# clock_input_conditioner

**clock_input_conditioner: track usage over the die**

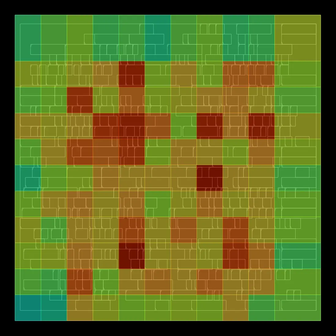
**clock_input_conditioner: clock wires, drivers and flops**

The bar under the picture is 20 um long.
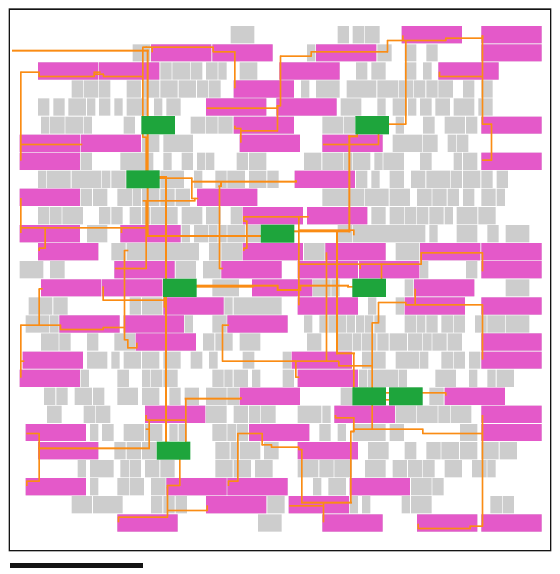
<file path="src/rtl/clock_input_conditioner.sv">
// Front-panel input conditioner: 2-flop sync + debounce for push/select/hlt and a fixed-width
// step pulse per press. Optional auto-repeat of the step pulse when AUTOREPEAT_EN is defined.
module clock_input_conditioner #(
  parameter int unsigned CNT_W           = 16,
  parameter int unsigned DEBOUNCE_CYCLES = 50000,
  parameter int unsigned PULSE_CYCLES    = 4,
  parameter int unsigned REPEAT_DELAY    = 25000,
  parameter int unsigned REPEAT_PERIOD   = 10000
) (
  input  logic clk,
  input  logic rst,
  input  logic push_raw,
  input  logic select_raw,
  input  logic hlt_raw,
  output logic push_db,
  output logic select_db,
  output logic hlt_db,
  output logic push_pulse
);

  if (DEBOUNCE_CYCLES < 1 || 64'(DEBOUNCE_CYCLES) > (64'd1 << CNT_W) - 64'd1) begin : g_bad_db
    $error("DEBOUNCE_CYCLES out of range");
  end
  if (PULSE_CYCLES < 1 || 64'(PULSE_CYCLES) > (64'd1 << CNT_W) - 64'd1) begin : g_bad_pulse
    $error("PULSE_CYCLES out of range");
  end
`ifndef AUTOREPEAT_EN
  // Repeat timing has no effect in this build.
  if (REPEAT_DELAY == 0 && REPEAT_PERIOD == 0) begin : g_no_repeat
  end
`endif

  localparam logic [CNT_W-1:0] DbLast    = CNT_W'(DEBOUNCE_CYCLES - 1);
  localparam logic [CNT_W-1:0] PulseLast = CNT_W'(PULSE_CYCLES - 1);

  // Bit 0 push, bit 1 select, bit 2 hlt.
  logic [2:0]       raw, sync1_q, sync2_q, db_q;
  logic [CNT_W-1:0] db_cnt_q [3];

  assign raw = {hlt_raw, select_raw, push_raw};

  always_ff @(posedge clk or posedge rst) begin
    if (rst) begin
      sync1_q <= '0;
      sync2_q <= '0;
      db_q    <= '0;
      for (int i = 0; i < 3; i++) db_cnt_q[i] <= '0;
    end else begin
      sync1_q <= raw;
      sync2_q <= sync1_q;
      for (int i = 0; i < 3; i++) begin
        if (sync2_q[i] == db_q[i]) begin
          db_cnt_q[i] <= '0;
        end else if (db_cnt_q[i] == DbLast) begin
          db_q[i]     <= ~db_q[i];
          db_cnt_q[i] <= '0;
        end else if (db_cnt_q[i] != '1) begin
          db_cnt_q[i] <= db_cnt_q[i] + CNT_W'(1);
        end
      end
    end
  end

  assign push_db   = db_q[0];
  assign select_db = db_q[1];
  assign hlt_db    = db_q[2];

  typedef enum logic [1:0] {
    StIdle,
    StPulse,
    StWaitRel
`ifdef AUTOREPEAT_EN
    , StRepeat
`endif
  } state_e;

  state_e           state_q, state_d;
  logic [CNT_W-1:0] pulse_cnt_q, pulse_cnt_d;
  logic             push_prev_q;
  logic             push_rise, blocked;

  assign push_rise = push_db & ~push_prev_q;
  assign blocked   = hlt_db | select_db;

`ifdef AUTOREPEAT_EN
  localparam logic [CNT_W-1:0] DelayLast  = CNT_W'(REPEAT_DELAY - 1);
  localparam logic [CNT_W-1:0] PeriodLast = CNT_W'(REPEAT_PERIOD - 1);
  localparam logic [CNT_W-1:0] PulseLen   = CNT_W'(PULSE_CYCLES);

  // rep_cnt counts clocks since the most recent pulse start.
  logic [CNT_W-1:0] rep_cnt_q, rep_cnt_d;
  logic             rep_stop_q, rep_stop_d;
  logic             rep_busy;

  assign rep_busy = rep_cnt_q < PulseLen;

  always_ff @(posedge clk or posedge rst) begin
    if (rst) begin
      rep_cnt_q  <= '0;
      rep_stop_q <= 1'b0;
    end else begin
      rep_cnt_q  <= rep_cnt_d;
      rep_stop_q <= rep_stop_d;
    end
  end
`endif

  always_ff @(posedge clk or posedge rst) begin
    if (rst) begin
      state_q     <= StIdle;
      pulse_cnt_q <= '0;
      push_prev_q <= 1'b0;
    end else begin
      state_q     <= state_d;
      pulse_cnt_q <= pulse_cnt_d;
      push_prev_q <= push_db;
    end
  end

  always_comb begin
    state_d     = state_q;
    pulse_cnt_d = pulse_cnt_q;
    push_pulse  = 1'b0;
`ifdef AUTOREPEAT_EN
    rep_cnt_d  = (rep_cnt_q != '1) ? rep_cnt_q + CNT_W'(1) : rep_cnt_q;
    rep_stop_d = rep_stop_q;
`endif
    case (state_q)
      StIdle: begin
        if (push_rise) begin
          if (blocked) begin
            state_d = StWaitRel;
`ifdef AUTOREPEAT_EN
            rep_stop_d = 1'b1;
`endif
          end else begin
            state_d     = StPulse;
            pulse_cnt_d = '0;
`ifdef AUTOREPEAT_EN
            rep_cnt_d  = '0;
            rep_stop_d = 1'b0;
`endif
          end
        end
      end
      StPulse: begin
        push_pulse = 1'b1;
        if (pulse_cnt_q == PulseLast) state_d = StWaitRel;
        else pulse_cnt_d = pulse_cnt_q + CNT_W'(1);
      end
      StWaitRel: begin
        if (!push_db) begin
          state_d = StIdle;
`ifdef AUTOREPEAT_EN
        end else if (blocked) begin
          rep_stop_d = 1'b1;
        end else if (!rep_stop_q && rep_cnt_q == DelayLast) begin
          state_d   = StRepeat;
          rep_cnt_d = '0;
`endif
        end
      end
`ifdef AUTOREPEAT_EN
      StRepeat: begin
        push_pulse = rep_busy;
        if (!rep_busy) begin
          if (!push_db) begin
            state_d = StIdle;
          end else if (blocked) begin
            state_d    = StWaitRel;
            rep_stop_d = 1'b1;
          end else if (rep_cnt_q == PeriodLast) begin
            rep_cnt_d = '0;
          end
        end
      end
`endif
      default: state_d = StIdle;
    endcase
  end

endmodule

</file>
<file path="config.mk">
export PLATFORM = sky130hd
export DESIGN_NAME = clock_input_conditioner
export DESIGN_NICKNAME = d
export VERILOG_FILES = /design/src/rtl/clock_input_conditioner.sv
export SDC_FILE = /design/constraint.sdc
export NUM_CORES = 1
export LEC_CHECK = 0
export CORE_UTILIZATION = 62
export CTS_CLUSTER_SIZE = 30
export DETAILED_ROUTE_END_ITERATION = 7
export PLACE_DENSITY = 0.79
export SLEW_MARGIN = 20
export SYNTH_ARGS = -nofsm -noshare
export SYNTH_HDL_FRONTEND = slang
export SYNTH_SLANG_ARGS = --single-unit
</file>
<file path="constraint.sdc">
create_clock -name clk -period 2.7 [get_ports clk]
set_input_delay 0.54 -clock clk [delete_from_list [all_inputs] [get_ports clk]]
set_output_delay 0.54 -clock clk [all_outputs]
set_load 0.01 [all_outputs]
</file>
==> impl_metrics.py <==
# Flow results
metrics = {
    "global_routing": {
        "grt_pass1_wl_um": 14300,
        "grt-ovfl-total": 0,
        "grt_busiest_layer": "met2",
    },
    "power_and_ir_drop": {
        "powerComb_w": 0.0000714,
        "switching_share_pct": 22.5,
        "power_sequential_w": 0.00117,
        "finalPower_w": 0.00222,
    },
    "synthesis": {
        "ys_seq_elements": 76,
        "edf_count": 0,
        "top_area_cell": "dfrtp_1",
        "fa_ha_area_share_pct": 1.29,
        "ys_sh_simple_pct": 30.1,
    },
    "critical_path": {
        "worst_path_max_delay_cell": "clkdlybuf4s50_1",
        "r2r_start": "db_cnt_q[0]$_DFFE_PP0P_",
        "path_cells": "nand2b_1 -> inv_1 -> clkdlybuf4s50_1",
    },
    "floorplan": {
        "rows": 28,
    },
    "clocking": {
        "postCtsSetupRepairBufs": 0,
        "hold_buffers": 0,
    },
    "cells_and_area": {
        "nonClkBufAreaFrac_pct": 3.18,
        "comb.multi_input.count": 317,
        "flop-count": 76,
        "largest_register_ffs": 48,
        "sh_seq_area_pct": 43.9,
    },
    "outcome": {
        "status": "finished, final reports clean",
    },
    "sta": {
        "drv_slew": 0,
    },
    "flow_run": {
        "max-cap-violations": 0,
    },
}
About 'track usage over the die' of clock_input_conditioner:
GRT Util Overall: 28.1%
final core occ: 72.3%

About 'clock wires, drivers and flops' of clock_input_conditioner:
Magenta is flip-flops, count 76. Green is clock-net drivers, count 9. Orange is clock wires, length 952 um.
There are 10 routed clock nets.


# llsc_link_ctrl

**llsc_link_ctrl: pin placement**

Pins as bars across the die edge, other pins in grey.
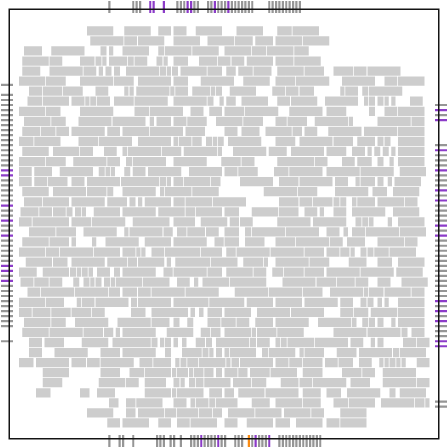
**llsc_link_ctrl: sequential cells coloured by netlist name**

Other sequential cells in the stronger grey, the rest of the logic in the fainter grey.
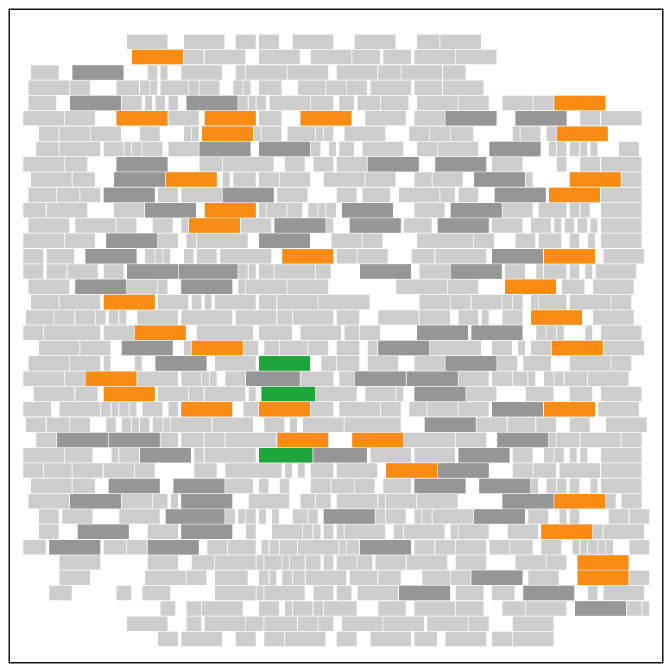
[src/rtl/cpu_types_pkg.sv]
// Shared CPU datapath types: machine word and the LL/SC link-controller state encoding.
package cpu_types_pkg;

    typedef logic [31:0] word_t;

    typedef enum logic [2:0] {
        IDLE,
        LL_WAIT,
        LL_LINK,
        SC_CHECK,
        WRITE,
        BCAST,
        SC_FAIL
    } llsc_state_t;

endpackage

[src/rtl/llsc_snoop_slot.sv]
// Single-entry snoop slot: turns remote stores and local SC completions into
// one-cycle reservation invalidates, with remote snoops taking priority.
module llsc_snoop_slot
    import cpu_types_pkg::*;
(
    input  logic  clk_i,
    input  logic  rst_ni,
    input  logic  snp_valid_i,
    input  word_t snp_addr_i,
    input  logic  own_set_i,
    input  word_t own_addr_i,
    output logic  lm_invalid_o,
    output word_t lm_addr_bus_o,
    output logic  snp_ack_o
);

    logic  inv_q, inv_d;
    logic  ack_q, ack_d;
    word_t addr_q, addr_d;
    logic  own_pend_q, own_pend_d;
    word_t own_addr_q, own_addr_d;

    always_comb begin
        inv_d      = 1'b0;
        ack_d      = 1'b0;
        addr_d     = addr_q;
        own_pend_d = own_pend_q;
        own_addr_d = own_addr_q;
        // ack_q marks the slot busy: a snoop seen during its own ack cycle is held off
        if (snp_valid_i && !ack_q) begin
            inv_d  = 1'b1;
            ack_d  = 1'b1;
            addr_d = snp_addr_i;
            if (own_set_i) begin
                own_pend_d = 1'b1;
                own_addr_d = own_addr_i;
            end
        end else if (own_pend_q) begin
            inv_d      = 1'b1;
            addr_d     = own_addr_q;
            own_pend_d = own_set_i;
            if (own_set_i) begin
                own_addr_d = own_addr_i;
            end
        end else if (own_set_i) begin
            inv_d  = 1'b1;
            addr_d = own_addr_i;
        end
    end

    always_ff @(posedge clk_i or negedge rst_ni) begin
        if (!rst_ni) begin
            inv_q      <= 1'b0;
            ack_q      <= 1'b0;
            addr_q     <= '0;
            own_pend_q <= 1'b0;
            own_addr_q <= '0;
        end else begin
            inv_q      <= inv_d;
            ack_q      <= ack_d;
            addr_q     <= addr_d;
            own_pend_q <= own_pend_d;
            own_addr_q <= own_addr_d;
        end
    end

    assign lm_invalid_o  = inv_q;
    assign lm_addr_bus_o = addr_q;
    assign snp_ack_o     = ack_q;

endmodule

[src/rtl/llsc_link_ctrl.sv]
// LL/SC link controller: sequences LL reservation set, SC check/store/broadcast,
// and forwards snoop and own-clear invalidates to the per-core link module.
module llsc_link_ctrl
    import cpu_types_pkg::*;
#(
    parameter int CPUID = 0
) (
    input  logic  CLK,
    input  logic  nRST,
    input  logic  dmemREN,
    input  logic  dmemWEN,
    input  logic  datomic,
    input  word_t dmemaddr,
    input  logic  dhit,
    output logic  cache_ren,
    output logic  cache_wen,
    output logic  sc_done,
    output logic  sc_result,
    output word_t lm_addr_cpu,
    output logic  lm_update,
    output word_t lm_addr_bus,
    output logic  lm_invalid,
    input  logic  lm_write_valid,
    input  logic  snp_valid,
    input  word_t snp_addr,
    output logic  snp_ack,
    output logic  bcast_valid,
    output word_t bcast_addr,
    output logic  bcast_src,
    input  logic  bcast_ack
);

    llsc_state_t state_q;
    word_t       req_addr_q;
    logic        is_sc_q;
    logic        sc_done_q;
    logic        sc_result_q;

    always_ff @(posedge CLK or negedge nRST) begin
        if (!nRST) begin
            state_q     <= IDLE;
            req_addr_q  <= '0;
            is_sc_q     <= 1'b0;
            sc_done_q   <= 1'b0;
            sc_result_q <= 1'b0;
        end else begin
            sc_done_q   <= 1'b0;
            sc_result_q <= 1'b0;
            unique case (state_q)
                IDLE: begin
                    if (dmemWEN) begin
                        req_addr_q <= dmemaddr;
                        is_sc_q    <= datomic;
                        state_q    <= datomic ? SC_CHECK : WRITE;
                    end else if (dmemREN && datomic) begin
                        req_addr_q <= dmemaddr;
                        is_sc_q    <= 1'b0;
                        state_q    <= LL_WAIT;
                    end
                end
                LL_WAIT: if (dhit) state_q <= LL_LINK;
                // Reservation set waits out any invalidate so the two never collide
                LL_LINK: if (!lm_invalid) state_q <= IDLE;
                SC_CHECK: begin
                    if (!lm_invalid) begin
                        state_q <= lm_write_valid ? WRITE : SC_FAIL;
                    end
                end
                WRITE: if (dhit) state_q <= BCAST;
                BCAST: begin
                    if (bcast_ack) begin
                        state_q     <= IDLE;
                        sc_done_q   <= is_sc_q;
                        sc_result_q <= is_sc_q;
                    end
                end
                SC_FAIL: begin
                    state_q   <= IDLE;
                    sc_done_q <= 1'b1;
                end
                default: state_q <= IDLE;
            endcase
        end
    end

    // The completed SC's own clear is launched from the sc_done cycle
    llsc_snoop_slot u_snoop_slot (
        .clk_i         (CLK),
        .rst_ni        (nRST),
        .snp_valid_i   (snp_valid),
        .snp_addr_i    (snp_addr),
        .own_set_i     (sc_done_q),
        .own_addr_i    (req_addr_q),
        .lm_invalid_o  (lm_invalid),
        .lm_addr_bus_o (lm_addr_bus),
        .snp_ack_o     (snp_ack)
    );

    assign cache_ren   = ((state_q == IDLE) && dmemREN && !datomic && !dmemWEN)
                         || (state_q == LL_WAIT);
    assign cache_wen   = (state_q == WRITE);
    assign lm_update   = (state_q == LL_LINK) && !lm_invalid;
    assign lm_addr_cpu = (state_q == IDLE) ? '0 : req_addr_q;
    assign bcast_valid = (state_q == BCAST);
    assign bcast_addr  = (state_q == BCAST) ? req_addr_q : '0;
    assign bcast_src   = CPUID[0];
    assign sc_done     = sc_done_q;
    assign sc_result   = sc_result_q;

endmodule

[config.mk]
export PLATFORM = sky130hd
export DESIGN_NAME = llsc_link_ctrl
export DESIGN_NICKNAME = d
export VERILOG_FILES = /design/src/rtl/cpu_types_pkg.sv /design/src/rtl/llsc_snoop_slot.sv /design/src/rtl/llsc_link_ctrl.sv
export SDC_FILE = /design/constraint.sdc
export NUM_CORES = 1
export LEC_CHECK = 0
export CAP_MARGIN = 20
export CORE_MARGIN = 2
export CORE_UTILIZATION = 42
export CTS_CLUSTER_SIZE = 20
export DETAILED_ROUTE_END_ITERATION = 7
export PLACE_DENSITY_LB_ADDON = 0.25
export SETUP_SLACK_MARGIN = 0.1
export SLEW_MARGIN = 20
export SYNTH_ARGS = -nofsm -noshare
export SYNTH_HDL_FRONTEND = slang
export SYNTH_SLANG_ARGS = --single-unit
[constraint.sdc]
create_clock -name CLK -period 1.8 [get_ports CLK]
set_clock_uncertainty 0.1 [all_clocks]
set_input_delay 0.27 -clock CLK [delete_from_list [all_inputs] [get_ports CLK]]
set_output_delay 0.27 -clock CLK [all_outputs]
set_load 0.1 [all_outputs]
==> impl_metrics.py <==
# Flow results
metrics = {
    "outcome": {
        "status": "finished, violations left",
        "violations": "setup timing",
    },
    "place": {
        "port_buffers": 176,
        "dp_cells": 814,
    },
    "global_routing": {
        "antenna_found_initial": 1,
        "grt-ovfl-total": 0,
        "grt_pass1_vias": 4786,
    },
    "sta": {
        "finalSetupViolCount": 85,
        "final.setup.worst_slack_ns": -0.229,
    },
    "critical_path": {
        "worstReg2RegEnd": "state_q[0]$_DFFE_PN0P_",
        "crit_cells": 5,
        "cp_max_fo": 27,
        "start_kind": "flip-flop",
    },
    "synthesis": {
        "ys_async_sr_fraction_pct": 100,
        "ff_type": "dfrtp_1",
    },
    "clocking": {
        "cts.htree.levels": 3,
        "clock_path_buffers": 2,
    },
}
About 'pin placement' of llsc_link_ctrl:
Purple is lm_addr_bus, pins 32, direction output, edge 13 right, 8 left, 7 top, 4 bottom. Orange is sc_done, pins 1, direction output, edge bottom.
All pins by edge: 49 left, 47 right, 44 bottom, 38 top.

About 'sequential cells coloured by netlist name' of llsc_link_ctrl:
Orange is u_snoop_slot.lm_addr_bus_o, placed flops 32. Green is state_q, placed flops 3.
Another 70 sequential cells are not coloured.


# mov_seq

**mov_seq: track usage over the die**

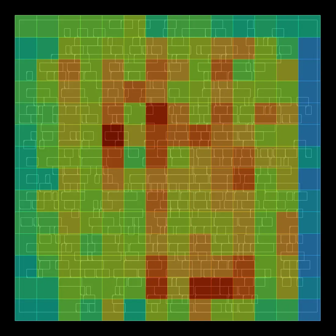
**mov_seq: pin placement**

Pins as bars across the die edge, other pins in grey.
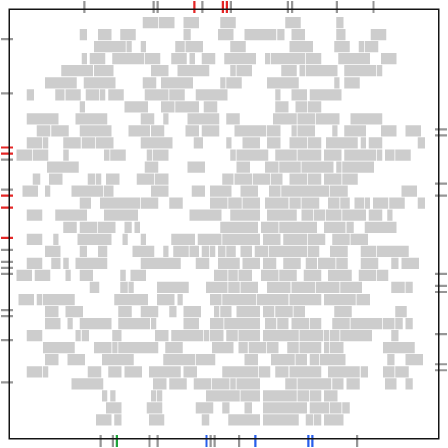
===== src/rtl/mov_seq.sv =====
`default_nettype none
// ============================================================================
//  Module   : mov_seq
//  Purpose  : Register-move sequencer (MOV / MOVI / XCH) driving register-file
//             read/write strobes with a configurable read latency.
//  Revision : 1.0 - initial release
// ============================================================================
module mov_seq #(
    parameter int          DATA_W  = 8,
    parameter int          ADDR_W  = 4,
    parameter int          RD_LAT  = 1,
    parameter logic [3:0]  OP_MOVI = 4'd9,
    parameter logic [3:0]  OP_MOV  = 4'd10,
    parameter logic [3:0]  OP_XCH  = 4'd11
) (
    input  logic              clk,
    input  logic              reset,
    input  logic              MOVstr,
    input  logic [3:0]        opCode,
    input  logic [ADDR_W-1:0] regI,
    input  logic [ADDR_W-1:0] regJ,
    input  logic [DATA_W-1:0] imm,
    input  logic [DATA_W-1:0] rdData,
    output logic              RrEn,
    output logic [ADDR_W-1:0] rAddr,
    output logic              RwEn,
    output logic [ADDR_W-1:0] wAddr,
    output logic [DATA_W-1:0] wData,
    output logic              busy,
    output logic              IF,
    output logic              err
);

    localparam int                CNT_W    = $clog2(RD_LAT + 1);
    localparam logic [CNT_W-1:0]  CNT_LAST = CNT_W'(RD_LAT - 1);

    typedef enum logic [2:0] {
        S_IDLE = 3'd0,
        S_RD1  = 3'd1,
        S_W1   = 3'd2,
        S_RD2  = 3'd3,
        S_W2   = 3'd4,
        S_WR1  = 3'd5,
        S_WR2  = 3'd6,
        S_DONE = 3'd7
    } state_t;

    state_t             state_q, state_d;
    logic [CNT_W-1:0]   cnt_q,   cnt_d;
    logic [3:0]         op_q,    op_d;
    logic [ADDR_W-1:0]  i_q,     i_d;
    logic [ADDR_W-1:0]  j_q,     j_d;
    logic [DATA_W-1:0]  imm_q,   imm_d;
    logic [DATA_W-1:0]  ta_q,    ta_d;
    logic [DATA_W-1:0]  tb_q,    tb_d;
    logic               ill_q,   ill_d;
    logic [ADDR_W-1:0]  raddr_q, raddr_d;
    logic [ADDR_W-1:0]  waddr_q, waddr_d;
    logic [DATA_W-1:0]  wdata_q, wdata_d;

    always_ff @(posedge clk) begin
        if (reset) begin
            state_q <= S_IDLE;
            cnt_q   <= '0;
            op_q    <= '0;
            i_q     <= '0;
            j_q     <= '0;
            imm_q   <= '0;
            ta_q    <= '0;
            tb_q    <= '0;
            ill_q   <= 1'b0;
            raddr_q <= '0;
            waddr_q <= '0;
            wdata_q <= '0;
        end else begin
            state_q <= state_d;
            cnt_q   <= cnt_d;
            op_q    <= op_d;
            i_q     <= i_d;
            j_q     <= j_d;
            imm_q   <= imm_d;
            ta_q    <= ta_d;
            tb_q    <= tb_d;
            ill_q   <= ill_d;
            raddr_q <= raddr_d;
            waddr_q <= waddr_d;
            wdata_q <= wdata_d;
        end
    end

    always_comb begin
        state_d = state_q;
        cnt_d   = cnt_q;
        op_d    = op_q;
        i_d     = i_q;
        j_d     = j_q;
        imm_d   = imm_q;
        ta_d    = ta_q;
        tb_d    = tb_q;
        ill_d   = ill_q;
        case (state_q)
            S_IDLE: begin
                if (MOVstr) begin
                    op_d  = opCode;
                    i_d   = regI;
                    j_d   = regJ;
                    imm_d = imm;
                    ill_d = 1'b0;
                    cnt_d = '0;
                    if (opCode == OP_MOVI) begin
                        state_d = S_WR1;
                    end else if (opCode == OP_MOV || opCode == OP_XCH) begin
                        state_d = S_RD1;
                    end else begin
                        state_d = S_DONE;
                        ill_d   = 1'b1;
                    end
                end
            end
            S_RD1: begin
                state_d = S_W1;
                cnt_d   = '0;
            end
            // Read data is only guaranteed in the final wait cycle
            S_W1: begin
                if (cnt_q == CNT_LAST) begin
                    ta_d    = rdData;
                    state_d = (op_q == OP_XCH) ? S_RD2 : S_WR1;
                end else begin
                    cnt_d = cnt_q + CNT_W'(1);
                end
            end
            S_RD2: begin
                state_d = S_W2;
                cnt_d   = '0;
            end
            S_W2: begin
                if (cnt_q == CNT_LAST) begin
                    tb_d    = rdData;
                    state_d = S_WR1;
                end else begin
                    cnt_d = cnt_q + CNT_W'(1);
                end
            end
            S_WR1:   state_d = (op_q == OP_XCH) ? S_WR2 : S_DONE;
            S_WR2:   state_d = S_DONE;
            S_DONE:  state_d = S_IDLE;
            default: state_d = S_IDLE;
        endcase
    end

    // Addresses and write data hold their last driven value between accesses
    always_comb begin
        RrEn  = 1'b0;
        RwEn  = 1'b0;
        rAddr = raddr_q;
        wAddr = waddr_q;
        wData = wdata_q;
        busy  = (state_q != S_IDLE);
        IF    = (state_q == S_DONE);
        err   = (state_q == S_DONE) && ill_q;
        case (state_q)
            S_RD1: begin
                RrEn  = 1'b1;
                rAddr = j_q;
            end
            S_RD2: begin
                RrEn  = 1'b1;
                rAddr = i_q;
            end
            S_WR1: begin
                RwEn  = 1'b1;
                wAddr = i_q;
                wData = (op_q == OP_MOVI) ? imm_q : ta_q;
            end
            S_WR2: begin
                RwEn  = 1'b1;
                wAddr = j_q;
                wData = tb_q;
            end
            default: ;
        endcase
        raddr_d = rAddr;
        waddr_d = wAddr;
        wdata_d = wData;
    end

endmodule
`default_nettype wire


===== config.mk =====
export PLATFORM = sky130hd
export DESIGN_NAME = mov_seq
export DESIGN_NICKNAME = d
export VERILOG_FILES = /design/src/rtl/mov_seq.sv
export SDC_FILE = /design/constraint.sdc
export NUM_CORES = 1
export LEC_CHECK = 0
export CELL_PAD_IN_SITES_DETAIL_PLACEMENT = 0
export CELL_PAD_IN_SITES_GLOBAL_PLACEMENT = 2
export CORE_UTILIZATION = 31
export DETAILED_ROUTE_END_ITERATION = 8
export GPL_TIMING_DRIVEN = 0
export HOLD_SLACK_MARGIN = 0.02
export PLACE_DENSITY_LB_ADDON = 0.1
export SLEW_MARGIN = 20
export SYNTH_ARGS = -nofsm -noshare
export SYNTH_HDL_FRONTEND = slang
export SYNTH_SLANG_ARGS = --single-unit

===== constraint.sdc =====
create_clock -name clk -period 1.5 [get_ports clk]
set_input_delay 0.15 -clock clk [delete_from_list [all_inputs] [get_ports clk]]
set_output_delay 0.15 -clock clk [all_outputs]
set_load 0.005 [all_outputs]

==> impl_metrics.py <==
# Flow results
metrics = {
    "route": {
        "drc": 0,
    },
    "outcome": {
        "violations": "setup timing",
        "status": "finished, violations left",
    },
    "synthesis": {
        "most_common_cell": "dfxtp_1",
        "ff_type": "dfxtp_1",
        "ys_cells": 317,
    },
    "critical_path": {
        "crit_buf_inv": 4,
        "r2r_start": "state_q[0]$_SDFFE_PP0P_",
        "worst_path_max_delay_cell": "dfxtp_2",
        "criticalPathCategory": "flip-flop to primary output",
    },
    "floorplan": {
        "nWellTaps": 108,
    },
    "place": {
        "dp_cells": 475,
        "postPlaceCellArea_sq_um": 3410,
    },
    "sta": {
        "finalSetupViolCount": 62,
        "final.setup.worst_slack_ns": -0.434,
    },
    "cells_and_area": {
        "comb.multi_input.count": 228,
    },
}
Notes on 'track usage over the die' of mov_seq above:
met2 global-route usage: 31.7%
final core occ: 54.5%

Notes on 'pin placement' of mov_seq above:
Blue is wAddr, pins 4, direction output, edge bottom. Red is imm, pins 8, direction input, edge 5 left, 3 top. Green is reset, pins 1, direction input, edge bottom.


# mem_stage

**src/rtl/mem_stage.sv**
```systemverilog
// Memory-access stage: loads, stores, and SP-based push/pop with two-cycle 32-bit push/pop.
// Optional macro STACK_GUARD_EN adds stack_fault and suppresses stack over/underflowing ops.
module mem_stage #(
  parameter int                ADDR_W  = 11,
  parameter logic [ADDR_W-1:0] SP_INIT = 11'h7FF
) (
  input  logic              clk,
  input  logic              rst,
  input  logic              mem_read_in,
  input  logic              mem_write_in,
  input  logic              push_in,
  input  logic              pop_in,
  input  logic              wide_in,
  input  logic [15:0]       addr_in,
  input  logic [31:0]       store_data_in,
  input  logic [2:0]        Rdst1_in,
  input  logic [2:0]        Rdst2_in,
  input  logic [15:0]       Rdst1_val_in,
  input  logic [15:0]       Rdst2_val_in,
  input  logic              reglow_write_in,
  input  logic              reghigh_write_in,
  input  logic              memToReg_in,
  input  logic [15:0]       dmem_rdata,
  output logic [ADDR_W-1:0] dmem_addr,
  output logic [15:0]       dmem_wdata,
  output logic              dmem_we,
  output logic              stall_out,
  output logic [15:0]       Data_out,
  output logic [31:0]       Data_wide_out,
  output logic              wide_valid_out,
  output logic [2:0]        Rdst1_out,
  output logic [2:0]        Rdst2_out,
  output logic [15:0]       Rdst1_val_out,
  output logic [15:0]       Rdst2_val_out,
  output logic              reglow_write_out,
  output logic              reghigh_write_out,
  output logic              memToReg_out,
`ifdef STACK_GUARD_EN
  output logic              stack_fault,
`endif
  output logic [ADDR_W-1:0] sp_out
);

  localparam logic [0:0] ST_IDLE  = 1'b0;
  localparam logic [0:0] ST_WIDE2 = 1'b1;
  localparam logic [ADDR_W-1:0] SP_ZERO = {ADDR_W{1'b0}};
  localparam logic [ADDR_W-1:0] SP_ONE  = {{(ADDR_W-1){1'b0}}, 1'b1};
  localparam logic [ADDR_W-1:0] SP_TWO  = {{(ADDR_W-2){1'b0}}, 2'b10};

  logic [0:0]        state_q, state_d;
  logic [ADDR_W-1:0] sp_q, sp_d;
  logic              wide_push_q, wide_push_d;
  logic              guard_q, guard_d;
  logic [15:0]       low_q, low_d;
  logic [15:0]       data_q;
  logic [31:0]       data_wide_q;
  logic              wide_valid_q;
  logic [2:0]        rdst1_q, rdst2_q;
  logic [15:0]       rdst1_val_q, rdst2_val_q;
  logic              reglow_q, reghigh_q, mem_to_reg_q;
  logic              we_s, capture_s, wide_done_s, suppress_s;
  logic              push_guard_s, pop_guard_s;
  logic              addr_unused_s;

  assign addr_unused_s = ^addr_in[15:ADDR_W];

`ifdef STACK_GUARD_EN
  assign push_guard_s = wide_in ? (sp_q <= SP_ONE) : (sp_q == SP_ZERO);
  assign pop_guard_s  = wide_in ? (sp_q >= (SP_INIT - SP_ONE)) : (sp_q == SP_INIT);
`else
  assign push_guard_s = 1'b0;
  assign pop_guard_s  = 1'b0;
`endif

  // Op decode (push > pop > store > load), memory port drive and next-state
  always_comb begin
    state_d     = state_q;
    sp_d        = sp_q;
    wide_push_d = wide_push_q;
    guard_d     = guard_q;
    low_d       = low_q;
    dmem_addr   = addr_in[ADDR_W-1:0];
    dmem_wdata  = store_data_in[15:0];
    we_s        = 1'b0;
    stall_out   = 1'b0;
    capture_s   = 1'b0;
    wide_done_s = 1'b0;
    suppress_s  = 1'b0;
    case (state_q)
      ST_IDLE: begin
        if (push_in) begin
          dmem_addr = sp_q;
          if (wide_in) begin
            dmem_wdata  = store_data_in[31:16];
            we_s        = ~push_guard_s;
            stall_out   = 1'b1;
            suppress_s  = 1'b1;
            state_d     = ST_WIDE2;
            wide_push_d = 1'b1;
            guard_d     = push_guard_s;
          end else if (push_guard_s) begin
            suppress_s = 1'b1;
          end else begin
            we_s = 1'b1;
            sp_d = sp_q - SP_ONE;
          end
        end else if (pop_in) begin
          dmem_addr = sp_q + SP_ONE;
          if (wide_in) begin
            low_d       = dmem_rdata;
            stall_out   = 1'b1;
            suppress_s  = 1'b1;
            state_d     = ST_WIDE2;
            wide_push_d = 1'b0;
            guard_d     = pop_guard_s;
          end else if (pop_guard_s) begin
            suppress_s = 1'b1;
          end else begin
            capture_s = 1'b1;
            sp_d      = sp_q + SP_ONE;
          end
        end else if (mem_write_in) begin
          we_s = 1'b1;
        end else if (mem_read_in) begin
          capture_s = 1'b1;
        end else begin
          capture_s = 1'b0;
        end
      end
      ST_WIDE2: begin
        state_d = ST_IDLE;
        if (guard_q) begin
          suppress_s = 1'b1;
        end else if (wide_push_q) begin
          dmem_addr = sp_q - SP_ONE;
          we_s      = 1'b1;
          sp_d      = sp_q - SP_TWO;
        end else begin
          dmem_addr   = sp_q + SP_TWO;
          wide_done_s = 1'b1;
          sp_d        = sp_q + SP_TWO;
        end
      end
      default: state_d = ST_IDLE;
    endcase
  end

  assign dmem_we = we_s & ~rst;

  // Stage state and MEM_WB register
  always_ff @(posedge clk) begin
    if (rst) begin
      state_q      <= ST_IDLE;
      sp_q         <= SP_INIT;
      wide_push_q  <= 1'b0;
      guard_q      <= 1'b0;
      low_q        <= 16'h0000;
      data_q       <= 16'h0000;
      data_wide_q  <= 32'h0000_0000;
      wide_valid_q <= 1'b0;
      rdst1_q      <= 3'd0;
      rdst2_q      <= 3'd0;
      rdst1_val_q  <= 16'h0000;
      rdst2_val_q  <= 16'h0000;
      reglow_q     <= 1'b0;
      reghigh_q    <= 1'b0;
      mem_to_reg_q <= 1'b0;
    end else begin
      state_q     <= state_d;
      sp_q        <= sp_d;
      wide_push_q <= wide_push_d;
      guard_q     <= guard_d;
      low_q       <= low_d;
      if (capture_s) begin
        data_q <= dmem_rdata;
      end else if (wide_done_s) begin
        data_q <= low_q;
      end
      if (wide_done_s) begin
        data_wide_q <= {dmem_rdata, low_q};
      end
      wide_valid_q <= wide_done_s;
      rdst1_q      <= Rdst1_in;
      rdst2_q      <= Rdst2_in;
      rdst1_val_q  <= Rdst1_val_in;
      rdst2_val_q  <= Rdst2_val_in;
      reglow_q     <= reglow_write_in & ~suppress_s;
      reghigh_q    <= reghigh_write_in & ~suppress_s;
      mem_to_reg_q <= memToReg_in;
    end
  end

`ifdef STACK_GUARD_EN
  logic fault_q, fault_d;

  // A suppressed op flags its fault on the edge ending its last cycle
  always_comb begin
    if (state_q == ST_WIDE2) begin
      fault_d = guard_q;
    end else if (push_in) begin
      fault_d = push_guard_s & ~wide_in;
    end else if (pop_in) begin
      fault_d = pop_guard_s & ~wide_in;
    end else begin
      fault_d = 1'b0;
    end
  end

  // Fault flag register
  always_ff @(posedge clk) begin
    if (rst) begin
      fault_q <= 1'b0;
    end else begin
      fault_q <= fault_d;
    end
  end

  assign stack_fault = fault_q;
`endif

  assign Data_out          = data_q;
  assign Data_wide_out     = data_wide_q;
  assign wide_valid_out    = wide_valid_q;
  assign Rdst1_out         = rdst1_q;
  assign Rdst2_out         = rdst2_q;
  assign Rdst1_val_out     = rdst1_val_q;
  assign Rdst2_val_out     = rdst2_val_q;
  assign reglow_write_out  = reglow_q;
  assign reghigh_write_out = reghigh_q;
  assign memToReg_out      = mem_to_reg_q;
  assign sp_out            = sp_q;

endmodule

```
**config.mk**
```make
export PLATFORM = sky130hd
export DESIGN_NAME = mem_stage
export DESIGN_NICKNAME = d
export VERILOG_FILES = /design/src/rtl/mem_stage.sv
export SDC_FILE = /design/constraint.sdc
export NUM_CORES = 1
export LEC_CHECK = 0
export CAP_MARGIN = 20
export CORE_ASPECT_RATIO = 0.6
export CORE_UTILIZATION = 32
export CTS_CLUSTER_SIZE = 16
export DETAILED_ROUTE_END_ITERATION = 8
export PLACE_DENSITY = 0.63
export SLEW_MARGIN = 10
export SYNTH_ARGS = -nofsm -noshare
export SYNTH_HDL_FRONTEND = slang
export SYNTH_SLANG_ARGS = --single-unit
export TNS_END_PERCENT = 100
```
**constraint.sdc**
```tcl
create_clock -name clk -period 2.85 [get_ports clk]
set_input_delay 0.57 -clock clk [delete_from_list [all_inputs] [get_ports clk]]
set_output_delay 0.57 -clock clk [all_outputs]
set_load 0.02 [all_outputs]
```
**mem_stage: sequential cells coloured by netlist name**

Other sequential cells in the stronger grey, the rest of the logic in the fainter grey.
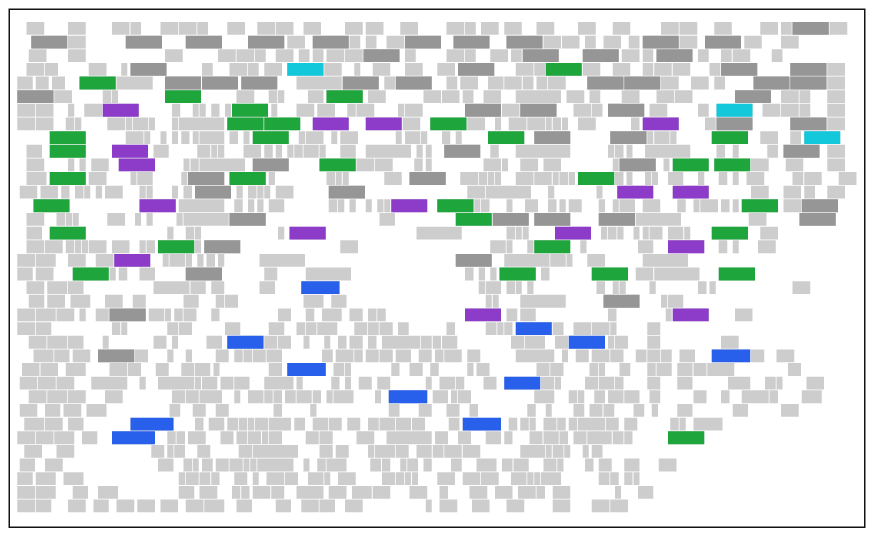
Green is Data_wide_out, placed flops 32. Purple is Data_out, placed flops 16. Cyan is Rdst2_out, placed flops 3. Blue is sp_out, placed flops 11.
Another 57 sequential cells are not coloured.

**mem_stage: pin placement**

Pins as bars across the die edge, other pins in grey.
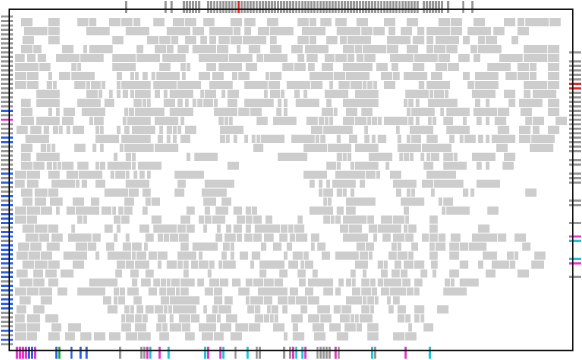
Green is clk, pins 1, direction input, edge bottom. Cyan is dmem_addr, pins 11, direction output, edge 9 bottom, 2 right. Red is Rdst2_out, pins 3, direction output, edge 2 right, 1 top. Blue is store_data_in, pins 32, direction input, edge 26 left, 6 bottom. Magenta is addr_in, pins 16, direction input, edge 13 bottom, 2 right, 1 left.
All pins by edge: 89 top, 74 left, 44 bottom, 35 right.

**mem_stage: clock wires, drivers and flops**

The bar under the picture is 50 um long.
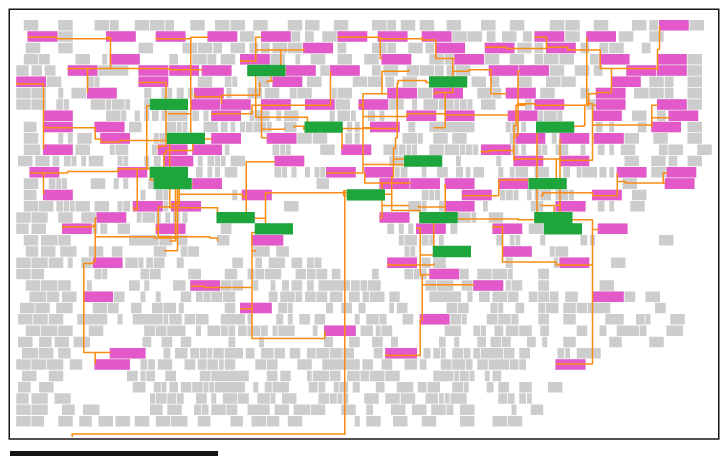
Green is clock-net drivers, count 17. Orange is clock wires, length 1770 um. Magenta is flip-flops, count 119.
There are 18 routed clock nets.
Late-Pin Clk Latency: 0.41 ns
skew final: 0.0110 ns
Clock Power: 0.00211 W
clock power share: 39.3%

==> impl_metrics.py <==
# Flow results
metrics = {
    "outcome": {
        "violations": "setup timing",
        "status": "finished, violations left",
    },
    "synthesis": {
        "ys_seq_elements": 119,
        "ys_cells": 659,
    },
    "power_and_ir_drop": {
        "ir_worst_vdd_v": 0.000295,
        "power_sequential_w": 0.00181,
    },
    "global_routing": {
        "grt_start_max_net_pins": 59,
    },
    "sta": {
        "final.period_utilization_pct": 105,
        "fmax_ghz": 0.335,
        "finalSetupViolCount": 2,
        "final.setup.worst_slack_ns": -0.136,
    },
    "place": {
        "dp_hpwl_um": 14200,
    },
    "cells_and_area": {
        "comb.multi_input.count": 476,
        "final_cell_area_sq_um": 9170,
    },
    "route": {
        "routed_wl_um": 19400,
    },
    "flow_run": {
        "max-cap-violations": 0,
    },
}

# readbuf_ctrl

**readbuf_ctrl: sequential cells coloured by netlist name**

Other sequential cells in the stronger grey, the rest of the logic in the fainter grey.
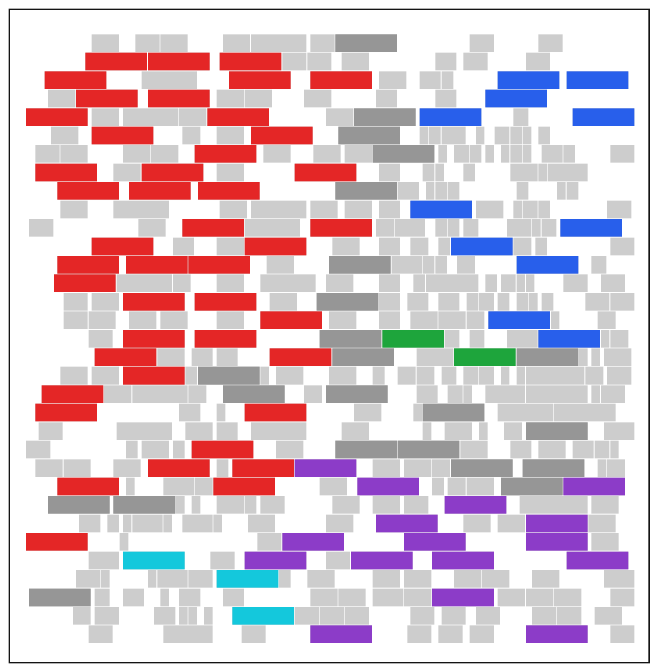
**readbuf_ctrl: track usage over the die**

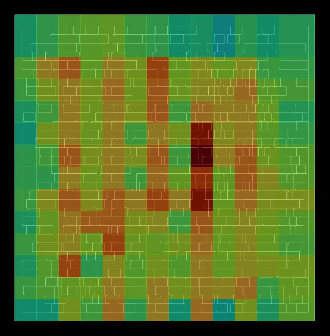
### src/rtl/readbuf_ctrl.sv
// Read-side controller for the multi-line packet buffer: streams each completed line as one AXI-Stream packet.
// Optional macro READBUF_STALL_CNT_EN adds a saturating tvalid-without-tready cycle counter (stall_cnt).
module readbuf_ctrl #(
  parameter int DATA_W  = 8,
  parameter int ADDR_W  = 11,
  parameter int LINES_W = 2
) (
  input  logic                       clk,
  input  logic                       rst,
  input  logic                       wr_line_done,
  input  logic [ADDR_W-1:0]          wr_last_idx,
  output logic                       rd_en,
  output logic [LINES_W+ADDR_W-1:0]  rd_addr,
  input  logic [DATA_W-1:0]          rd_data,
  output logic [DATA_W-1:0]          tdata,
  output logic                       tvalid,
  output logic                       tlast,
  input  logic                       tready,
  output logic                       line_free,
  output logic [LINES_W:0]           lines_pending,
  output logic                       overflow_err
`ifdef READBUF_STALL_CNT_EN
  ,
  output logic [15:0]                stall_cnt
`endif
);

  localparam int DEPTH = 1 << LINES_W;
  localparam logic [LINES_W:0] FULL = {1'b1, {LINES_W{1'b0}}};

  typedef enum logic [1:0] {IDLE, READ, FLUSH} state_e;

  state_e              state_q, state_d;
  logic [ADDR_W-1:0]   len_q [DEPTH];
  logic [ADDR_W-1:0]   len_d [DEPTH];
  logic [LINES_W-1:0]  wr_ptr_q, wr_ptr_d, rd_line_q, rd_line_d;
  logic [ADDR_W-1:0]   rd_word_q, rd_word_d, last_idx_q, last_idx_d;
  logic [LINES_W:0]    pend_q, pend_d;
  logic                ovf_q, ovf_d;
  logic                inflight_q, inflight_d, tag_q, tag_d;
  logic [DATA_W-1:0]   buf_data_q [2];
  logic [DATA_W-1:0]   buf_data_d [2];
  logic                buf_last_q [2];
  logic                buf_last_d [2];
  logic                head_q, head_d;
  logic [1:0]          cnt_q, cnt_d;
  logic                push, pop, hs_last, credit_ok, is_last_word;
  logic [1:0]          occ_next;
`ifdef READBUF_STALL_CNT_EN
  logic [15:0]         stall_q, stall_d;
`endif

  // The FIFO read pointer is rd_line itself: lines are consumed strictly in order.
  assign tvalid        = (cnt_q != 2'd0);
  assign tdata         = buf_data_q[head_q];
  assign tlast         = tvalid & buf_last_q[head_q];
  assign pop           = tvalid & tready;
  assign hs_last       = pop & tlast;
  assign line_free     = (state_q == FLUSH) & hs_last;
  assign push          = wr_line_done & (pend_q < FULL);
  assign lines_pending = pend_q;
  assign overflow_err  = ovf_q;
  assign is_last_word  = (rd_word_q == last_idx_q);

  // Occupancy after this cycle's capture and pop; a new read is safe only below 2.
  assign occ_next  = cnt_q + 2'(inflight_q) - 2'(pop);
  assign credit_ok = (occ_next < 2'd2);
  assign rd_en     = (state_q == READ) & credit_ok;
  assign rd_addr   = {rd_line_q, rd_word_q};
`ifdef READBUF_STALL_CNT_EN
  assign stall_cnt = stall_q;
`endif

  always_comb begin
    state_d    = state_q;
    len_d      = len_q;
    wr_ptr_d   = wr_ptr_q;
    rd_line_d  = rd_line_q;
    rd_word_d  = rd_word_q;
    last_idx_d = last_idx_q;
    pend_d     = pend_q;
    ovf_d      = ovf_q | (wr_line_done & ~push);
    inflight_d = rd_en;
    tag_d      = rd_en & is_last_word;
    buf_data_d = buf_data_q;
    buf_last_d = buf_last_q;
    head_d     = head_q;
    cnt_d      = occ_next;
`ifdef READBUF_STALL_CNT_EN
    stall_d    = stall_q;
    if (tvalid && !tready && stall_q != 16'hFFFF) stall_d = stall_q + 16'(1);
`endif

    if (push) begin
      len_d[wr_ptr_q] = wr_last_idx;
      wr_ptr_d        = wr_ptr_q + LINES_W'(1);
    end

    case ({push, line_free})
      2'b10:   pend_d = pend_q + (LINES_W+1)'(1);
      2'b01:   pend_d = pend_q - (LINES_W+1)'(1);
      default: pend_d = pend_q;
    endcase

    case (state_q)
      IDLE: begin
        if (pend_q != '0) begin
          state_d    = READ;
          rd_word_d  = '0;
          last_idx_d = len_q[rd_line_q];
        end
      end
      READ: begin
        if (rd_en) begin
          if (is_last_word) begin
            state_d   = FLUSH;
            rd_word_d = '0;
          end else begin
            rd_word_d = rd_word_q + ADDR_W'(1);
          end
        end
      end
      FLUSH: begin
        if (hs_last) begin
          state_d   = IDLE;
          rd_line_d = rd_line_q + LINES_W'(1);
        end
      end
      default: state_d = IDLE;
    endcase

    if (inflight_q) begin
      buf_data_d[head_q ^ cnt_q[0]] = rd_data;
      buf_last_d[head_q ^ cnt_q[0]] = tag_q;
    end
    if (pop) head_d = ~head_q;
  end

  always_ff @(posedge clk or negedge rst) begin
    if (!rst) begin
      state_q    <= IDLE;
      for (int i = 0; i < DEPTH; i++) len_q[i] <= '0;
      wr_ptr_q   <= '0;
      rd_line_q  <= '0;
      rd_word_q  <= '0;
      last_idx_q <= '0;
      pend_q     <= '0;
      ovf_q      <= 1'b0;
      inflight_q <= 1'b0;
      tag_q      <= 1'b0;
      for (int i = 0; i < 2; i++) begin
        buf_data_q[i] <= '0;
        buf_last_q[i] <= 1'b0;
      end
      head_q     <= 1'b0;
      cnt_q      <= 2'd0;
`ifdef READBUF_STALL_CNT_EN
      stall_q    <= '0;
`endif
    end else begin
      state_q    <= state_d;
      len_q      <= len_d;
      wr_ptr_q   <= wr_ptr_d;
      rd_line_q  <= rd_line_d;
      rd_word_q  <= rd_word_d;
      last_idx_q <= last_idx_d;
      pend_q     <= pend_d;
      ovf_q      <= ovf_d;
      inflight_q <= inflight_d;
      tag_q      <= tag_d;
      buf_data_q <= buf_data_d;
      buf_last_q <= buf_last_d;
      head_q     <= head_d;
      cnt_q      <= cnt_d;
`ifdef READBUF_STALL_CNT_EN
      stall_q    <= stall_d;
`endif
    end
  end

endmodule

### config.mk
export PLATFORM = sky130hd
export DESIGN_NAME = readbuf_ctrl
export DESIGN_NICKNAME = d
export VERILOG_FILES = /design/src/rtl/readbuf_ctrl.sv
export SDC_FILE = /design/constraint.sdc
export NUM_CORES = 1
export LEC_CHECK = 0
export CAP_MARGIN = 20
export CORE_AREA = 2 2 92 94
export CTS_BUF_LIST = sky130_fd_sc_hd__clkbuf_4
export CTS_CLUSTER_SIZE = 14
export DETAILED_ROUTE_END_ITERATION = 10
export DIE_AREA = 0 0 94 96
export GPL_TIMING_DRIVEN = 0
export HOLD_SLACK_MARGIN = 0.06
export PLACE_DENSITY_LB_ADDON = 0.1
export SLEW_MARGIN = 20
export SYNTH_ARGS = -nofsm -noshare
export SYNTH_HDL_FRONTEND = slang
export SYNTH_SLANG_ARGS = --single-unit
### constraint.sdc
create_clock -name clk -period 2.6 [get_ports clk]
set_input_delay 0.52 -clock clk [delete_from_list [all_inputs] [get_ports clk]]
set_output_delay 0.52 -clock clk [all_outputs]
set_load 0.03 [all_outputs]
==> impl_metrics.py <==
# Flow results
metrics = {
    "outcome": {
        "status": "finished, violations left",
        "violations": "setup timing",
    },
    "critical_path": {
        "start_kind": "flip-flop",
        "path_common_cell": "inv_2",
        "worstReg2RegEnd": "rd_word_q[2]$_DFFE_PN0P_",
        "critical_path.max_stage_delay_ns": 0.43,
    },
    "synthesis": {
        "most_common_cell": "dfrtp_1",
        "edf_count": 0,
    },
    "route": {
        "num_vias": 2855,
        "via_per_inst": 5.53,
    },
    "sta": {
        "final.setup.worst_slack_ns": -0.0853,
        "finalSetupViolCount": 1,
    },
    "cells_and_area": {
        "reg.largest.list": "len_q: 44 flops, buf_data_q: 16 flops",
        "layout_top_cell": "dfrtp_1",
        "largestClassByArea": "sequential cells",
    },
    "global_routing": {
        "grt_pass1_wl_um": 14100,
    },
    "place": {
        "postPlaceCellArea_sq_um": 5260,
    },
}
## Picture notes: 'sequential cells coloured by netlist name' of readbuf_ctrl
Red is len_q, placed flops 44. Green is state_q, placed flops 2. Cyan is lines_pending, placed flops 3. Purple is buf_data_q, placed flops 16. Blue is rd_word_q, placed flops 11.

## Picture notes: 'track usage over the die' of readbuf_ctrl
met2 global-route usage: 34.0%
Most Crowded Layer GR: met2
Global Route met1 Usage: 27.7%
final core occ: 68.6%


# link_port_bridge

**link_port_bridge: pin placement**

Pins as bars across the die edge, other pins in grey.
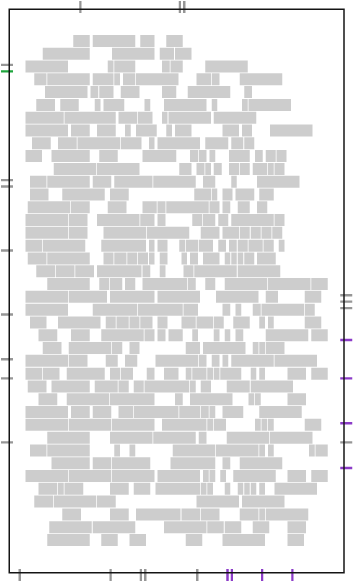
**link_port_bridge: track usage over the die**

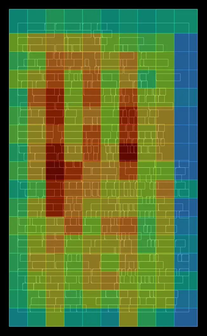
`src/rtl/link_port_bridge.sv`:
```
// Bridge between a byte-wide host handshake and a clocked serial link.
// Ports: clk/reset (async active-low); link_sck_in/link_sd_in from the
// serial port; link_sd_out/link_sck_out to it; host_tx_* pushes reply
// bytes into a small FIFO; host_rx_* presents received bytes; busy and
// sticky overrun flags. master_start requests a bridge-clocked byte.
// Optional macro LINK_BRIDGE_MASTER_EN adds the generated-clock mode.
module link_port_bridge #(
    parameter int SYNC_STAGES = 2,
    parameter int TX_DEPTH    = 4,
    parameter int TIMEOUT     = 4096,
    parameter int MASTER_DIV  = 256
) (
    input  logic       clk,
    input  logic       reset,
    input  logic       link_sck_in,
    input  logic       link_sd_in,
    output logic       link_sd_out,
    output logic       link_sck_out,
    input  logic [7:0] host_tx_data,
    input  logic       host_tx_valid,
    output logic       host_tx_ready,
    output logic [7:0] host_rx_data,
    output logic       host_rx_valid,
    input  logic       host_rx_ready,
    input  logic       master_start,
    output logic       busy,
    output logic       overrun
);

    localparam int PW = (TX_DEPTH > 1) ? $clog2(TX_DEPTH) : 1;
    localparam int TW = $clog2(TIMEOUT + 1);

`ifdef LINK_BRIDGE_MASTER_EN
    localparam int DW = $clog2(MASTER_DIV + 1);
    typedef enum logic [1:0] {
        S_IDLE, S_SHIFT, S_MCLK_LO, S_MCLK_HI
    } state_t;
`else
    typedef enum logic [1:0] {
        S_IDLE, S_SHIFT
    } state_t;
`endif

    state_t                 r_state;
    logic [SYNC_STAGES-1:0] r_sck_sync;
    logic [SYNC_STAGES-1:0] r_sd_sync;
    logic [SYNC_STAGES-1:0] r_arm;
    logic                   r_sck_prev;
    logic [7:0]             r_mem [TX_DEPTH];
    logic [PW-1:0]          r_wr;
    logic [PW-1:0]          r_rd;
    logic [PW:0]            r_cnt;
    logic [7:0]             r_tx;
    logic [6:0]             r_rx;
    logic [2:0]             r_bit;
    logic [TW-1:0]          r_tmo;
    logic [7:0]             r_rx_data;
    logic                   r_rx_valid;
    logic                   r_overrun;

    logic       w_sck;
    logic       w_sd;
    logic       w_fall;
    logic       w_rise;
    logic       w_full;
    logic       w_empty;
    logic       w_start;
    logic       w_pop;
    logic       w_push;
    logic       w_rise_ev;
    logic       w_fall_ev;
    logic       w_done;
    logic [7:0] w_tx_load;
    logic [7:0] w_rx_byte;

`ifdef LINK_BRIDGE_MASTER_EN
    logic [DW-1:0] r_div;
    logic          r_sck_out;
    logic          w_div_end;
    assign w_div_end    = (r_div == DW'(MASTER_DIV - 1));
    assign link_sck_out = r_sck_out;
`else
    logic w_unused;
    assign w_unused     = ^{master_start, MASTER_DIV[0]};
    assign link_sck_out = 1'b1;
`endif

    assign w_sck = r_sck_sync[SYNC_STAGES-1];
    assign w_sd  = r_sd_sync[SYNC_STAGES-1];
    // r_arm fills with ones after release, masking edges while the
    // synchronizers still hold their reset value.
    assign w_fall = r_arm[SYNC_STAGES-1] & r_sck_prev & ~w_sck;
    assign w_rise = r_arm[SYNC_STAGES-1] & ~r_sck_prev & w_sck;

    always_ff @(posedge clk or negedge reset) begin
        if (!reset) begin
            r_sck_sync <= '1;
            r_sd_sync  <= '1;
            r_arm      <= '0;
            r_sck_prev <= 1'b1;
        end else begin
            r_sck_sync <= {r_sck_sync[SYNC_STAGES-2:0], link_sck_in};
            r_sd_sync  <= {r_sd_sync[SYNC_STAGES-2:0], link_sd_in};
            r_arm      <= {r_arm[SYNC_STAGES-2:0], 1'b1};
            r_sck_prev <= w_sck;
        end
    end

    assign w_full        = (r_cnt == (PW + 1)'(TX_DEPTH));
    assign w_empty       = (r_cnt == '0);
    assign host_tx_ready = ~w_full;
    assign w_pop         = w_start & ~w_empty;
    assign w_push        = host_tx_valid & (~w_full | w_pop);
    assign w_tx_load     = w_empty ? 8'hFF : r_mem[r_rd];

    always_ff @(posedge clk or negedge reset) begin
        if (!reset) begin
            r_wr  <= '0;
            r_rd  <= '0;
            r_cnt <= '0;
            for (int i = 0; i < TX_DEPTH; i++) r_mem[i] <= '0;
        end else begin
            if (w_push) begin
                r_mem[r_wr] <= host_tx_data;
                r_wr        <= r_wr + 1'b1;
            end
            if (w_pop) r_rd <= r_rd + 1'b1;
            case ({w_push, w_pop})
                2'b10:   r_cnt <= r_cnt + 1'b1;
                2'b01:   r_cnt <= r_cnt - 1'b1;
                default: r_cnt <= r_cnt;
            endcase
        end
    end

    always_comb begin
        w_start   = 1'b0;
        w_rise_ev = 1'b0;
        w_fall_ev = 1'b0;
        case (r_state)
`ifdef LINK_BRIDGE_MASTER_EN
            S_IDLE:    w_start   = w_fall | master_start;
            S_MCLK_LO: w_rise_ev = w_div_end;
            S_MCLK_HI: w_fall_ev = w_div_end;
`else
            S_IDLE:    w_start   = w_fall;
`endif
            S_SHIFT: begin
                w_rise_ev = w_rise;
                w_fall_ev = w_fall;
            end
            default: ;
        endcase
    end

    assign w_done    = w_rise_ev & (r_bit == 3'd7);
    assign w_rx_byte = {r_rx, w_sd};

    always_ff @(posedge clk or negedge reset) begin
        if (!reset) begin
            r_state <= S_IDLE;
            r_tx    <= 8'hFF;
            r_rx    <= '0;
            r_bit   <= '0;
            r_tmo   <= '0;
`ifdef LINK_BRIDGE_MASTER_EN
            r_div     <= '0;
            r_sck_out <= 1'b1;
`endif
        end else begin
            if (w_rise_ev) begin
                r_rx  <= w_rx_byte[6:0];
                r_bit <= r_bit + 3'd1;
            end
            // Filling with ones leaves the line high once the byte is out.
            if (w_fall_ev) r_tx <= {r_tx[6:0], 1'b1};
            case (r_state)
                S_IDLE: begin
                    r_tmo <= '0;
                    if (w_start) begin
                        r_tx  <= w_tx_load;
                        r_bit <= '0;
`ifdef LINK_BRIDGE_MASTER_EN
                        if (w_fall) begin
                            r_state <= S_SHIFT;
                        end else begin
                            r_state   <= S_MCLK_LO;
                            r_sck_out <= 1'b0;
                            r_div     <= '0;
                        end
`else
                        r_state <= S_SHIFT;
`endif
                    end
                end
                S_SHIFT: begin
                    if (w_done) begin
                        r_state <= S_IDLE;
                        r_tx    <= 8'hFF;
                    end else if (w_rise_ev | w_fall_ev) begin
                        r_tmo <= '0;
                    end else if (r_tmo == TW'(TIMEOUT - 1)) begin
                        r_state <= S_IDLE;
                        r_tx    <= 8'hFF;
                        r_tmo   <= '0;
                    end else begin
                        r_tmo <= r_tmo + 1'b1;
                    end
                end
`ifdef LINK_BRIDGE_MASTER_EN
                S_MCLK_LO: begin
                    if (w_div_end) begin
                        r_div     <= '0;
                        r_sck_out <= 1'b1;
                        if (w_done) begin
                            r_state <= S_IDLE;
                            r_tx    <= 8'hFF;
                        end else begin
                            r_state <= S_MCLK_HI;
                        end
                    end else begin
                        r_div <= r_div + 1'b1;
                    end
                end
                S_MCLK_HI: begin
                    if (w_div_end) begin
                        r_div     <= '0;
                        r_sck_out <= 1'b0;
                        r_state   <= S_MCLK_LO;
                    end else begin
                        r_div <= r_div + 1'b1;
                    end
                end
`endif
                default: r_state <= S_IDLE;
            endcase
        end
    end

    // A completing byte is kept only if the holding register is free
    // or being accepted in this same cycle.
    always_ff @(posedge clk or negedge reset) begin
        if (!reset) begin
            r_rx_data  <= 8'h00;
            r_rx_valid <= 1'b0;
            r_overrun  <= 1'b0;
        end else if (w_done) begin
            if (!r_rx_valid || host_rx_ready) begin
                r_rx_data  <= w_rx_byte;
                r_rx_valid <= 1'b1;
            end else begin
                r_overrun <= 1'b1;
            end
        end else if (r_rx_valid && host_rx_ready) begin
            r_rx_valid <= 1'b0;
        end
    end

    assign link_sd_out   = r_tx[7];
    assign host_rx_data  = r_rx_data;
    assign host_rx_valid = r_rx_valid;
    assign overrun       = r_overrun;
    assign busy          = (r_state != S_IDLE);

endmodule

```
`config.mk`:
```
export PLATFORM = sky130hd
export DESIGN_NAME = link_port_bridge
export DESIGN_NICKNAME = d
export VERILOG_FILES = /design/src/rtl/link_port_bridge.sv
export SDC_FILE = /design/constraint.sdc
export NUM_CORES = 1
export LEC_CHECK = 0
export CAP_MARGIN = 0
export CORE_ASPECT_RATIO = 1.75
export CORE_MARGIN = 3
export CORE_UTILIZATION = 55
export CTS_CLUSTER_SIZE = 28
export DETAILED_ROUTE_END_ITERATION = 16
export GPL_TIMING_DRIVEN = 0
export PLACE_DENSITY = 0.76
export SYNTH_ARGS = -nofsm -noshare
export SYNTH_HDL_FRONTEND = slang
export SYNTH_SLANG_ARGS = --single-unit
```
`constraint.sdc`:
```
create_clock -name clk -period 6.45 [get_ports clk]
set_clock_uncertainty 0.1 [all_clocks]
set_input_delay 1.935 -clock clk [delete_from_list [all_inputs] [get_ports clk]]
set_output_delay 1.935 -clock clk [all_outputs]
set_load 0.01 [all_outputs]
```
==> impl_metrics.py <==
# Flow results
metrics = {
    "critical_path": {
        "startpoint": "r_cnt[0]$_DFFE_PN0P_",
        "critical_path.max_stage_delay_ns": 0.49,
        "r2r_setup_slack_ns": 3.81,
    },
    "global_routing": {
        "antenna_found_initial": 0,
        "grt_pass1_vias": 2741,
        "grt_pass1_wl_um": 13100,
        "grt_busiest_layer": "met2",
    },
    "synthesis": {
        "top_cells_by_area": "dfrtp_1 46%, mux2_2 11%, dfstp_2 8.4%, mux4_2 4.5%, nand2_1 3.7%",
        "yosys_area_sq_um": 4050,
        "synthAoiAreaFrac_pct": 8.78,
        "syn_area_per_cell_sq_um": 12.4,
        "top_area_cell": "dfrtp_1",
        "synthCells": 325,
        "ys_seq_share_pct": 54.8,
    },
    "cells_and_area": {
        "layout-drive-gt1-share_pct": 26.6,
        "largest_register_ffs": 32,
        "fill_cells": 520,
        "reg.largest.list": "r_mem: 32 flops, r_tmo: 13 flops",
        "syn_to_final_growth_pct": 17.4,
    },
    "clocking": {
        "postCtsResizedCells": 0,
        "clock_path_buffers": 2,
        "postCtsSetupRepairBufs": 0,
        "path_clk_slew_ns": 0.06,
    },
    "power_and_ir_drop": {
        "finalPower_w": 0.00194,
        "combPwrFrac_pct": 27.8,
    },
    "hold_path": {
        "worstHoldPathCells": 0,
    },
    "outcome": {
        "status": "finished, final reports clean",
    },
    "flow_run": {
        "max-cap-violations": 0,
    },
}
Notes on 'pin placement' of link_port_bridge above:
Purple is host_rx_data, pins 8, direction output, edge 4 bottom, 4 right. Green is reset, pins 1, direction input, edge left.
PortBufs: 26
die x size: 70.8 um

Notes on 'track usage over the die' of link_port_bridge above:
GRT Util Overall: 19.9%
grt met3 use: 4.65%


# sm83_alu_nibble_seq

**sm83_alu_nibble_seq: sequential cells coloured by netlist name**

Other sequential cells in the stronger grey, the rest of the logic in the fainter grey.
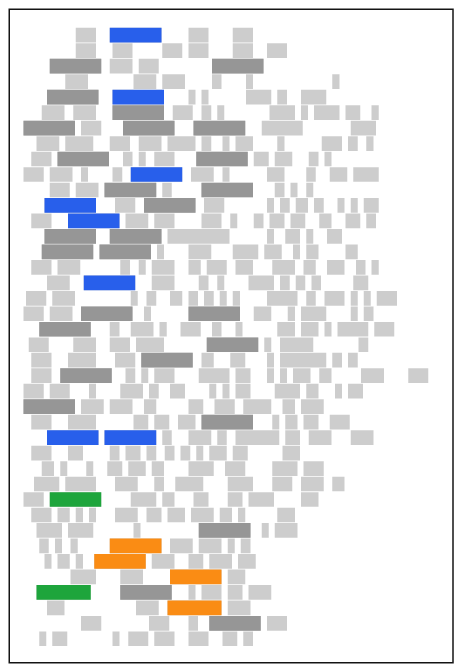
**sm83_alu_nibble_seq: track usage over the die**

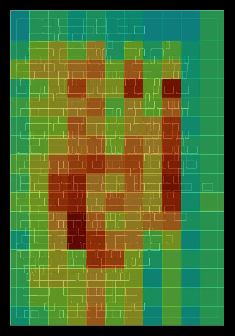
**sm83_alu_nibble_seq: signal wires on met4**

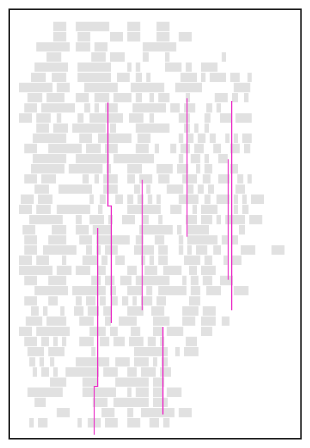
### src/rtl/sm83_alu_pkg.sv
// sm83_alu_pkg
// Shared types and constants for the SM83 nibble-sequenced ALU:
//   alu_op_t     - 4-bit operation code presented on the ALU op port
//   alu_state_t  - sequencer states (IDLE, LOW, HIGH, DONE)
//   DAA_*        - decimal-adjust correction constants and limits
//   op_is_*      - small classifiers shared by the top and the nibble slice
package sm83_alu_pkg;

    typedef enum logic [3:0] {
        OP_ADD = 4'd0,
        OP_ADC = 4'd1,
        OP_SUB = 4'd2,
        OP_SBC = 4'd3,
        OP_AND = 4'd4,
        OP_XOR = 4'd5,
        OP_OR  = 4'd6,
        OP_CP  = 4'd7,
        OP_RLC = 4'd8,
        OP_RRC = 4'd9,
        OP_RL  = 4'd10,
        OP_RR  = 4'd11,
        OP_SLA = 4'd12,
        OP_SRA = 4'd13,
        OP_SRL = 4'd14,
        OP_DAA = 4'd15
    } alu_op_t;

    typedef enum logic [1:0] {
        S_IDLE = 2'd0,
        S_LOW  = 2'd1,
        S_HIGH = 2'd2,
        S_DONE = 2'd3
    } alu_state_t;

    localparam logic [7:0] DAA_LO_CORR   = 8'h06;
    localparam logic [7:0] DAA_HI_CORR   = 8'h60;
    localparam logic [7:0] DAA_HI_LIMIT  = 8'h99;
    localparam logic [3:0] DAA_NIB_LIMIT = 4'd9;

    function automatic logic op_is_arith(alu_op_t op);
        return op inside {OP_ADD, OP_ADC, OP_SUB, OP_SBC, OP_CP};
    endfunction

    function automatic logic op_is_sub(alu_op_t op);
        return op inside {OP_SUB, OP_SBC, OP_CP};
    endfunction

    function automatic logic op_is_left(alu_op_t op);
        return op inside {OP_RLC, OP_RL, OP_SLA};
    endfunction

    function automatic logic op_is_right(alu_op_t op);
        return op inside {OP_RRC, OP_RR, OP_SRA, OP_SRL};
    endfunction

endpackage

### src/rtl/sm83_alu_nibble.sv
// sm83_alu_nibble
// Purely combinational nibble slice shared by the LOW and HIGH passes.
// Ports:
//   op    in   alu_op_t  operation (DAA never reaches here; the top remaps it)
//   a, b  in   NW        operand nibbles (b is inverted internally for subtracts)
//   cin   in   1         carry-in for arithmetic, shift-in bit for shifts
//   y     out  NW        result nibble
//   cout  out  1         raw carry-out, or the bit shifted out of the nibble
module sm83_alu_nibble
    import sm83_alu_pkg::*;
#(
    parameter int NW = 4
) (
    input  alu_op_t         op,
    input  logic [NW-1:0]   a,
    input  logic [NW-1:0]   b,
    input  logic            cin,
    output logic [NW-1:0]   y,
    output logic            cout
);

    logic [NW-1:0] b_eff;
    logic [NW:0]   sum;

    always_comb begin
        b_eff = op_is_sub(op) ? ~b : b;
        sum   = {1'b0, a} + {1'b0, b_eff} + {{NW{1'b0}}, cin};
        y     = '0;
        cout  = 1'b0;
        case (op)
            OP_ADD, OP_ADC, OP_SUB, OP_SBC, OP_CP: begin
                y    = sum[NW-1:0];
                cout = sum[NW];
            end
            OP_AND: y = a & b;
            OP_XOR: y = a ^ b;
            OP_OR:  y = a | b;
            OP_RLC, OP_RL, OP_SLA: begin
                y    = {a[NW-2:0], cin};
                cout = a[NW-1];
            end
            OP_RRC, OP_RR, OP_SRA, OP_SRL: begin
                y    = {cin, a[NW-1:1]};
                cout = a[0];
            end
            default: begin
                y    = a;
                cout = 1'b0;
            end
        endcase
    end

endmodule

### src/rtl/sm83_alu_nibble_seq.sv
// sm83_alu_nibble_seq
// Multi-cycle SM83 ALU front end: every operation runs as a LOW nibble pass
// followed by a HIGH nibble pass through one shared sm83_alu_nibble slice.
// Build option: define SM83_ALU_DAA_EN to enable decimal adjust (DAA);
// without it DAA passes `a` through and keeps the latched carry.
// Ports:
//   clk, reset_n                 clock, async active-low reset
//   start                        request; accepted only while busy=0
//   op                           alu_op_t operation
//   a_in, b_in                   operands, sampled on the accept edge
//   carry/half_carry/neg_flag_in current C/H/N, sampled on the accept edge
//   busy                         high during LOW and HIGH
//   done                         one-cycle pulse, results valid
//   result, zero_out, carry_out, half_carry_out, sign_out, shift_out,
//   daa_carry_out                registered results, held until next DONE
//
// state  | meaning
// IDLE   | waiting for start
// LOW    | low nibble pass, stores nibble result and half carry
// HIGH   | high nibble pass, outputs registered on exit
// DONE   | done pulse; start here chains straight into LOW
module sm83_alu_nibble_seq
    import sm83_alu_pkg::*;
#(
    parameter int WORD_SIZE = 8
) (
    input  logic                 clk,
    input  logic                 reset_n,
    input  logic                 start,
    input  alu_op_t              op,
    input  logic [WORD_SIZE-1:0] a_in,
    input  logic [WORD_SIZE-1:0] b_in,
    input  logic                 carry_flag_in,
    input  logic                 half_carry_flag_in,
    input  logic                 neg_flag_in,
    output logic                 busy,
    output logic                 done,
    output logic [WORD_SIZE-1:0] result,
    output logic                 zero_out,
    output logic                 carry_out,
    output logic                 half_carry_out,
    output logic                 sign_out,
    output logic                 shift_out,
    output logic                 daa_carry_out
);

    localparam int NW = WORD_SIZE / 2;

    alu_state_t state_q, state_d;
    logic       accept;

    alu_op_t              op_q;
    logic [WORD_SIZE-1:0] a_q, b_q;
    logic                 c_q;
    logic [NW-1:0]        lo_q;
    logic                 hc_q;    // raw carry/shift-out of the LOW pass

    alu_op_t       nib_op;
    logic [NW-1:0] nib_a, nib_b, nib_y;
    logic          nib_cin, nib_cout;
    logic          hi_pass;
    logic          carry_base, fill_left, fill_right;

    logic [WORD_SIZE-1:0] full_val, res_val;
    logic                 z_val, c_val, h_val, s_val, sh_val, dc_val;

`ifdef SM83_ALU_DAA_EN
    logic                 h_q, n_q;
    logic                 daa_lo, daa_hi;
    logic [WORD_SIZE-1:0] daa_corr;
`endif

    // ---------------- FSM: state register ----------------
    always_ff @(posedge clk or negedge reset_n) begin
        if (!reset_n) state_q <= S_IDLE;
        else          state_q <= state_d;
    end

    // ---------------- FSM: next state ----------------
    always_comb begin
        state_d = state_q;
        case (state_q)
            S_IDLE:  if (start) state_d = S_LOW;
            S_LOW:   state_d = S_HIGH;
            S_HIGH:  state_d = S_DONE;
            S_DONE:  state_d = start ? S_LOW : S_IDLE;
            default: state_d = S_IDLE;
        endcase
    end

    // ---------------- FSM: outputs ----------------
    always_comb begin
        busy   = (state_q == S_LOW) || (state_q == S_HIGH);
        done   = (state_q == S_DONE);
        accept = start && ((state_q == S_IDLE) || (state_q == S_DONE));
    end

    // ---------------- nibble pass operand selection ----------------
`ifdef SM83_ALU_DAA_EN
    // Corrections are judged on the original operand, before any adjust.
    always_comb begin
        daa_lo   = h_q || (!n_q && (a_q[NW-1:0] > NW'(DAA_NIB_LIMIT)));
        daa_hi   = c_q || (!n_q && (a_q > WORD_SIZE'(DAA_HI_LIMIT)));
        daa_corr = (daa_lo ? WORD_SIZE'(DAA_LO_CORR) : '0)
                 | (daa_hi ? WORD_SIZE'(DAA_HI_CORR) : '0);
    end
`endif

    always_comb begin
        hi_pass    = (state_q == S_HIGH);
        carry_base = (op_q == OP_ADC || op_q == OP_SBC) ? c_q : 1'b0;

        case (op_q)
            OP_RLC:  fill_left = a_q[WORD_SIZE-1];
            OP_RL:   fill_left = c_q;
            default: fill_left = 1'b0;
        endcase
        case (op_q)
            OP_RRC:  fill_right = a_q[0];
            OP_RR:   fill_right = c_q;
            OP_SRA:  fill_right = a_q[WORD_SIZE-1];
            default: fill_right = 1'b0;
        endcase

        nib_op  = op_q;
        nib_a   = hi_pass ? a_q[WORD_SIZE-1:NW] : a_q[NW-1:0];
        nib_b   = hi_pass ? b_q[WORD_SIZE-1:NW] : b_q[NW-1:0];
        nib_cin = 1'b0;

        if (op_is_arith(op_q)) begin
            // Subtracts run as a + ~b + ~borrow; HIGH chains the raw carry.
            nib_cin = hi_pass ? hc_q : (carry_base ^ op_is_sub(op_q));
        end else if (op_is_left(op_q)) begin
            nib_cin = hi_pass ? a_q[NW-1] : fill_left;
        end else if (op_is_right(op_q)) begin
            nib_cin = hi_pass ? fill_right : a_q[NW];
        end else if (op_q == OP_DAA) begin
`ifdef SM83_ALU_DAA_EN
            nib_op  = n_q ? OP_SUB : OP_ADD;
            nib_b   = hi_pass ? daa_corr[WORD_SIZE-1:NW] : daa_corr[NW-1:0];
            nib_cin = hi_pass ? hc_q : n_q;
`else
            nib_op  = OP_OR;
            nib_b   = '0;
`endif
        end
    end

    sm83_alu_nibble #(.NW(NW)) u_nibble (
        .op   (nib_op),
        .a    (nib_a),
        .b    (nib_b),
        .cin  (nib_cin),
        .y    (nib_y),
        .cout (nib_cout)
    );

    // ---------------- final result/flags, valid during HIGH ----------------
    always_comb begin
        full_val = {nib_y, lo_q};
        res_val  = (op_q == OP_CP) ? a_q : full_val;
        z_val    = (full_val == '0);
        s_val    = full_val[WORD_SIZE-1];
        c_val    = 1'b0;
        h_val    = 1'b0;
        sh_val   = 1'b0;
        dc_val   = 1'b0;

        if (op_is_arith(op_q)) begin
            h_val = op_is_sub(op_q) ? ~hc_q : hc_q;
            c_val = op_is_sub(op_q) ? ~nib_cout : nib_cout;
        end else if (op_q == OP_AND) begin
            h_val = 1'b1;
        end else if (op_is_left(op_q)) begin
            sh_val = nib_cout;
            c_val  = nib_cout;
        end else if (op_is_right(op_q)) begin
            // Right shifts lose bit 0, which fell out during the LOW pass.
            sh_val = hc_q;
            c_val  = hc_q;
        end else if (op_q == OP_DAA) begin
`ifdef SM83_ALU_DAA_EN
            c_val  = daa_hi;
            dc_val = daa_hi;
`else
            c_val  = c_q;
`endif
        end
    end

    // ---------------- datapath registers ----------------
    always_ff @(posedge clk or negedge reset_n) begin
        if (!reset_n) begin
            op_q           <= OP_ADD;
            a_q            <= '0;
            b_q            <= '0;
            c_q            <= 1'b0;
            lo_q           <= '0;
            hc_q           <= 1'b0;
            result         <= '0;
            zero_out       <= 1'b0;
            carry_out      <= 1'b0;
            half_carry_out <= 1'b0;
            sign_out       <= 1'b0;
            shift_out      <= 1'b0;
            daa_carry_out  <= 1'b0;
        end else begin
            if (accept) begin
                op_q <= op;
                a_q  <= a_in;
                b_q  <= b_in;
                c_q  <= carry_flag_in;
            end
            if (state_q == S_LOW) begin
                lo_q <= nib_y;
                hc_q <= nib_cout;
            end
            if (state_q == S_HIGH) begin
                result         <= res_val;
                zero_out       <= z_val;
                carry_out      <= c_val;
                half_carry_out <= h_val;
                sign_out       <= s_val;
                shift_out      <= sh_val;
                daa_carry_out  <= dc_val;
            end
        end
    end

`ifdef SM83_ALU_DAA_EN
    always_ff @(posedge clk or negedge reset_n) begin
        if (!reset_n) begin
            h_q <= 1'b0;
            n_q <= 1'b0;
        end else if (accept) begin
            h_q <= half_carry_flag_in;
            n_q <= neg_flag_in;
        end
    end
`endif

endmodule

### config.mk
export PLATFORM = sky130hd
export DESIGN_NAME = sm83_alu_nibble_seq
export DESIGN_NICKNAME = d
export VERILOG_FILES = /design/src/rtl/sm83_alu_pkg.sv /design/src/rtl/sm83_alu_nibble.sv /design/src/rtl/sm83_alu_nibble_seq.sv
export SDC_FILE = /design/constraint.sdc
export NUM_CORES = 1
export LEC_CHECK = 0
export CAP_MARGIN = 10
export CELL_PAD_IN_SITES_DETAIL_PLACEMENT = 1
export CELL_PAD_IN_SITES_GLOBAL_PLACEMENT = 2
export CORE_ASPECT_RATIO = 1.5
export CORE_MARGIN = 2
export CORE_UTILIZATION = 36
export CTS_BUF_LIST = sky130_fd_sc_hd__clkbuf_4 sky130_fd_sc_hd__clkbuf_8
export DETAILED_ROUTE_END_ITERATION = 6
export GPL_TIMING_DRIVEN = 0
export PLACE_DENSITY = 0.91
export RECOVER_POWER = 100
export SLEW_MARGIN = 20
export SYNTH_ARGS = -nofsm -noshare
export SYNTH_HDL_FRONTEND = slang
export SYNTH_HIERARCHICAL = 1
export SYNTH_SLANG_ARGS = --single-unit
### constraint.sdc
create_clock -name clk -period 3.68 [get_ports clk]
set_input_delay 0.552 -clock clk [delete_from_list [all_inputs] [get_ports clk]]
set_output_delay 0.552 -clock clk [all_outputs]
set_load 0.01 [all_outputs]
==> impl_metrics.py <==
# Flow results
metrics = {
    "synthesis": {
        "yosys_area_sq_um": 2940,
        "ys_seq_elements": 41,
        "synthCells": 298,
        "top_cells_by_area": "dfrtp_1 35%, mux2_2 10%, ha_1 6.8%, mux2i_1 5.5%, a21oi_1 3.9%",
        "synth_cell_types": 56,
        "ys_seq_share_pct": 35.0,
    },
    "cells_and_area": {
        "lay_top_cells": "39 x dfrtp_1, 26 x mux2_2, 23 x a21oi_1, 22 x nor2_1, 21 x clkdlybuf4s50_1",
        "logic_area_sq_um": 1710,
        "clock_buffers": 5,
        "fill_cells": 903,
        "final_cell_area_sq_um": 3700,
    },
    "sta": {
        "hold_ws_ns": 0.197,
        "drv_slew": 33,
    },
    "outcome": {
        "violations": "capacitance limit, slew limit",
        "status": "finished, violations left",
    },
    "place": {
        "port_buffers": 38,
    },
    "route": {
        "firstDrtPassIters": 4,
        "ant_nets": 0,
    },
    "floorplan": {
        "die_w_um": 77.7,
    },
    "critical_path": {
        "cp.required_ns": 3.86,
        "critPathTopFamily": "simple AND/OR/NAND/NOR gates",
    },
    "flow_run": {
        "max-cap-violations": 1,
    },
    "clocking": {
        "cts.htree.levels": 2,
    },
}
About 'sequential cells coloured by netlist name' of sm83_alu_nibble_seq:
Green is state_q, placed flops 2. Orange is op_q, placed flops 4. Blue is a_q, placed flops 8.
Another 27 sequential cells are not coloured.
flop share of the area: 27.8%
area taken by flip-flops and latches: 1030 sq um
final core occ: 46.5%

About 'track usage over the die' of sm83_alu_nibble_seq:
GRT Util Overall: 19.5%
Global Route met1 Usage: 21.3%
met2 global-route usage: 36.4%
Most Crowded Layer GR: met2
drt wl/cell: 18.0 um

About 'signal wires on met4' of sm83_alu_nibble_seq:
The longest straight run is 55.8 um. The wires run mostly vertical. 7 nets have wire on it. The layer carries 298 um of wire. The layer holds 3.6% of the routed length.
total wire length: 8250 um
via count: 2478


# simple_graph_monitor

<file path="config.mk">
export PLATFORM = sky130hd
export DESIGN_NAME = simple_graph_monitor
export DESIGN_NICKNAME = d
export VERILOG_FILES = /design/src/rtl/simple_graph_monitor_pkg.sv /design/src/rtl/simple_graph_monitor_event_queue.sv /design/src/rtl/simple_graph_monitor.sv
export SDC_FILE = /design/constraint.sdc
export NUM_CORES = 1
export LEC_CHECK = 0
export CAP_MARGIN = 25
export CORE_ASPECT_RATIO = 1.2
export CORE_MARGIN = 2
export CORE_UTILIZATION = 50
export DETAILED_ROUTE_END_ITERATION = 16
export HOLD_SLACK_MARGIN = 0.02
export PLACE_DENSITY = 0.79
export SLEW_MARGIN = 30
export SYNTH_ARGS = -nofsm -noshare
export SYNTH_HDL_FRONTEND = slang
export SYNTH_SLANG_ARGS = --single-unit
</file>
<file path="constraint.sdc">
create_clock -name clk -period 4.29 [get_ports clk]
set_clock_uncertainty 0.05 [all_clocks]
set_input_delay 0.429 -clock clk [delete_from_list [all_inputs] [get_ports clk]]
set_output_delay 0.429 -clock clk [all_outputs]
set_load 0.1 [all_outputs]
</file>
<file path="src/rtl/simple_graph_monitor_pkg.sv">
// Shared types and sizes for the four-stream graph monitor.
// All stream arithmetic is signed two's complement that wraps on overflow.
package simple_graph_monitor_pkg;

    localparam int DATA_WIDTH  = 64;
    localparam int QUEUE_DEPTH = 4;
    localparam int NUM_STREAMS = 4;

    typedef logic signed [DATA_WIDTH-1:0] sample_t;

    // IDLE accepts a pop; L0..L2 compute one dependency layer each.
    typedef enum logic [1:0] {
        IDLE = 2'd0,
        L0   = 2'd1,
        L1   = 2'd2,
        L2   = 2'd3
    } eval_state_t;

endpackage

</file>
<file path="src/rtl/simple_graph_monitor_event_queue.sv">
// Synchronous input-event FIFO with registered read data.
// Pointers carry one extra wrap bit so full and empty need no counter.
module simple_graph_monitor_event_queue
    import simple_graph_monitor_pkg::*;
#(
    parameter int DEPTH = QUEUE_DEPTH,
    parameter int WIDTH = DATA_WIDTH
) (
    input  logic             clk,
    input  logic             rst,
    input  logic             push,
    input  logic [WIDTH-1:0] push_data,
    input  logic             pop,
    output logic [WIDTH-1:0] pop_data,
    output logic             full,
    output logic             empty
);

    // DEPTH must be a power of two for the wrap-bit comparison to hold.
    localparam int PTR_W = $clog2(DEPTH);

    logic [WIDTH-1:0] mem [DEPTH];
    logic [PTR_W:0]   wr_ptr_reg;
    logic [PTR_W:0]   rd_ptr_reg;
    logic [WIDTH-1:0] pop_data_reg;
    logic             do_push;
    logic             do_pop;

    assign empty   = (wr_ptr_reg == rd_ptr_reg);
    assign full    = (wr_ptr_reg[PTR_W] != rd_ptr_reg[PTR_W]) &&
                     (wr_ptr_reg[PTR_W-1:0] == rd_ptr_reg[PTR_W-1:0]);
    assign do_push = push && !full;
    assign do_pop  = pop && !empty;
    assign pop_data = pop_data_reg;

    always_ff @(posedge clk) begin
        if (do_push) begin
            mem[wr_ptr_reg[PTR_W-1:0]] <= push_data;
        end
    end

    always_ff @(posedge clk) begin
        if (rst) begin
            wr_ptr_reg   <= '0;
            rd_ptr_reg   <= '0;
            pop_data_reg <= '0;
        end else begin
            if (do_push) begin
                wr_ptr_reg <= wr_ptr_reg + (PTR_W+1)'(1);
            end
            if (do_pop) begin
                pop_data_reg <= mem[rd_ptr_reg[PTR_W-1:0]];
                rd_ptr_reg   <= rd_ptr_reg + (PTR_W+1)'(1);
            end
        end
    end

endmodule

</file>
<file path="src/rtl/simple_graph_monitor.sv">
// Runtime monitor: queues input events and evaluates the four dependent
// streams one layer per cycle, pulsing all aktv flags when output_3 lands.
module simple_graph_monitor
    import simple_graph_monitor_pkg::*;
(
    input  logic    clk,
    input  logic    rst,
    input  logic    en,
    input  sample_t input_0,
    input  logic    new_input_0,
    output sample_t output_0,
    output sample_t output_1,
    output sample_t output_2,
    output sample_t output_3,
    output logic    output_0_aktv,
    output logic    output_1_aktv,
    output logic    output_2_aktv,
    output logic    output_3_aktv,
    output logic    q_push,
    output logic    q_pop,
    output logic    q_push_valid,
    output logic    q_pop_valid,
    output logic    pacing_0,
    output logic    pacing_1,
    output logic    pacing_2,
    output logic    pacing_3
);

    localparam sample_t ONE = sample_t'(1);

    logic        full;
    logic        empty;
    sample_t     sample;
    eval_state_t state_reg;
    sample_t     out_reg [NUM_STREAMS];
    logic        aktv_reg;

    logic [NUM_STREAMS-1:0] aktv_vec;
    logic [NUM_STREAMS-1:0] pacing_vec;

    assign q_push       = new_input_0 && en;
    assign q_pop        = en && (state_reg == IDLE);
    assign q_push_valid = q_push && !full;
    assign q_pop_valid  = q_pop && !empty;

    // The queue's registered read doubles as the evaluator's sample latch (E1).
    simple_graph_monitor_event_queue #(
        .DEPTH (QUEUE_DEPTH),
        .WIDTH (DATA_WIDTH)
    ) u_event_queue (
        .clk       (clk),
        .rst       (rst),
        .push      (q_push_valid),
        .push_data (input_0),
        .pop       (q_pop_valid),
        .pop_data  (sample),
        .full      (full),
        .empty     (empty)
    );

    always_ff @(posedge clk) begin
        if (rst) begin
            state_reg <= IDLE;
            aktv_reg  <= 1'b0;
            for (int i = 0; i < NUM_STREAMS; i++) begin
                out_reg[i] <= '0;
            end
        end else if (en) begin
            aktv_reg <= 1'b0;
            case (state_reg)
                IDLE: begin
                    if (q_pop_valid) begin
                        state_reg <= L0;
                    end
                end
                L0: begin
                    out_reg[0] <= sample + ONE;
                    state_reg  <= L1;
                end
                L1: begin
                    out_reg[1] <= out_reg[0] + ONE;
                    out_reg[2] <= out_reg[0] + out_reg[0];
                    state_reg  <= L2;
                end
                L2: begin
                    out_reg[3] <= out_reg[1] + out_reg[2];
                    aktv_reg   <= 1'b1;
                    state_reg  <= IDLE;
                end
                default: state_reg <= IDLE;
            endcase
        end
    end

    // A pulse caught by en going low is held and shown once en returns.
    for (genvar gi = 0; gi < NUM_STREAMS; gi++) begin : g_flags
        assign aktv_vec[gi]   = aktv_reg && en;
        assign pacing_vec[gi] = q_pop_valid;
    end

    assign output_0      = out_reg[0];
    assign output_1      = out_reg[1];
    assign output_2      = out_reg[2];
    assign output_3      = out_reg[3];
    assign output_0_aktv = aktv_vec[0];
    assign output_1_aktv = aktv_vec[1];
    assign output_2_aktv = aktv_vec[2];
    assign output_3_aktv = aktv_vec[3];
    assign pacing_0      = pacing_vec[0];
    assign pacing_1      = pacing_vec[1];
    assign pacing_2      = pacing_vec[2];
    assign pacing_3      = pacing_vec[3];

endmodule

</file>
**simple_graph_monitor: sequential cells coloured by netlist name**

Other sequential cells in the stronger grey, the rest of the logic in the fainter grey.
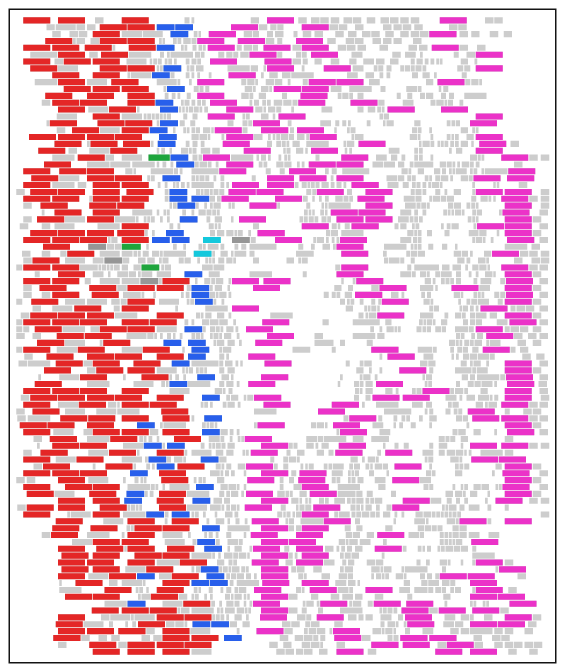
Magenta is out_reg, placed flops 255. Blue is u_event_queue.pop_data, placed flops 64. Green is u_event_queue.rd_ptr_reg, placed flops 3. Cyan is state_reg, placed flops 2. Red is u_event_queue.mem, placed flops 256, where a vertical strip on the left.
Another 4 sequential cells are not coloured.
area taken by flip-flops and latches: 16800 sq um
final core occ: 60.9%

==> impl_metrics.py <==
# Flow results
metrics = {
    "critical_path": {
        "cp-end-kind": "flip-flop",
        "critPathTopFamily": "AND-OR/OR-AND gates",
        "startpoint": "out_reg[1][15]$_SDFFCE_PN0P_",
        "r2r_setup_slack_ns": 0.78,
    },
    "clocking": {
        "cts_sinks": 584,
        "clock_path_buffers": 3,
        "postCtsSetupRepairBufs": 0,
    },
    "route": {
        "wl_met1_um": 28000,
    },
    "global_routing": {
        "grt_start_max_net_pins": 74,
    },
    "hold_path": {
        "hold_end": "aktv_reg$_SDFFE_PP0P_",
        "worstHoldPathCells": 2,
    },
    "synthesis": {
        "ys_sh_simple_pct": 13.9,
        "mux_area_share_pct": 5.38,
        "netlist_area_sq_um": 27000,
        "fa_ha_area_share_pct": 3.46,
        "ys_seq_elements": 584,
        "synthAoiAreaFrac_pct": 7.59,
        "yosys-top-cells-count": "511 x edfxtp_1, 234 x nand2_1, 223 x nor2_1",
    },
    "cells_and_area": {
        "comb_area_share_pct": 29.6,
    },
    "place": {
        "place_worst_setup_slack_ns": 0.886,
    },
    "power_and_ir_drop": {
        "cellInternalPower_w": 0.0100,
    },
    "outcome": {
        "status": "finished, final reports clean",
    },
}
**simple_graph_monitor: pin placement**

Pins as bars across the die edge, other pins in grey.
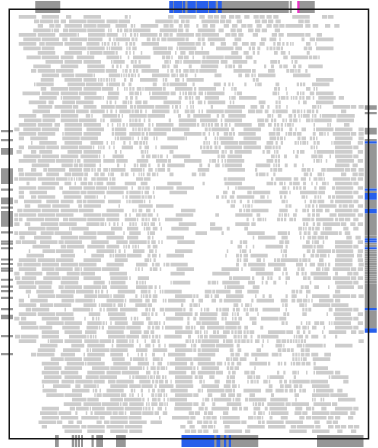
Magenta is clk, pins 1, direction input, edge top. Blue is output_0, pins 64, direction output, edge 26 top, 25 bottom, 13 right.
PortBufs: 334
Die H: 258 um
die x size: 216 um


# pc_gen_flat

**pc_gen_flat: track usage over the die**

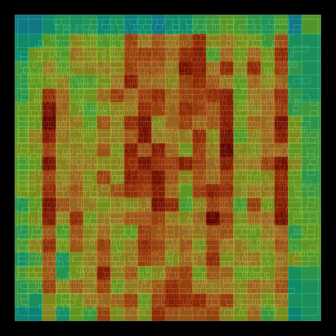
File: src/rtl/pc_gen_pkg.sv
// Shared constants and types for the program-counter generator:
// branch funct3 codes, mtvec modes and the fetch FSM states.
package pc_gen_pkg;

    localparam int unsigned MXLEN = 32;

    localparam logic [2:0] F3_BEQ  = 3'b000;
    localparam logic [2:0] F3_BNE  = 3'b001;
    localparam logic [2:0] F3_BLT  = 3'b100;
    localparam logic [2:0] F3_BGE  = 3'b101;
    localparam logic [2:0] F3_BLTU = 3'b110;
    localparam logic [2:0] F3_BGEU = 3'b111;

    // Only VECTORED changes the trap target; modes 00, 10 and 11 all behave as direct.
    localparam logic [1:0] MTVEC_MODE_VECTORED = 2'b01;

    typedef enum logic [1:0] {
        StReset,
        StFetch,
        StExec,
        StFault
    } pc_state_e;

endpackage

File: src/rtl/pc_gen_if.sv
// Instruction-fetch request bus: the PC generator (master) offers pc_val,
// and the instruction memory (slave) accepts it with fetch_ready.
interface pc_gen_if import pc_gen_pkg::*; #(
    parameter int unsigned XLEN = MXLEN
) ();

    logic            fetch_valid;
    logic            fetch_ready;
    logic [XLEN-1:0] pc_val;

    modport master (
        output fetch_valid,
        output pc_val,
        input  fetch_ready
    );

    modport slave (
        input  fetch_valid,
        input  pc_val,
        output fetch_ready
    );

endinterface

File: src/rtl/pc_gen_br_resolve.sv
// Combinational control-transfer resolver: branch condition, JAL/JALR/branch
// target and target misalignment for the configured instruction alignment.
module pc_gen_br_resolve import pc_gen_pkg::*; #(
    parameter int unsigned XLEN   = MXLEN,
    parameter int unsigned IALIGN = 32
) (
    input  logic [2:0]      funct3_i,
    input  logic            cmp_eq_i,
    input  logic            cmp_lt_i,
    input  logic            cmp_ltu_i,
    input  logic            is_jalr_i,
    input  logic [XLEN-1:0] pc_i,
    input  logic [XLEN-1:0] imm_i,
    input  logic [XLEN-1:0] rs1_val_i,
    output logic            taken_o,
    output logic [XLEN-1:0] target_o,
    output logic            misaligned_o
);

    always_comb begin
        taken_o = 1'b0;
        case (funct3_i)
            F3_BEQ:  taken_o = cmp_eq_i;
            F3_BNE:  taken_o = ~cmp_eq_i;
            F3_BLT:  taken_o = cmp_lt_i;
            F3_BGE:  taken_o = ~cmp_lt_i;
            F3_BLTU: taken_o = cmp_ltu_i;
            F3_BGEU: taken_o = ~cmp_ltu_i;
            default: taken_o = 1'b0;
        endcase
    end

    always_comb begin
        target_o = (is_jalr_i ? rs1_val_i : pc_i) + imm_i;
        if (is_jalr_i) begin
            target_o[0] = 1'b0;
        end
    end

    assign misaligned_o = (IALIGN == 16) ? target_o[0] : (|target_o[1:0]);

endmodule

File: src/rtl/pc_gen.sv
// Architectural PC owner: drives instruction fetch, resolves the next PC
// (trap, mret, jumps, branches, sequential) and parks misaligned targets.
module pc_gen import pc_gen_pkg::*; #(
    parameter int unsigned    XLEN    = MXLEN,
    parameter logic [XLEN-1:0] RST_VEC = '0,
    parameter int unsigned    IALIGN  = 32
) (
    input  logic            CLK,
    input  logic            RST,
    pc_gen_if.master        fetch,
    input  logic            instr_done_i,
    input  logic            is_branch_i,
    input  logic            is_jal_i,
    input  logic            is_jalr_i,
    input  logic [2:0]      funct3_i,
    input  logic            cmp_eq_i,
    input  logic            cmp_lt_i,
    input  logic            cmp_ltu_i,
    input  logic [XLEN-1:0] imm_i,
    input  logic [XLEN-1:0] rs1_val_i,
    input  logic            instr_len16_i,
    input  logic            exception_i,
    input  logic            trap_is_irq_i,
    input  logic [4:0]      trap_cause_i,
    input  logic            mret_i,
    input  logic [XLEN-1:0] mtvec_i,
    input  logic [XLEN-1:0] mepc_i,
    output logic [XLEN-1:0] pc_link_o,
    output logic            i_misaligned_o,
    output logic [XLEN-1:0] bad_target_o
);

    pc_state_e       state_q, state_d;
    logic [XLEN-1:0] pc_q, pc_d;
    logic [XLEN-1:0] bad_q, bad_d;

    logic            br_taken;
    logic            tgt_misaligned;
    logic [XLEN-1:0] tgt;
    logic            xfer;
    logic [XLEN-1:0] tvec_base;
    logic [XLEN-1:0] trap_vec;

    pc_gen_br_resolve #(
        .XLEN   (XLEN),
        .IALIGN (IALIGN)
    ) u_br_resolve (
        .funct3_i     (funct3_i),
        .cmp_eq_i     (cmp_eq_i),
        .cmp_lt_i     (cmp_lt_i),
        .cmp_ltu_i    (cmp_ltu_i),
        .is_jalr_i    (is_jalr_i),
        .pc_i         (pc_q),
        .imm_i        (imm_i),
        .rs1_val_i    (rs1_val_i),
        .taken_o      (br_taken),
        .target_o     (tgt),
        .misaligned_o (tgt_misaligned)
    );

    assign xfer = is_jalr_i | is_jal_i | (is_branch_i & br_taken);

    assign pc_link_o = pc_q + (((IALIGN == 16) && instr_len16_i) ? XLEN'(2) : XLEN'(4));

    assign tvec_base = {mtvec_i[XLEN-1:2], 2'b00};
    assign trap_vec  = (trap_is_irq_i && (mtvec_i[1:0] == MTVEC_MODE_VECTORED)) ?
                       tvec_base + {{(XLEN-7){1'b0}}, trap_cause_i, 2'b00} : tvec_base;

    always_comb begin
        state_d = state_q;
        pc_d    = pc_q;
        bad_d   = bad_q;
        case (state_q)
            StReset: state_d = StFetch;
            StFetch: begin
                if (fetch.fetch_ready) begin
                    state_d = StExec;
                end
            end
            StExec: begin
                if (instr_done_i) begin
                    state_d = StFetch;
                    if (exception_i) begin
                        pc_d = trap_vec;
                    end else if (mret_i) begin
                        pc_d = mepc_i;
                    end else if (xfer && tgt_misaligned) begin
                        // PC stays on the faulting instruction; the target goes to mtval.
                        bad_d   = tgt;
                        state_d = StFault;
                    end else if (xfer) begin
                        pc_d = tgt;
                    end else begin
                        pc_d = pc_link_o;
                    end
                end
            end
            StFault: begin
                if (exception_i) begin
                    pc_d    = trap_vec;
                    state_d = StFetch;
                end
            end
            default: state_d = StReset;
        endcase
    end

    always_ff @(posedge CLK) begin
        if (RST) begin
            state_q <= StReset;
            pc_q    <= RST_VEC;
            bad_q   <= '0;
        end else begin
            state_q <= state_d;
            pc_q    <= pc_d;
            bad_q   <= bad_d;
        end
    end

    assign fetch.fetch_valid = (state_q == StFetch);
    assign fetch.pc_val      = pc_q;
    assign i_misaligned_o    = (state_q == StFault);
    assign bad_target_o      = bad_q;

endmodule

File: src/flat_wrapper.sv
// flat-port wrapper written by rule: the top's interface ports become plain ports
module pc_gen_flat import pc_gen_pkg::*;
#(
    parameter int unsigned    XLEN    = MXLEN,
    parameter logic [XLEN-1:0] RST_VEC = '0,
    parameter int unsigned    IALIGN  = 32
)
  (CLK, RST, instr_done_i, is_branch_i, is_jal_i, is_jalr_i, funct3_i, cmp_eq_i, cmp_lt_i, cmp_ltu_i, imm_i, rs1_val_i, instr_len16_i, exception_i, trap_is_irq_i, trap_cause_i, mret_i, mtvec_i, mepc_i, pc_link_o, i_misaligned_o, bad_target_o, fetch_fetch_valid, fetch_pc_val, fetch_fetch_ready);
  pc_gen_if #(.XLEN(XLEN)) fetch_i ();
  input  logic CLK;
  input  logic RST;
  input  logic instr_done_i;
  input  logic is_branch_i;
  input  logic is_jal_i;
  input  logic is_jalr_i;
  input  logic [2:0] funct3_i;
  input  logic cmp_eq_i;
  input  logic cmp_lt_i;
  input  logic cmp_ltu_i;
  input  logic [XLEN-1:0] imm_i;
  input  logic [XLEN-1:0] rs1_val_i;
  input  logic instr_len16_i;
  input  logic exception_i;
  input  logic trap_is_irq_i;
  input  logic [4:0] trap_cause_i;
  input  logic mret_i;
  input  logic [XLEN-1:0] mtvec_i;
  input  logic [XLEN-1:0] mepc_i;
  output logic [XLEN-1:0] pc_link_o;
  output logic i_misaligned_o;
  output logic [XLEN-1:0] bad_target_o;
  output wire logic [$bits(fetch_i.fetch_valid)-1:0] fetch_fetch_valid;
  output wire logic [$bits(fetch_i.pc_val)-1:0] fetch_pc_val;
  input wire logic [$bits(fetch_i.fetch_ready)-1:0] fetch_fetch_ready;
  assign fetch_fetch_valid = fetch_i.fetch_valid;
  assign fetch_pc_val = fetch_i.pc_val;
  assign fetch_i.fetch_ready = fetch_fetch_ready;
  pc_gen #(.XLEN(XLEN), .RST_VEC(RST_VEC), .IALIGN(IALIGN)) u_core (.CLK(CLK), .RST(RST), .fetch(fetch_i), .instr_done_i(instr_done_i), .is_branch_i(is_branch_i), .is_jal_i(is_jal_i), .is_jalr_i(is_jalr_i), .funct3_i(funct3_i), .cmp_eq_i(cmp_eq_i), .cmp_lt_i(cmp_lt_i), .cmp_ltu_i(cmp_ltu_i), .imm_i(imm_i), .rs1_val_i(rs1_val_i), .instr_len16_i(instr_len16_i), .exception_i(exception_i), .trap_is_irq_i(trap_is_irq_i), .trap_cause_i(trap_cause_i), .mret_i(mret_i), .mtvec_i(mtvec_i), .mepc_i(mepc_i), .pc_link_o(pc_link_o), .i_misaligned_o(i_misaligned_o), .bad_target_o(bad_target_o));
endmodule
File: config.mk
export PLATFORM = sky130hd
export DESIGN_NAME = pc_gen_flat
export DESIGN_NICKNAME = d
export VERILOG_FILES = /design/src/rtl/pc_gen_pkg.sv /design/src/rtl/pc_gen_if.sv /design/src/rtl/pc_gen_br_resolve.sv /design/src/rtl/pc_gen.sv /design/src/flat_wrapper.sv
export SDC_FILE = /design/constraint.sdc
export NUM_CORES = 1
export LEC_CHECK = 0
export ABC_AREA = 1
export ABC_CLOCK_PERIOD_IN_PS = 8400
export CAP_MARGIN = 15
export CELL_PAD_IN_SITES_DETAIL_PLACEMENT = 1
export CELL_PAD_IN_SITES_GLOBAL_PLACEMENT = 1
export CORE_UTILIZATION = 34
export DETAILED_ROUTE_END_ITERATION = 12
export GPL_ROUTABILITY_DRIVEN = 0
export PLACE_DENSITY_LB_ADDON = 0.1
export SETUP_SLACK_MARGIN = 0.5
export SYNTH_ARGS = -nofsm -noshare
export SYNTH_HDL_FRONTEND = slang
export SYNTH_SLANG_ARGS = --single-unit
export TNS_END_PERCENT = 1
File: constraint.sdc
create_clock -name CLK -period 8.4 [get_ports CLK]
set_clock_uncertainty 0.1 [all_clocks]
set_input_delay 1.68 -clock CLK [delete_from_list [all_inputs] [get_ports CLK]]
set_output_delay 1.68 -clock CLK [all_outputs]
set_load 0.03 [all_outputs]
==> impl_metrics.py <==
# Flow results
metrics = {
    "hold_path": {
        "hold_start": "u_core.bad_target_o[31]$_SDFFE_PP0P_",
    },
    "global_routing": {
        "grt_start_max_net_pins": 64,
        "grt_busiest_layer": "met2",
        "grt_pass1_vias": 10011,
    },
    "power_and_ir_drop": {
        "power_leader": "combinational logic",
        "p_leak_nw": 4.95,
        "p_switching_w": 0.000554,
        "switching_share_pct": 41.1,
    },
    "clocking": {
        "postCtsResizedCells": 0,
        "cts_root_buffer": "clkbuf_16",
        "cts_made_buffers": 9,
    },
    "cells_and_area": {
        "syn_to_final_growth_pct": 37.4,
        "nNonClkBuffers": 251,
        "area.sequential_sq_um": 1320,
    },
    "critical_path": {
        "r2r_setup_slack_ns": 5.00,
        "reg2regPathDepth": 12,
        "crit_end": "u_core.bad_target_o[31]$_SDFFE_PP0P_",
    },
    "floorplan": {
        "io_pins": 248,
    },
    "synthesis": {
        "top_area_cell": "nand2_1",
        "fa_ha_area_share_pct": 7.00,
        "yosys-top-cells-count": "470 x nand2_1, 200 x inv_1, 132 x nor2_1",
        "ff_type": "dfxtp_1",
    },
    "outcome": {
        "status": "finished, final reports clean",
    },
    "place": {
        "dp_cells": 1924,
    },
    "sta": {
        "worst_slew_pin_slew_ns": 0.957,
        "rsz0062_at_grt": "no",
    },
    "flow_run": {
        "max-cap-violations": 0,
    },
}
About 'track usage over the die' of pc_gen_flat:
Global Route met1 Usage: 38.5%
met2 global-route usage: 50.2%
drt wl/cell: 18.3 um
GRT Util Overall: 29.5%


# time_counter

### src/rtl/time_counter.sv
// Time-of-day counter: prescaled one-second tick driving SEC/MIN/HOUR with full carry,
// plus a SET mode where button edges adjust minutes and hours without carry.
module time_counter #(
  parameter int unsigned TICK_DIV = 50_000_000
) (
  input  logic       clk,
  input  logic       rst_n,
  input  logic       run,
  input  logic       set_mode,
  input  logic       inc_min,
  input  logic       inc_hour,
  input  logic       clear,
  output logic [5:0] sec,
  output logic [5:0] min,
  output logic [5:0] hour,
  output logic       tick,
  output logic [1:0] mode
);

  localparam int unsigned PW = (TICK_DIV > 1) ? $clog2(TICK_DIV) : 1;
  localparam logic [PW-1:0] PRESC_LAST = PW'(TICK_DIV - 1);
  localparam logic [5:0] SEC_LAST  = 6'd59;
  localparam logic [5:0] MIN_LAST  = 6'd59;
  localparam logic [5:0] HOUR_LAST = 6'd23;

  typedef enum logic [1:0] {
    ST_PAUSE = 2'd0,
    ST_RUN   = 2'd1,
    ST_SET   = 2'd2
  } state_t;

  state_t        state_q;
  state_t        state_d;
  logic          count_en;
  logic          adjust_en;
  logic [PW-1:0] presc_q;
  logic [PW-1:0] presc_d;
  logic [5:0]    sec_d;
  logic [5:0]    min_d;
  logic [5:0]    hour_d;
  logic          tick_d;
  logic          inc_min_q;
  logic          inc_hour_q;
  logic          rise_min;
  logic          rise_hour;

  // State register
  always_ff @(posedge clk) begin
    if (!rst_n) begin
      state_q <= ST_PAUSE;
    end else begin
      state_q <= state_d;
    end
  end

  // Next state: SET_MODE outranks RUN, any transition allowed
  always_comb begin
    state_d = ST_PAUSE;
    if (set_mode) begin
      state_d = ST_SET;
    end else if (run) begin
      state_d = ST_RUN;
    end
  end

  // Counter actions follow the registered state only
  always_comb begin
    count_en  = 1'b0;
    adjust_en = 1'b0;
    case (state_q)
      ST_RUN:  count_en  = 1'b1;
      ST_SET:  adjust_en = 1'b1;
      default: ;
    endcase
  end

  assign mode = state_q;

  // History resets high so a button held through reset yields no edge
  always_ff @(posedge clk) begin
    if (!rst_n) begin
      inc_min_q  <= 1'b1;
      inc_hour_q <= 1'b1;
    end else begin
      inc_min_q  <= inc_min;
      inc_hour_q <= inc_hour;
    end
  end

  assign rise_min  = inc_min & ~inc_min_q;
  assign rise_hour = inc_hour & ~inc_hour_q;

  // Next time value: clear, then run-mode carry chain or set-mode adjust
  always_comb begin
    presc_d = presc_q;
    sec_d   = sec;
    min_d   = min;
    hour_d  = hour;
    tick_d  = 1'b0;
    if (clear) begin
      presc_d = '0;
      sec_d   = '0;
      min_d   = '0;
      hour_d  = '0;
    end else if (count_en) begin
      if (presc_q == PRESC_LAST) begin
        presc_d = '0;
        tick_d  = 1'b1;
        if (sec == SEC_LAST) begin
          sec_d = '0;
          if (min == MIN_LAST) begin
            min_d  = '0;
            hour_d = (hour == HOUR_LAST) ? 6'd0 : hour + 6'd1;
          end else begin
            min_d = min + 6'd1;
          end
        end else begin
          sec_d = sec + 6'd1;
        end
      end else begin
        presc_d = presc_q + PW'(1);
      end
    end else if (adjust_en) begin
      presc_d = '0;
      sec_d   = '0;
      if (rise_min) begin
        min_d = (min == MIN_LAST) ? 6'd0 : min + 6'd1;
      end
      if (rise_hour) begin
        hour_d = (hour == HOUR_LAST) ? 6'd0 : hour + 6'd1;
      end
    end
  end

  always_ff @(posedge clk) begin
    if (!rst_n) begin
      presc_q <= '0;
      sec     <= '0;
      min     <= '0;
      hour    <= '0;
      tick    <= 1'b0;
    end else begin
      presc_q <= presc_d;
      sec     <= sec_d;
      min     <= min_d;
      hour    <= hour_d;
      tick    <= tick_d;
    end
  end

endmodule

### config.mk
export PLATFORM = sky130hd
export DESIGN_NAME = time_counter
export DESIGN_NICKNAME = d
export VERILOG_FILES = /design/src/rtl/time_counter.sv
export SDC_FILE = /design/constraint.sdc
export NUM_CORES = 1
export LEC_CHECK = 0
export CAP_MARGIN = 15
export CORE_MARGIN = 1.5
export CORE_UTILIZATION = 56
export CTS_BUF_LIST = sky130_fd_sc_hd__clkbuf_4 sky130_fd_sc_hd__clkbuf_8
export DETAILED_ROUTE_END_ITERATION = 8
export GPL_ROUTABILITY_DRIVEN = 1
export PLACE_DENSITY_LB_ADDON = 0.1
export SLEW_MARGIN = 25
export SYNTH_ARGS = -nofsm -noshare
export SYNTH_HDL_FRONTEND = slang
export SYNTH_SLANG_ARGS = --single-unit
### constraint.sdc
create_clock -name clk -period 2.2 [get_ports clk]
set_input_delay 0.44 -clock clk [delete_from_list [all_inputs] [get_ports clk]]
set_output_delay 0.44 -clock clk [all_outputs]
set_load 0.05 [all_outputs]
**time_counter: clock wires, drivers and flops**

The bar under the picture is 20 um long.
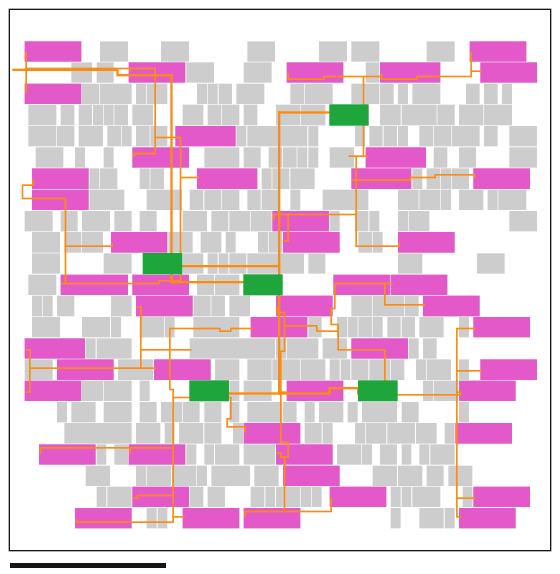
Orange is clock wires, length 594 um. Magenta is flip-flops, count 49. Green is clock-net drivers, count 5.
Position of the flops: spread over the die.

==> impl_metrics.py <==
# Flow results
metrics = {
    "outcome": {
        "status": "finished, final reports clean",
    },
    "cells_and_area": {
        "antennaDiodeCount": 0,
        "logic_area_sq_um": 1400,
        "lay_top_cells": "45 x nor2_1, 42 x dfxtp_1, 28 x nand2_1, 27 x clkdlybuf4s50_1, 15 x xnor2_1",
    },
    "synthesis": {
        "top_area_cell": "dfxtp_1",
        "mux_area_share_pct": 0.815,
        "ys_cells": 284,
        "ff_type": "dfxtp_1",
        "most_common_cell": "dfxtp_1",
        "yosys_area_sq_um": 2460,
        "netlist_area_sq_um": 2460,
        "logic_family": "simple AND/OR/NAND/NOR gates",
    },
    "global_routing": {
        "grt_start_max_net_pins": 27,
    },
    "power_and_ir_drop": {
        "powerClk_w": 0.000662,
        "clkPwrFrac_pct": 39.9,
    },
    "critical_path": {
        "worst_path_max_delay_cell": "clkdlybuf4s50_1",
        "r2r_start": "presc_q[8]$_SDFFE_PP0P_",
    },
    "sta": {
        "worst_slew_pin_slew_ns": 0.504,
        "rsz0062_at_grt": "no",
        "period_needed_ns": 2.08,
    },
    "route": {
        "wl_met1_um": 2460,
    },
    "hold_path": {
        "hold_end": "sec[1]$_SDFFE_PP0P_",
    },
    "place": {
        "port_buffers": 27,
        "place_congestion": 0.975,
    },
}
**time_counter: sequential cells coloured by netlist name**

Other sequential cells in the stronger grey, the rest of the logic in the fainter grey.
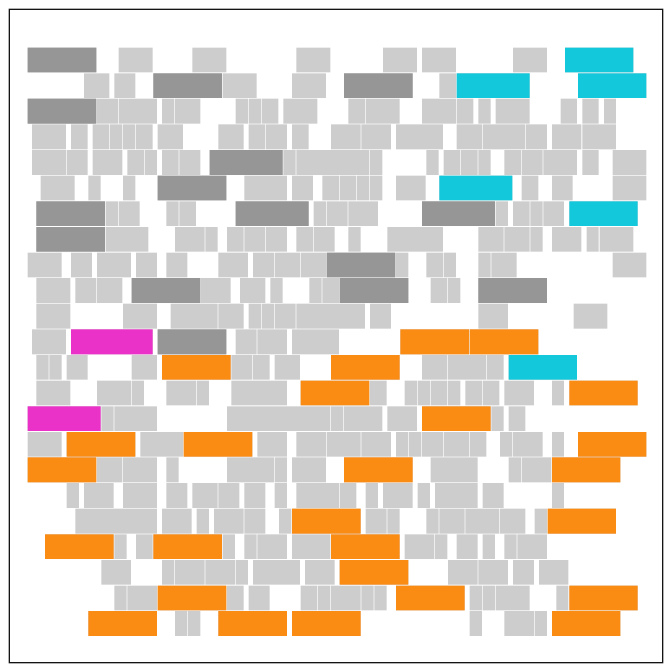
Orange is presc_q, placed flops 26. Magenta is mode, placed flops 2. Cyan is min, placed flops 6, where top right.
Another 15 sequential cells are not coloured.
final core occ: 72.0%
flop share of the area: 33.5%
area taken by flip-flops and latches: 992 sq um
sequential power: 0.000894 W


# alu_cmd_ctrl

**alu_cmd_ctrl: pin placement**

Pins as bars across the die edge, other pins in grey.
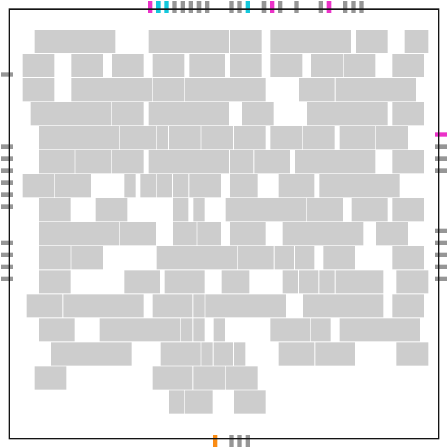
**alu_cmd_ctrl: sequential cells coloured by netlist name**

Other sequential cells in the stronger grey, the rest of the logic in the fainter grey.
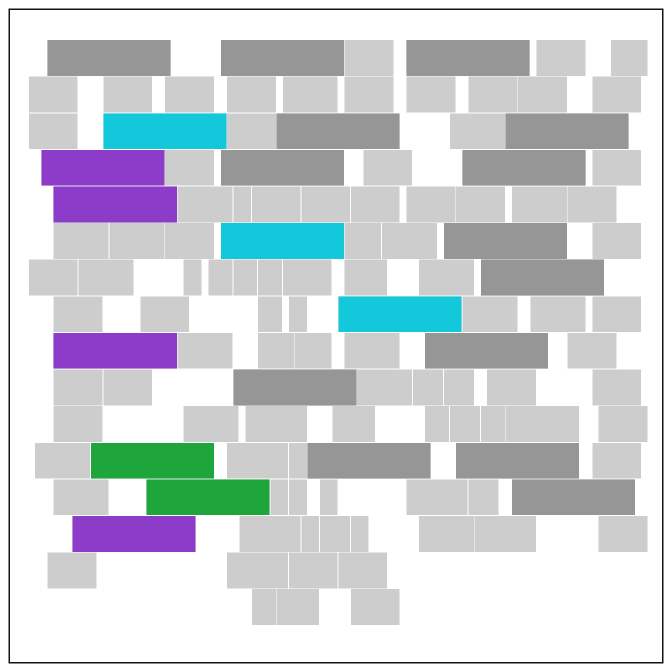
==> src/rtl/alu_pkg.sv <==
// Shared opcode and FSM definitions for the ALU command controller.
package alu_pkg;

  // ALU opcodes as driven on alu_op
  localparam logic [2:0] OP_ADD = 3'b000;
  localparam logic [2:0] OP_SUB = 3'b001;
  localparam logic [2:0] OP_NOT = 3'b010;
  localparam logic [2:0] OP_AND = 3'b011;
  localparam logic [2:0] OP_OR  = 3'b100;
  localparam logic [2:0] OP_XOR = 3'b101;
  localparam logic [2:0] OP_LT  = 3'b110;
  localparam logic [2:0] OP_EQ  = 3'b111;

  // Controller FSM encoding
  typedef enum logic [1:0] {
    ST_IDLE    = 2'b00,
    ST_ISSUE   = 2'b01,
    ST_CAPTURE = 2'b10,
    ST_RESP    = 2'b11
  } state_t;

  // Only arithmetic opcodes produce meaningful carry/overflow flags
  function automatic logic op_has_flags(input logic [2:0] op);
    return (op == OP_ADD) || (op == OP_SUB);
  endfunction

endpackage

==> src/rtl/sat_cnt4.sv <==
// 4-bit up counter that sticks at 15 instead of wrapping.
module sat_cnt4 (
  input  logic       clk,
  input  logic       rst_n,
  input  logic       en,
  input  logic       clear,
  output logic [3:0] count
);

  // Count enabled events, holding at the maximum value
  always_ff @(posedge clk or negedge rst_n) begin
    if (!rst_n) begin
      count <= 4'd0;
    end else if (clear) begin
      count <= 4'd0;
    end else if (en && (count != 4'hF)) begin
      count <= count + 4'd1;
    end
  end

endmodule

==> src/rtl/alu_cmd_ctrl.sv <==
// Sequences one command at a time through an external combinational ALU:
// accept, present operands, capture results, hold response until consumed.
module alu_cmd_ctrl
  import alu_pkg::*;
(
  input  logic       clk,
  input  logic       rst_n,
  input  logic       cmd_valid,
  output logic       cmd_ready,
  input  logic [2:0] cmd_op,
  input  logic [3:0] cmd_a,
  input  logic [3:0] cmd_b,
  output logic [3:0] alu_num1,
  output logic [3:0] alu_num2,
  output logic [2:0] alu_op,
  input  logic [3:0] alu_result,
  input  logic       alu_cf,
  input  logic       alu_overflow,
  output logic       rsp_valid,
  input  logic       rsp_ready,
  output logic [3:0] rsp_result,
  output logic       rsp_cf,
  output logic       rsp_overflow,
  output logic [3:0] ovf_count
);

  state_t state_q;
  state_t state_d;
  logic   cmd_fire;
  logic   rsp_fire;

  assign cmd_fire = cmd_valid && cmd_ready;
  assign rsp_fire = rsp_valid && rsp_ready;

  // State register
  always_ff @(posedge clk or negedge rst_n) begin
    if (!rst_n) begin
      state_q <= ST_IDLE;
    end else begin
      // NOTE: sequential state always uses non-blocking assignment so every
      // flop samples the pre-edge values, independent of block ordering.
      state_q <= state_d;
    end
  end

  // Next-state and handshake outputs
  always_comb begin
    // NOTE: every output gets a default before the case so no path leaves
    // a signal unassigned, which would infer a latch.
    state_d   = state_q;
    cmd_ready = 1'b0;
    rsp_valid = 1'b0;
    unique case (state_q)
      ST_IDLE: begin
        cmd_ready = 1'b1;
        if (cmd_valid) state_d = ST_ISSUE;
      end
      ST_ISSUE:   state_d = ST_CAPTURE;
      ST_CAPTURE: state_d = ST_RESP;
      ST_RESP: begin
        rsp_valid = 1'b1;
        // Back to IDLE only; a command waiting now is taken next cycle.
        if (rsp_ready) state_d = ST_IDLE;
      end
      default: state_d = ST_IDLE;
    endcase
  end

  // Operand registers toward the ALU: load only on command acceptance
  always_ff @(posedge clk or negedge rst_n) begin
    if (!rst_n) begin
      // NOTE: these are a handful of flops, not a memory array, so all of
      // them take the async reset to give a defined ALU input after reset.
      alu_num1 <= 4'd0;
      alu_num2 <= 4'd0;
      alu_op   <= OP_ADD;
    end else if (cmd_fire) begin
      alu_num1 <= cmd_a;
      alu_num2 <= cmd_b;
      alu_op   <= cmd_op;
    end
  end

  // Response registers: sample the ALU at the end of CAPTURE, hold otherwise
  always_ff @(posedge clk or negedge rst_n) begin
    if (!rst_n) begin
      rsp_result   <= 4'd0;
      rsp_cf       <= 1'b0;
      rsp_overflow <= 1'b0;
    end else if (state_q == ST_CAPTURE) begin
      rsp_result   <= alu_result;
      rsp_cf       <= op_has_flags(alu_op) ? alu_cf       : 1'b0;
      rsp_overflow <= op_has_flags(alu_op) ? alu_overflow : 1'b0;
    end
  end

  // Count delivered responses that carried an overflow
  sat_cnt4 u_ovf_cnt (
    .clk   (clk),
    .rst_n (rst_n),
    .en    (rsp_fire && rsp_overflow),
    .clear (1'b0),
    .count (ovf_count)
  );

endmodule

==> config.mk <==
export PLATFORM = sky130hd
export DESIGN_NAME = alu_cmd_ctrl
export DESIGN_NICKNAME = d
export VERILOG_FILES = /design/src/rtl/alu_pkg.sv /design/src/rtl/sat_cnt4.sv /design/src/rtl/alu_cmd_ctrl.sv
export SDC_FILE = /design/constraint.sdc
export NUM_CORES = 1
export LEC_CHECK = 0
export CAP_MARGIN = 20
export CORE_UTILIZATION = 46
export CTS_BUF_LIST = sky130_fd_sc_hd__clkbuf_4
export DETAILED_ROUTE_END_ITERATION = 6
export GPL_ROUTABILITY_DRIVEN = 0
export PLACE_DENSITY = 0.95
export SLEW_MARGIN = 20
export SYNTH_ARGS = -nofsm -noshare
export SYNTH_HDL_FRONTEND = slang
export SYNTH_SLANG_ARGS = --single-unit
export TNS_END_PERCENT = 100
==> constraint.sdc <==
create_clock -name clk -period 2 [get_ports clk]
set_input_delay 0.4 -clock clk [delete_from_list [all_inputs] [get_ports clk]]
set_output_delay 0.4 -clock clk [all_outputs]
set_load 0.03 [all_outputs]
==> impl_metrics.py <==
# Flow results
metrics = {
    "route": {
        "dr_wl_met3_um": 65,
        "routed_wl_um": 2080,
        "highest_layer": "met4",
        "num_vias": 718,
    },
    "synthesis": {
        "edf_count": 0,
        "yosys_area_sq_um": 992,
        "yosys-top-cells-count": "23 x dfrtp_1, 15 x mux2_2, 6 x inv_1",
        "top_area_cell": "dfrtp_1",
        "logic_family": "multiplexers",
    },
    "critical_path": {
        "critPathTopFamily": "buffers and inverters",
    },
    "sta": {
        "period_needed_ns": 1.87,
        "hold_ws_ns": 0.430,
        "final.setup.worst_slack_ns": 0.130,
    },
    "cells_and_area": {
        "largestClassByArea": "sequential cells",
        "clock_cell_area_share_pct": 1.86,
        "nonClkBufAreaFrac_pct": 29.4,
        "layout_top_cell": "clkdlybuf4s50_1",
    },
    "floorplan": {
        "dieArea_sq_um": 2350,
    },
    "global_routing": {
        "use_met1_pct": 22.9,
        "grt_pass1_vias": 756,
    },
    "power_and_ir_drop": {
        "combPwrFrac_pct": 56.8,
    },
    "outcome": {
        "status": "finished, final reports clean",
    },
}
## Picture notes: 'pin placement' of alu_cmd_ctrl
Orange is cmd_ready, pins 1, direction output, edge bottom. Cyan is cmd_op, pins 3, direction input, edge top. Magenta is cmd_a, pins 4, direction input, edge 3 top, 1 right.
All pins by edge: 20 top, 11 left, 9 right, 4 bottom.

## Picture notes: 'sequential cells coloured by netlist name' of alu_cmd_ctrl
Cyan is alu_op, placed flops 3. Purple is rsp_result, placed flops 4. Green is state_q, placed flops 2.



==> notes/layouts.md <==
Pictures saved along the way, in no particular order.

Signal wires on met4.
shot_01.png
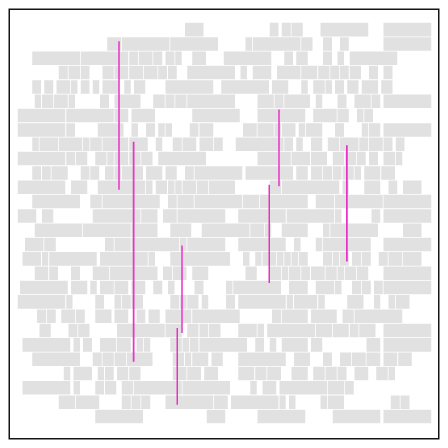
shot_02.png
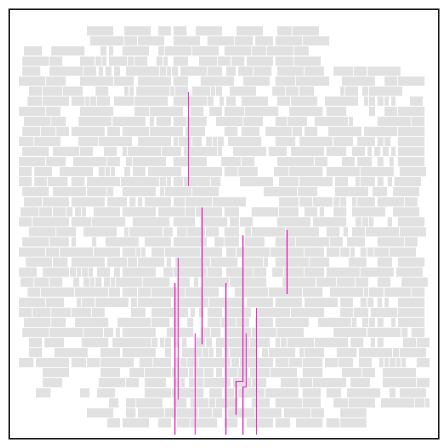
shot_03.png
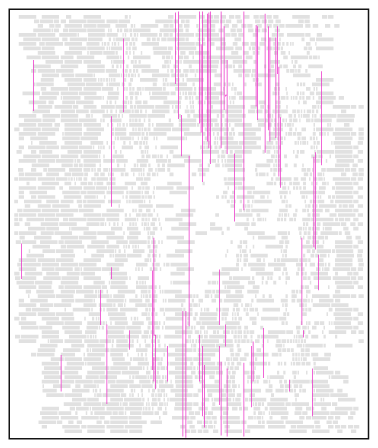
shot_04.png
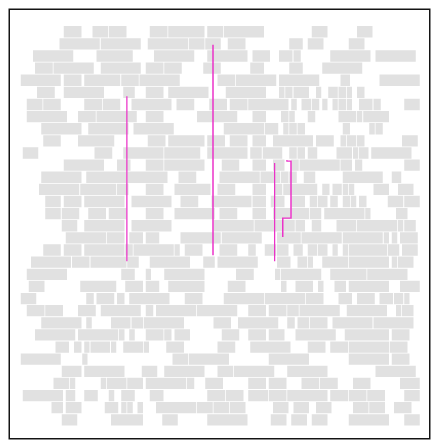
shot_05.png
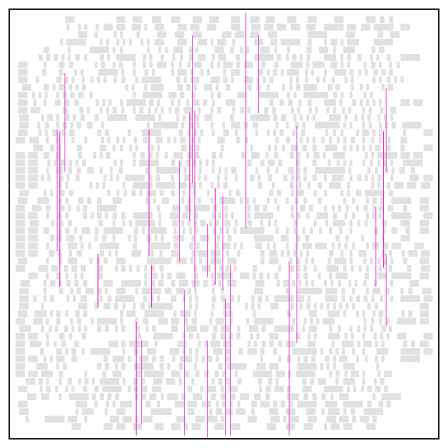
simple_graph_monitor -> shot_03.png
readbuf_ctrl -> shot_04.png
llsc_link_ctrl -> shot_02.png
pc_gen_flat -> shot_05.png
clock_input_conditioner -> shot_01.png

Key to shot_03.png:
The wires run mostly vertical. 42 nets have wire on it. The layer holds 4.3% of the routed length. The longest straight run is 120 um.


==> layout pictures side by side <==
Sequential cells coloured by netlist name.
Other sequential cells in the stronger grey, the rest of the logic in the fainter grey.
picture 1
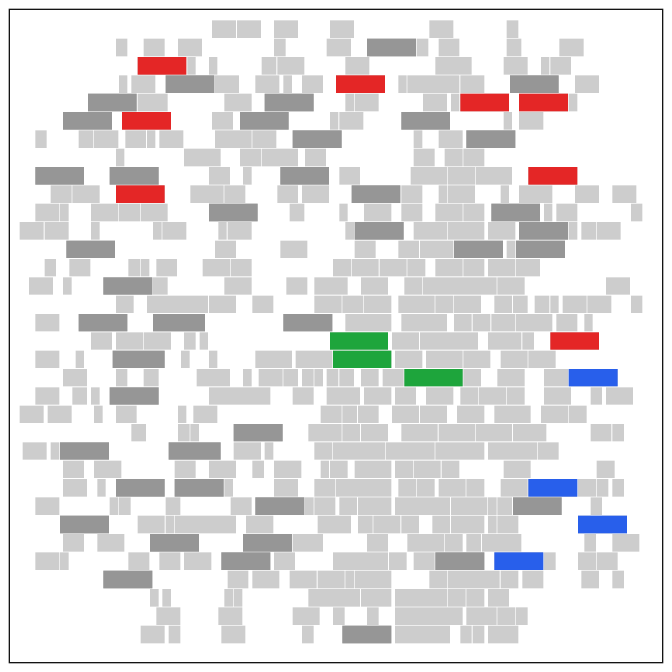
picture 2
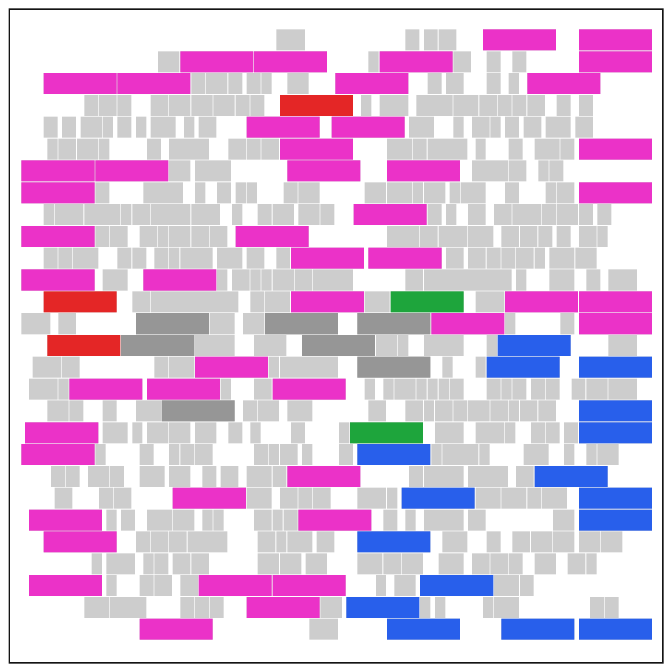
picture 3
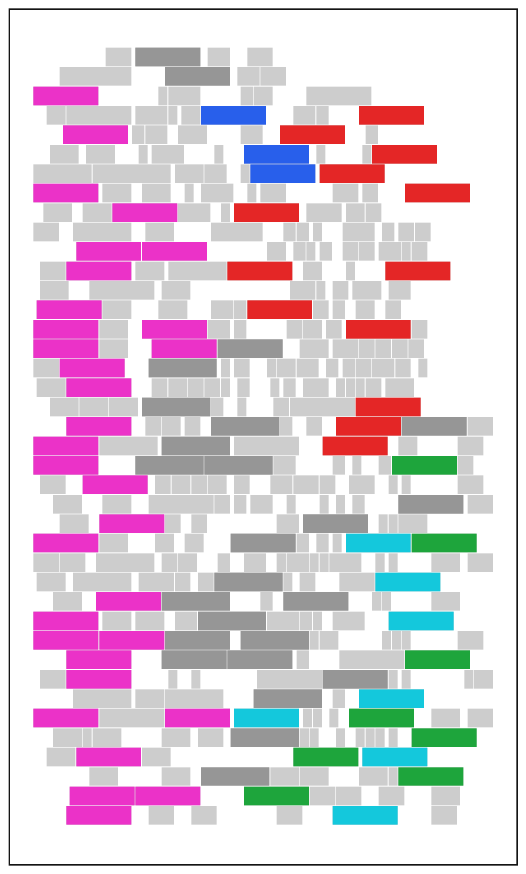
picture 4
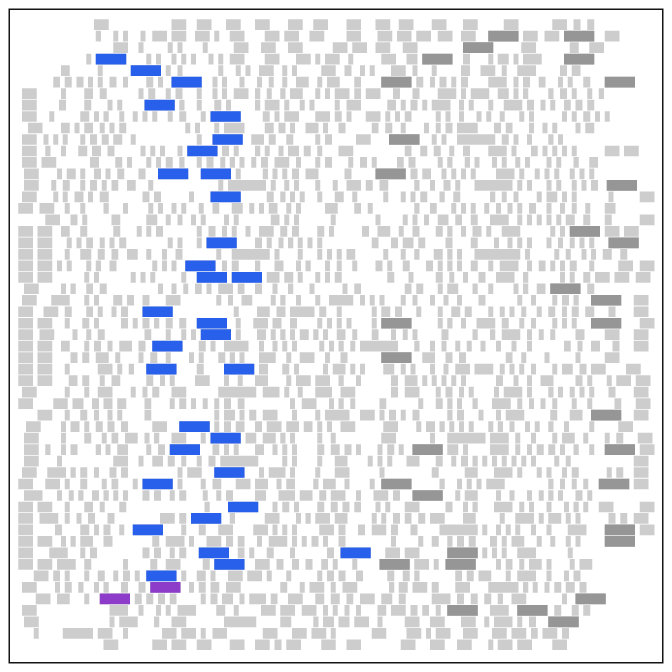
Of these, most cells: picture 4
- picture 1 = mov_seq
- picture 4 = pc_gen_flat
- picture 3 = link_port_bridge
- picture 2 = clock_input_conditioner

Power and IR drop assume default switching activity.
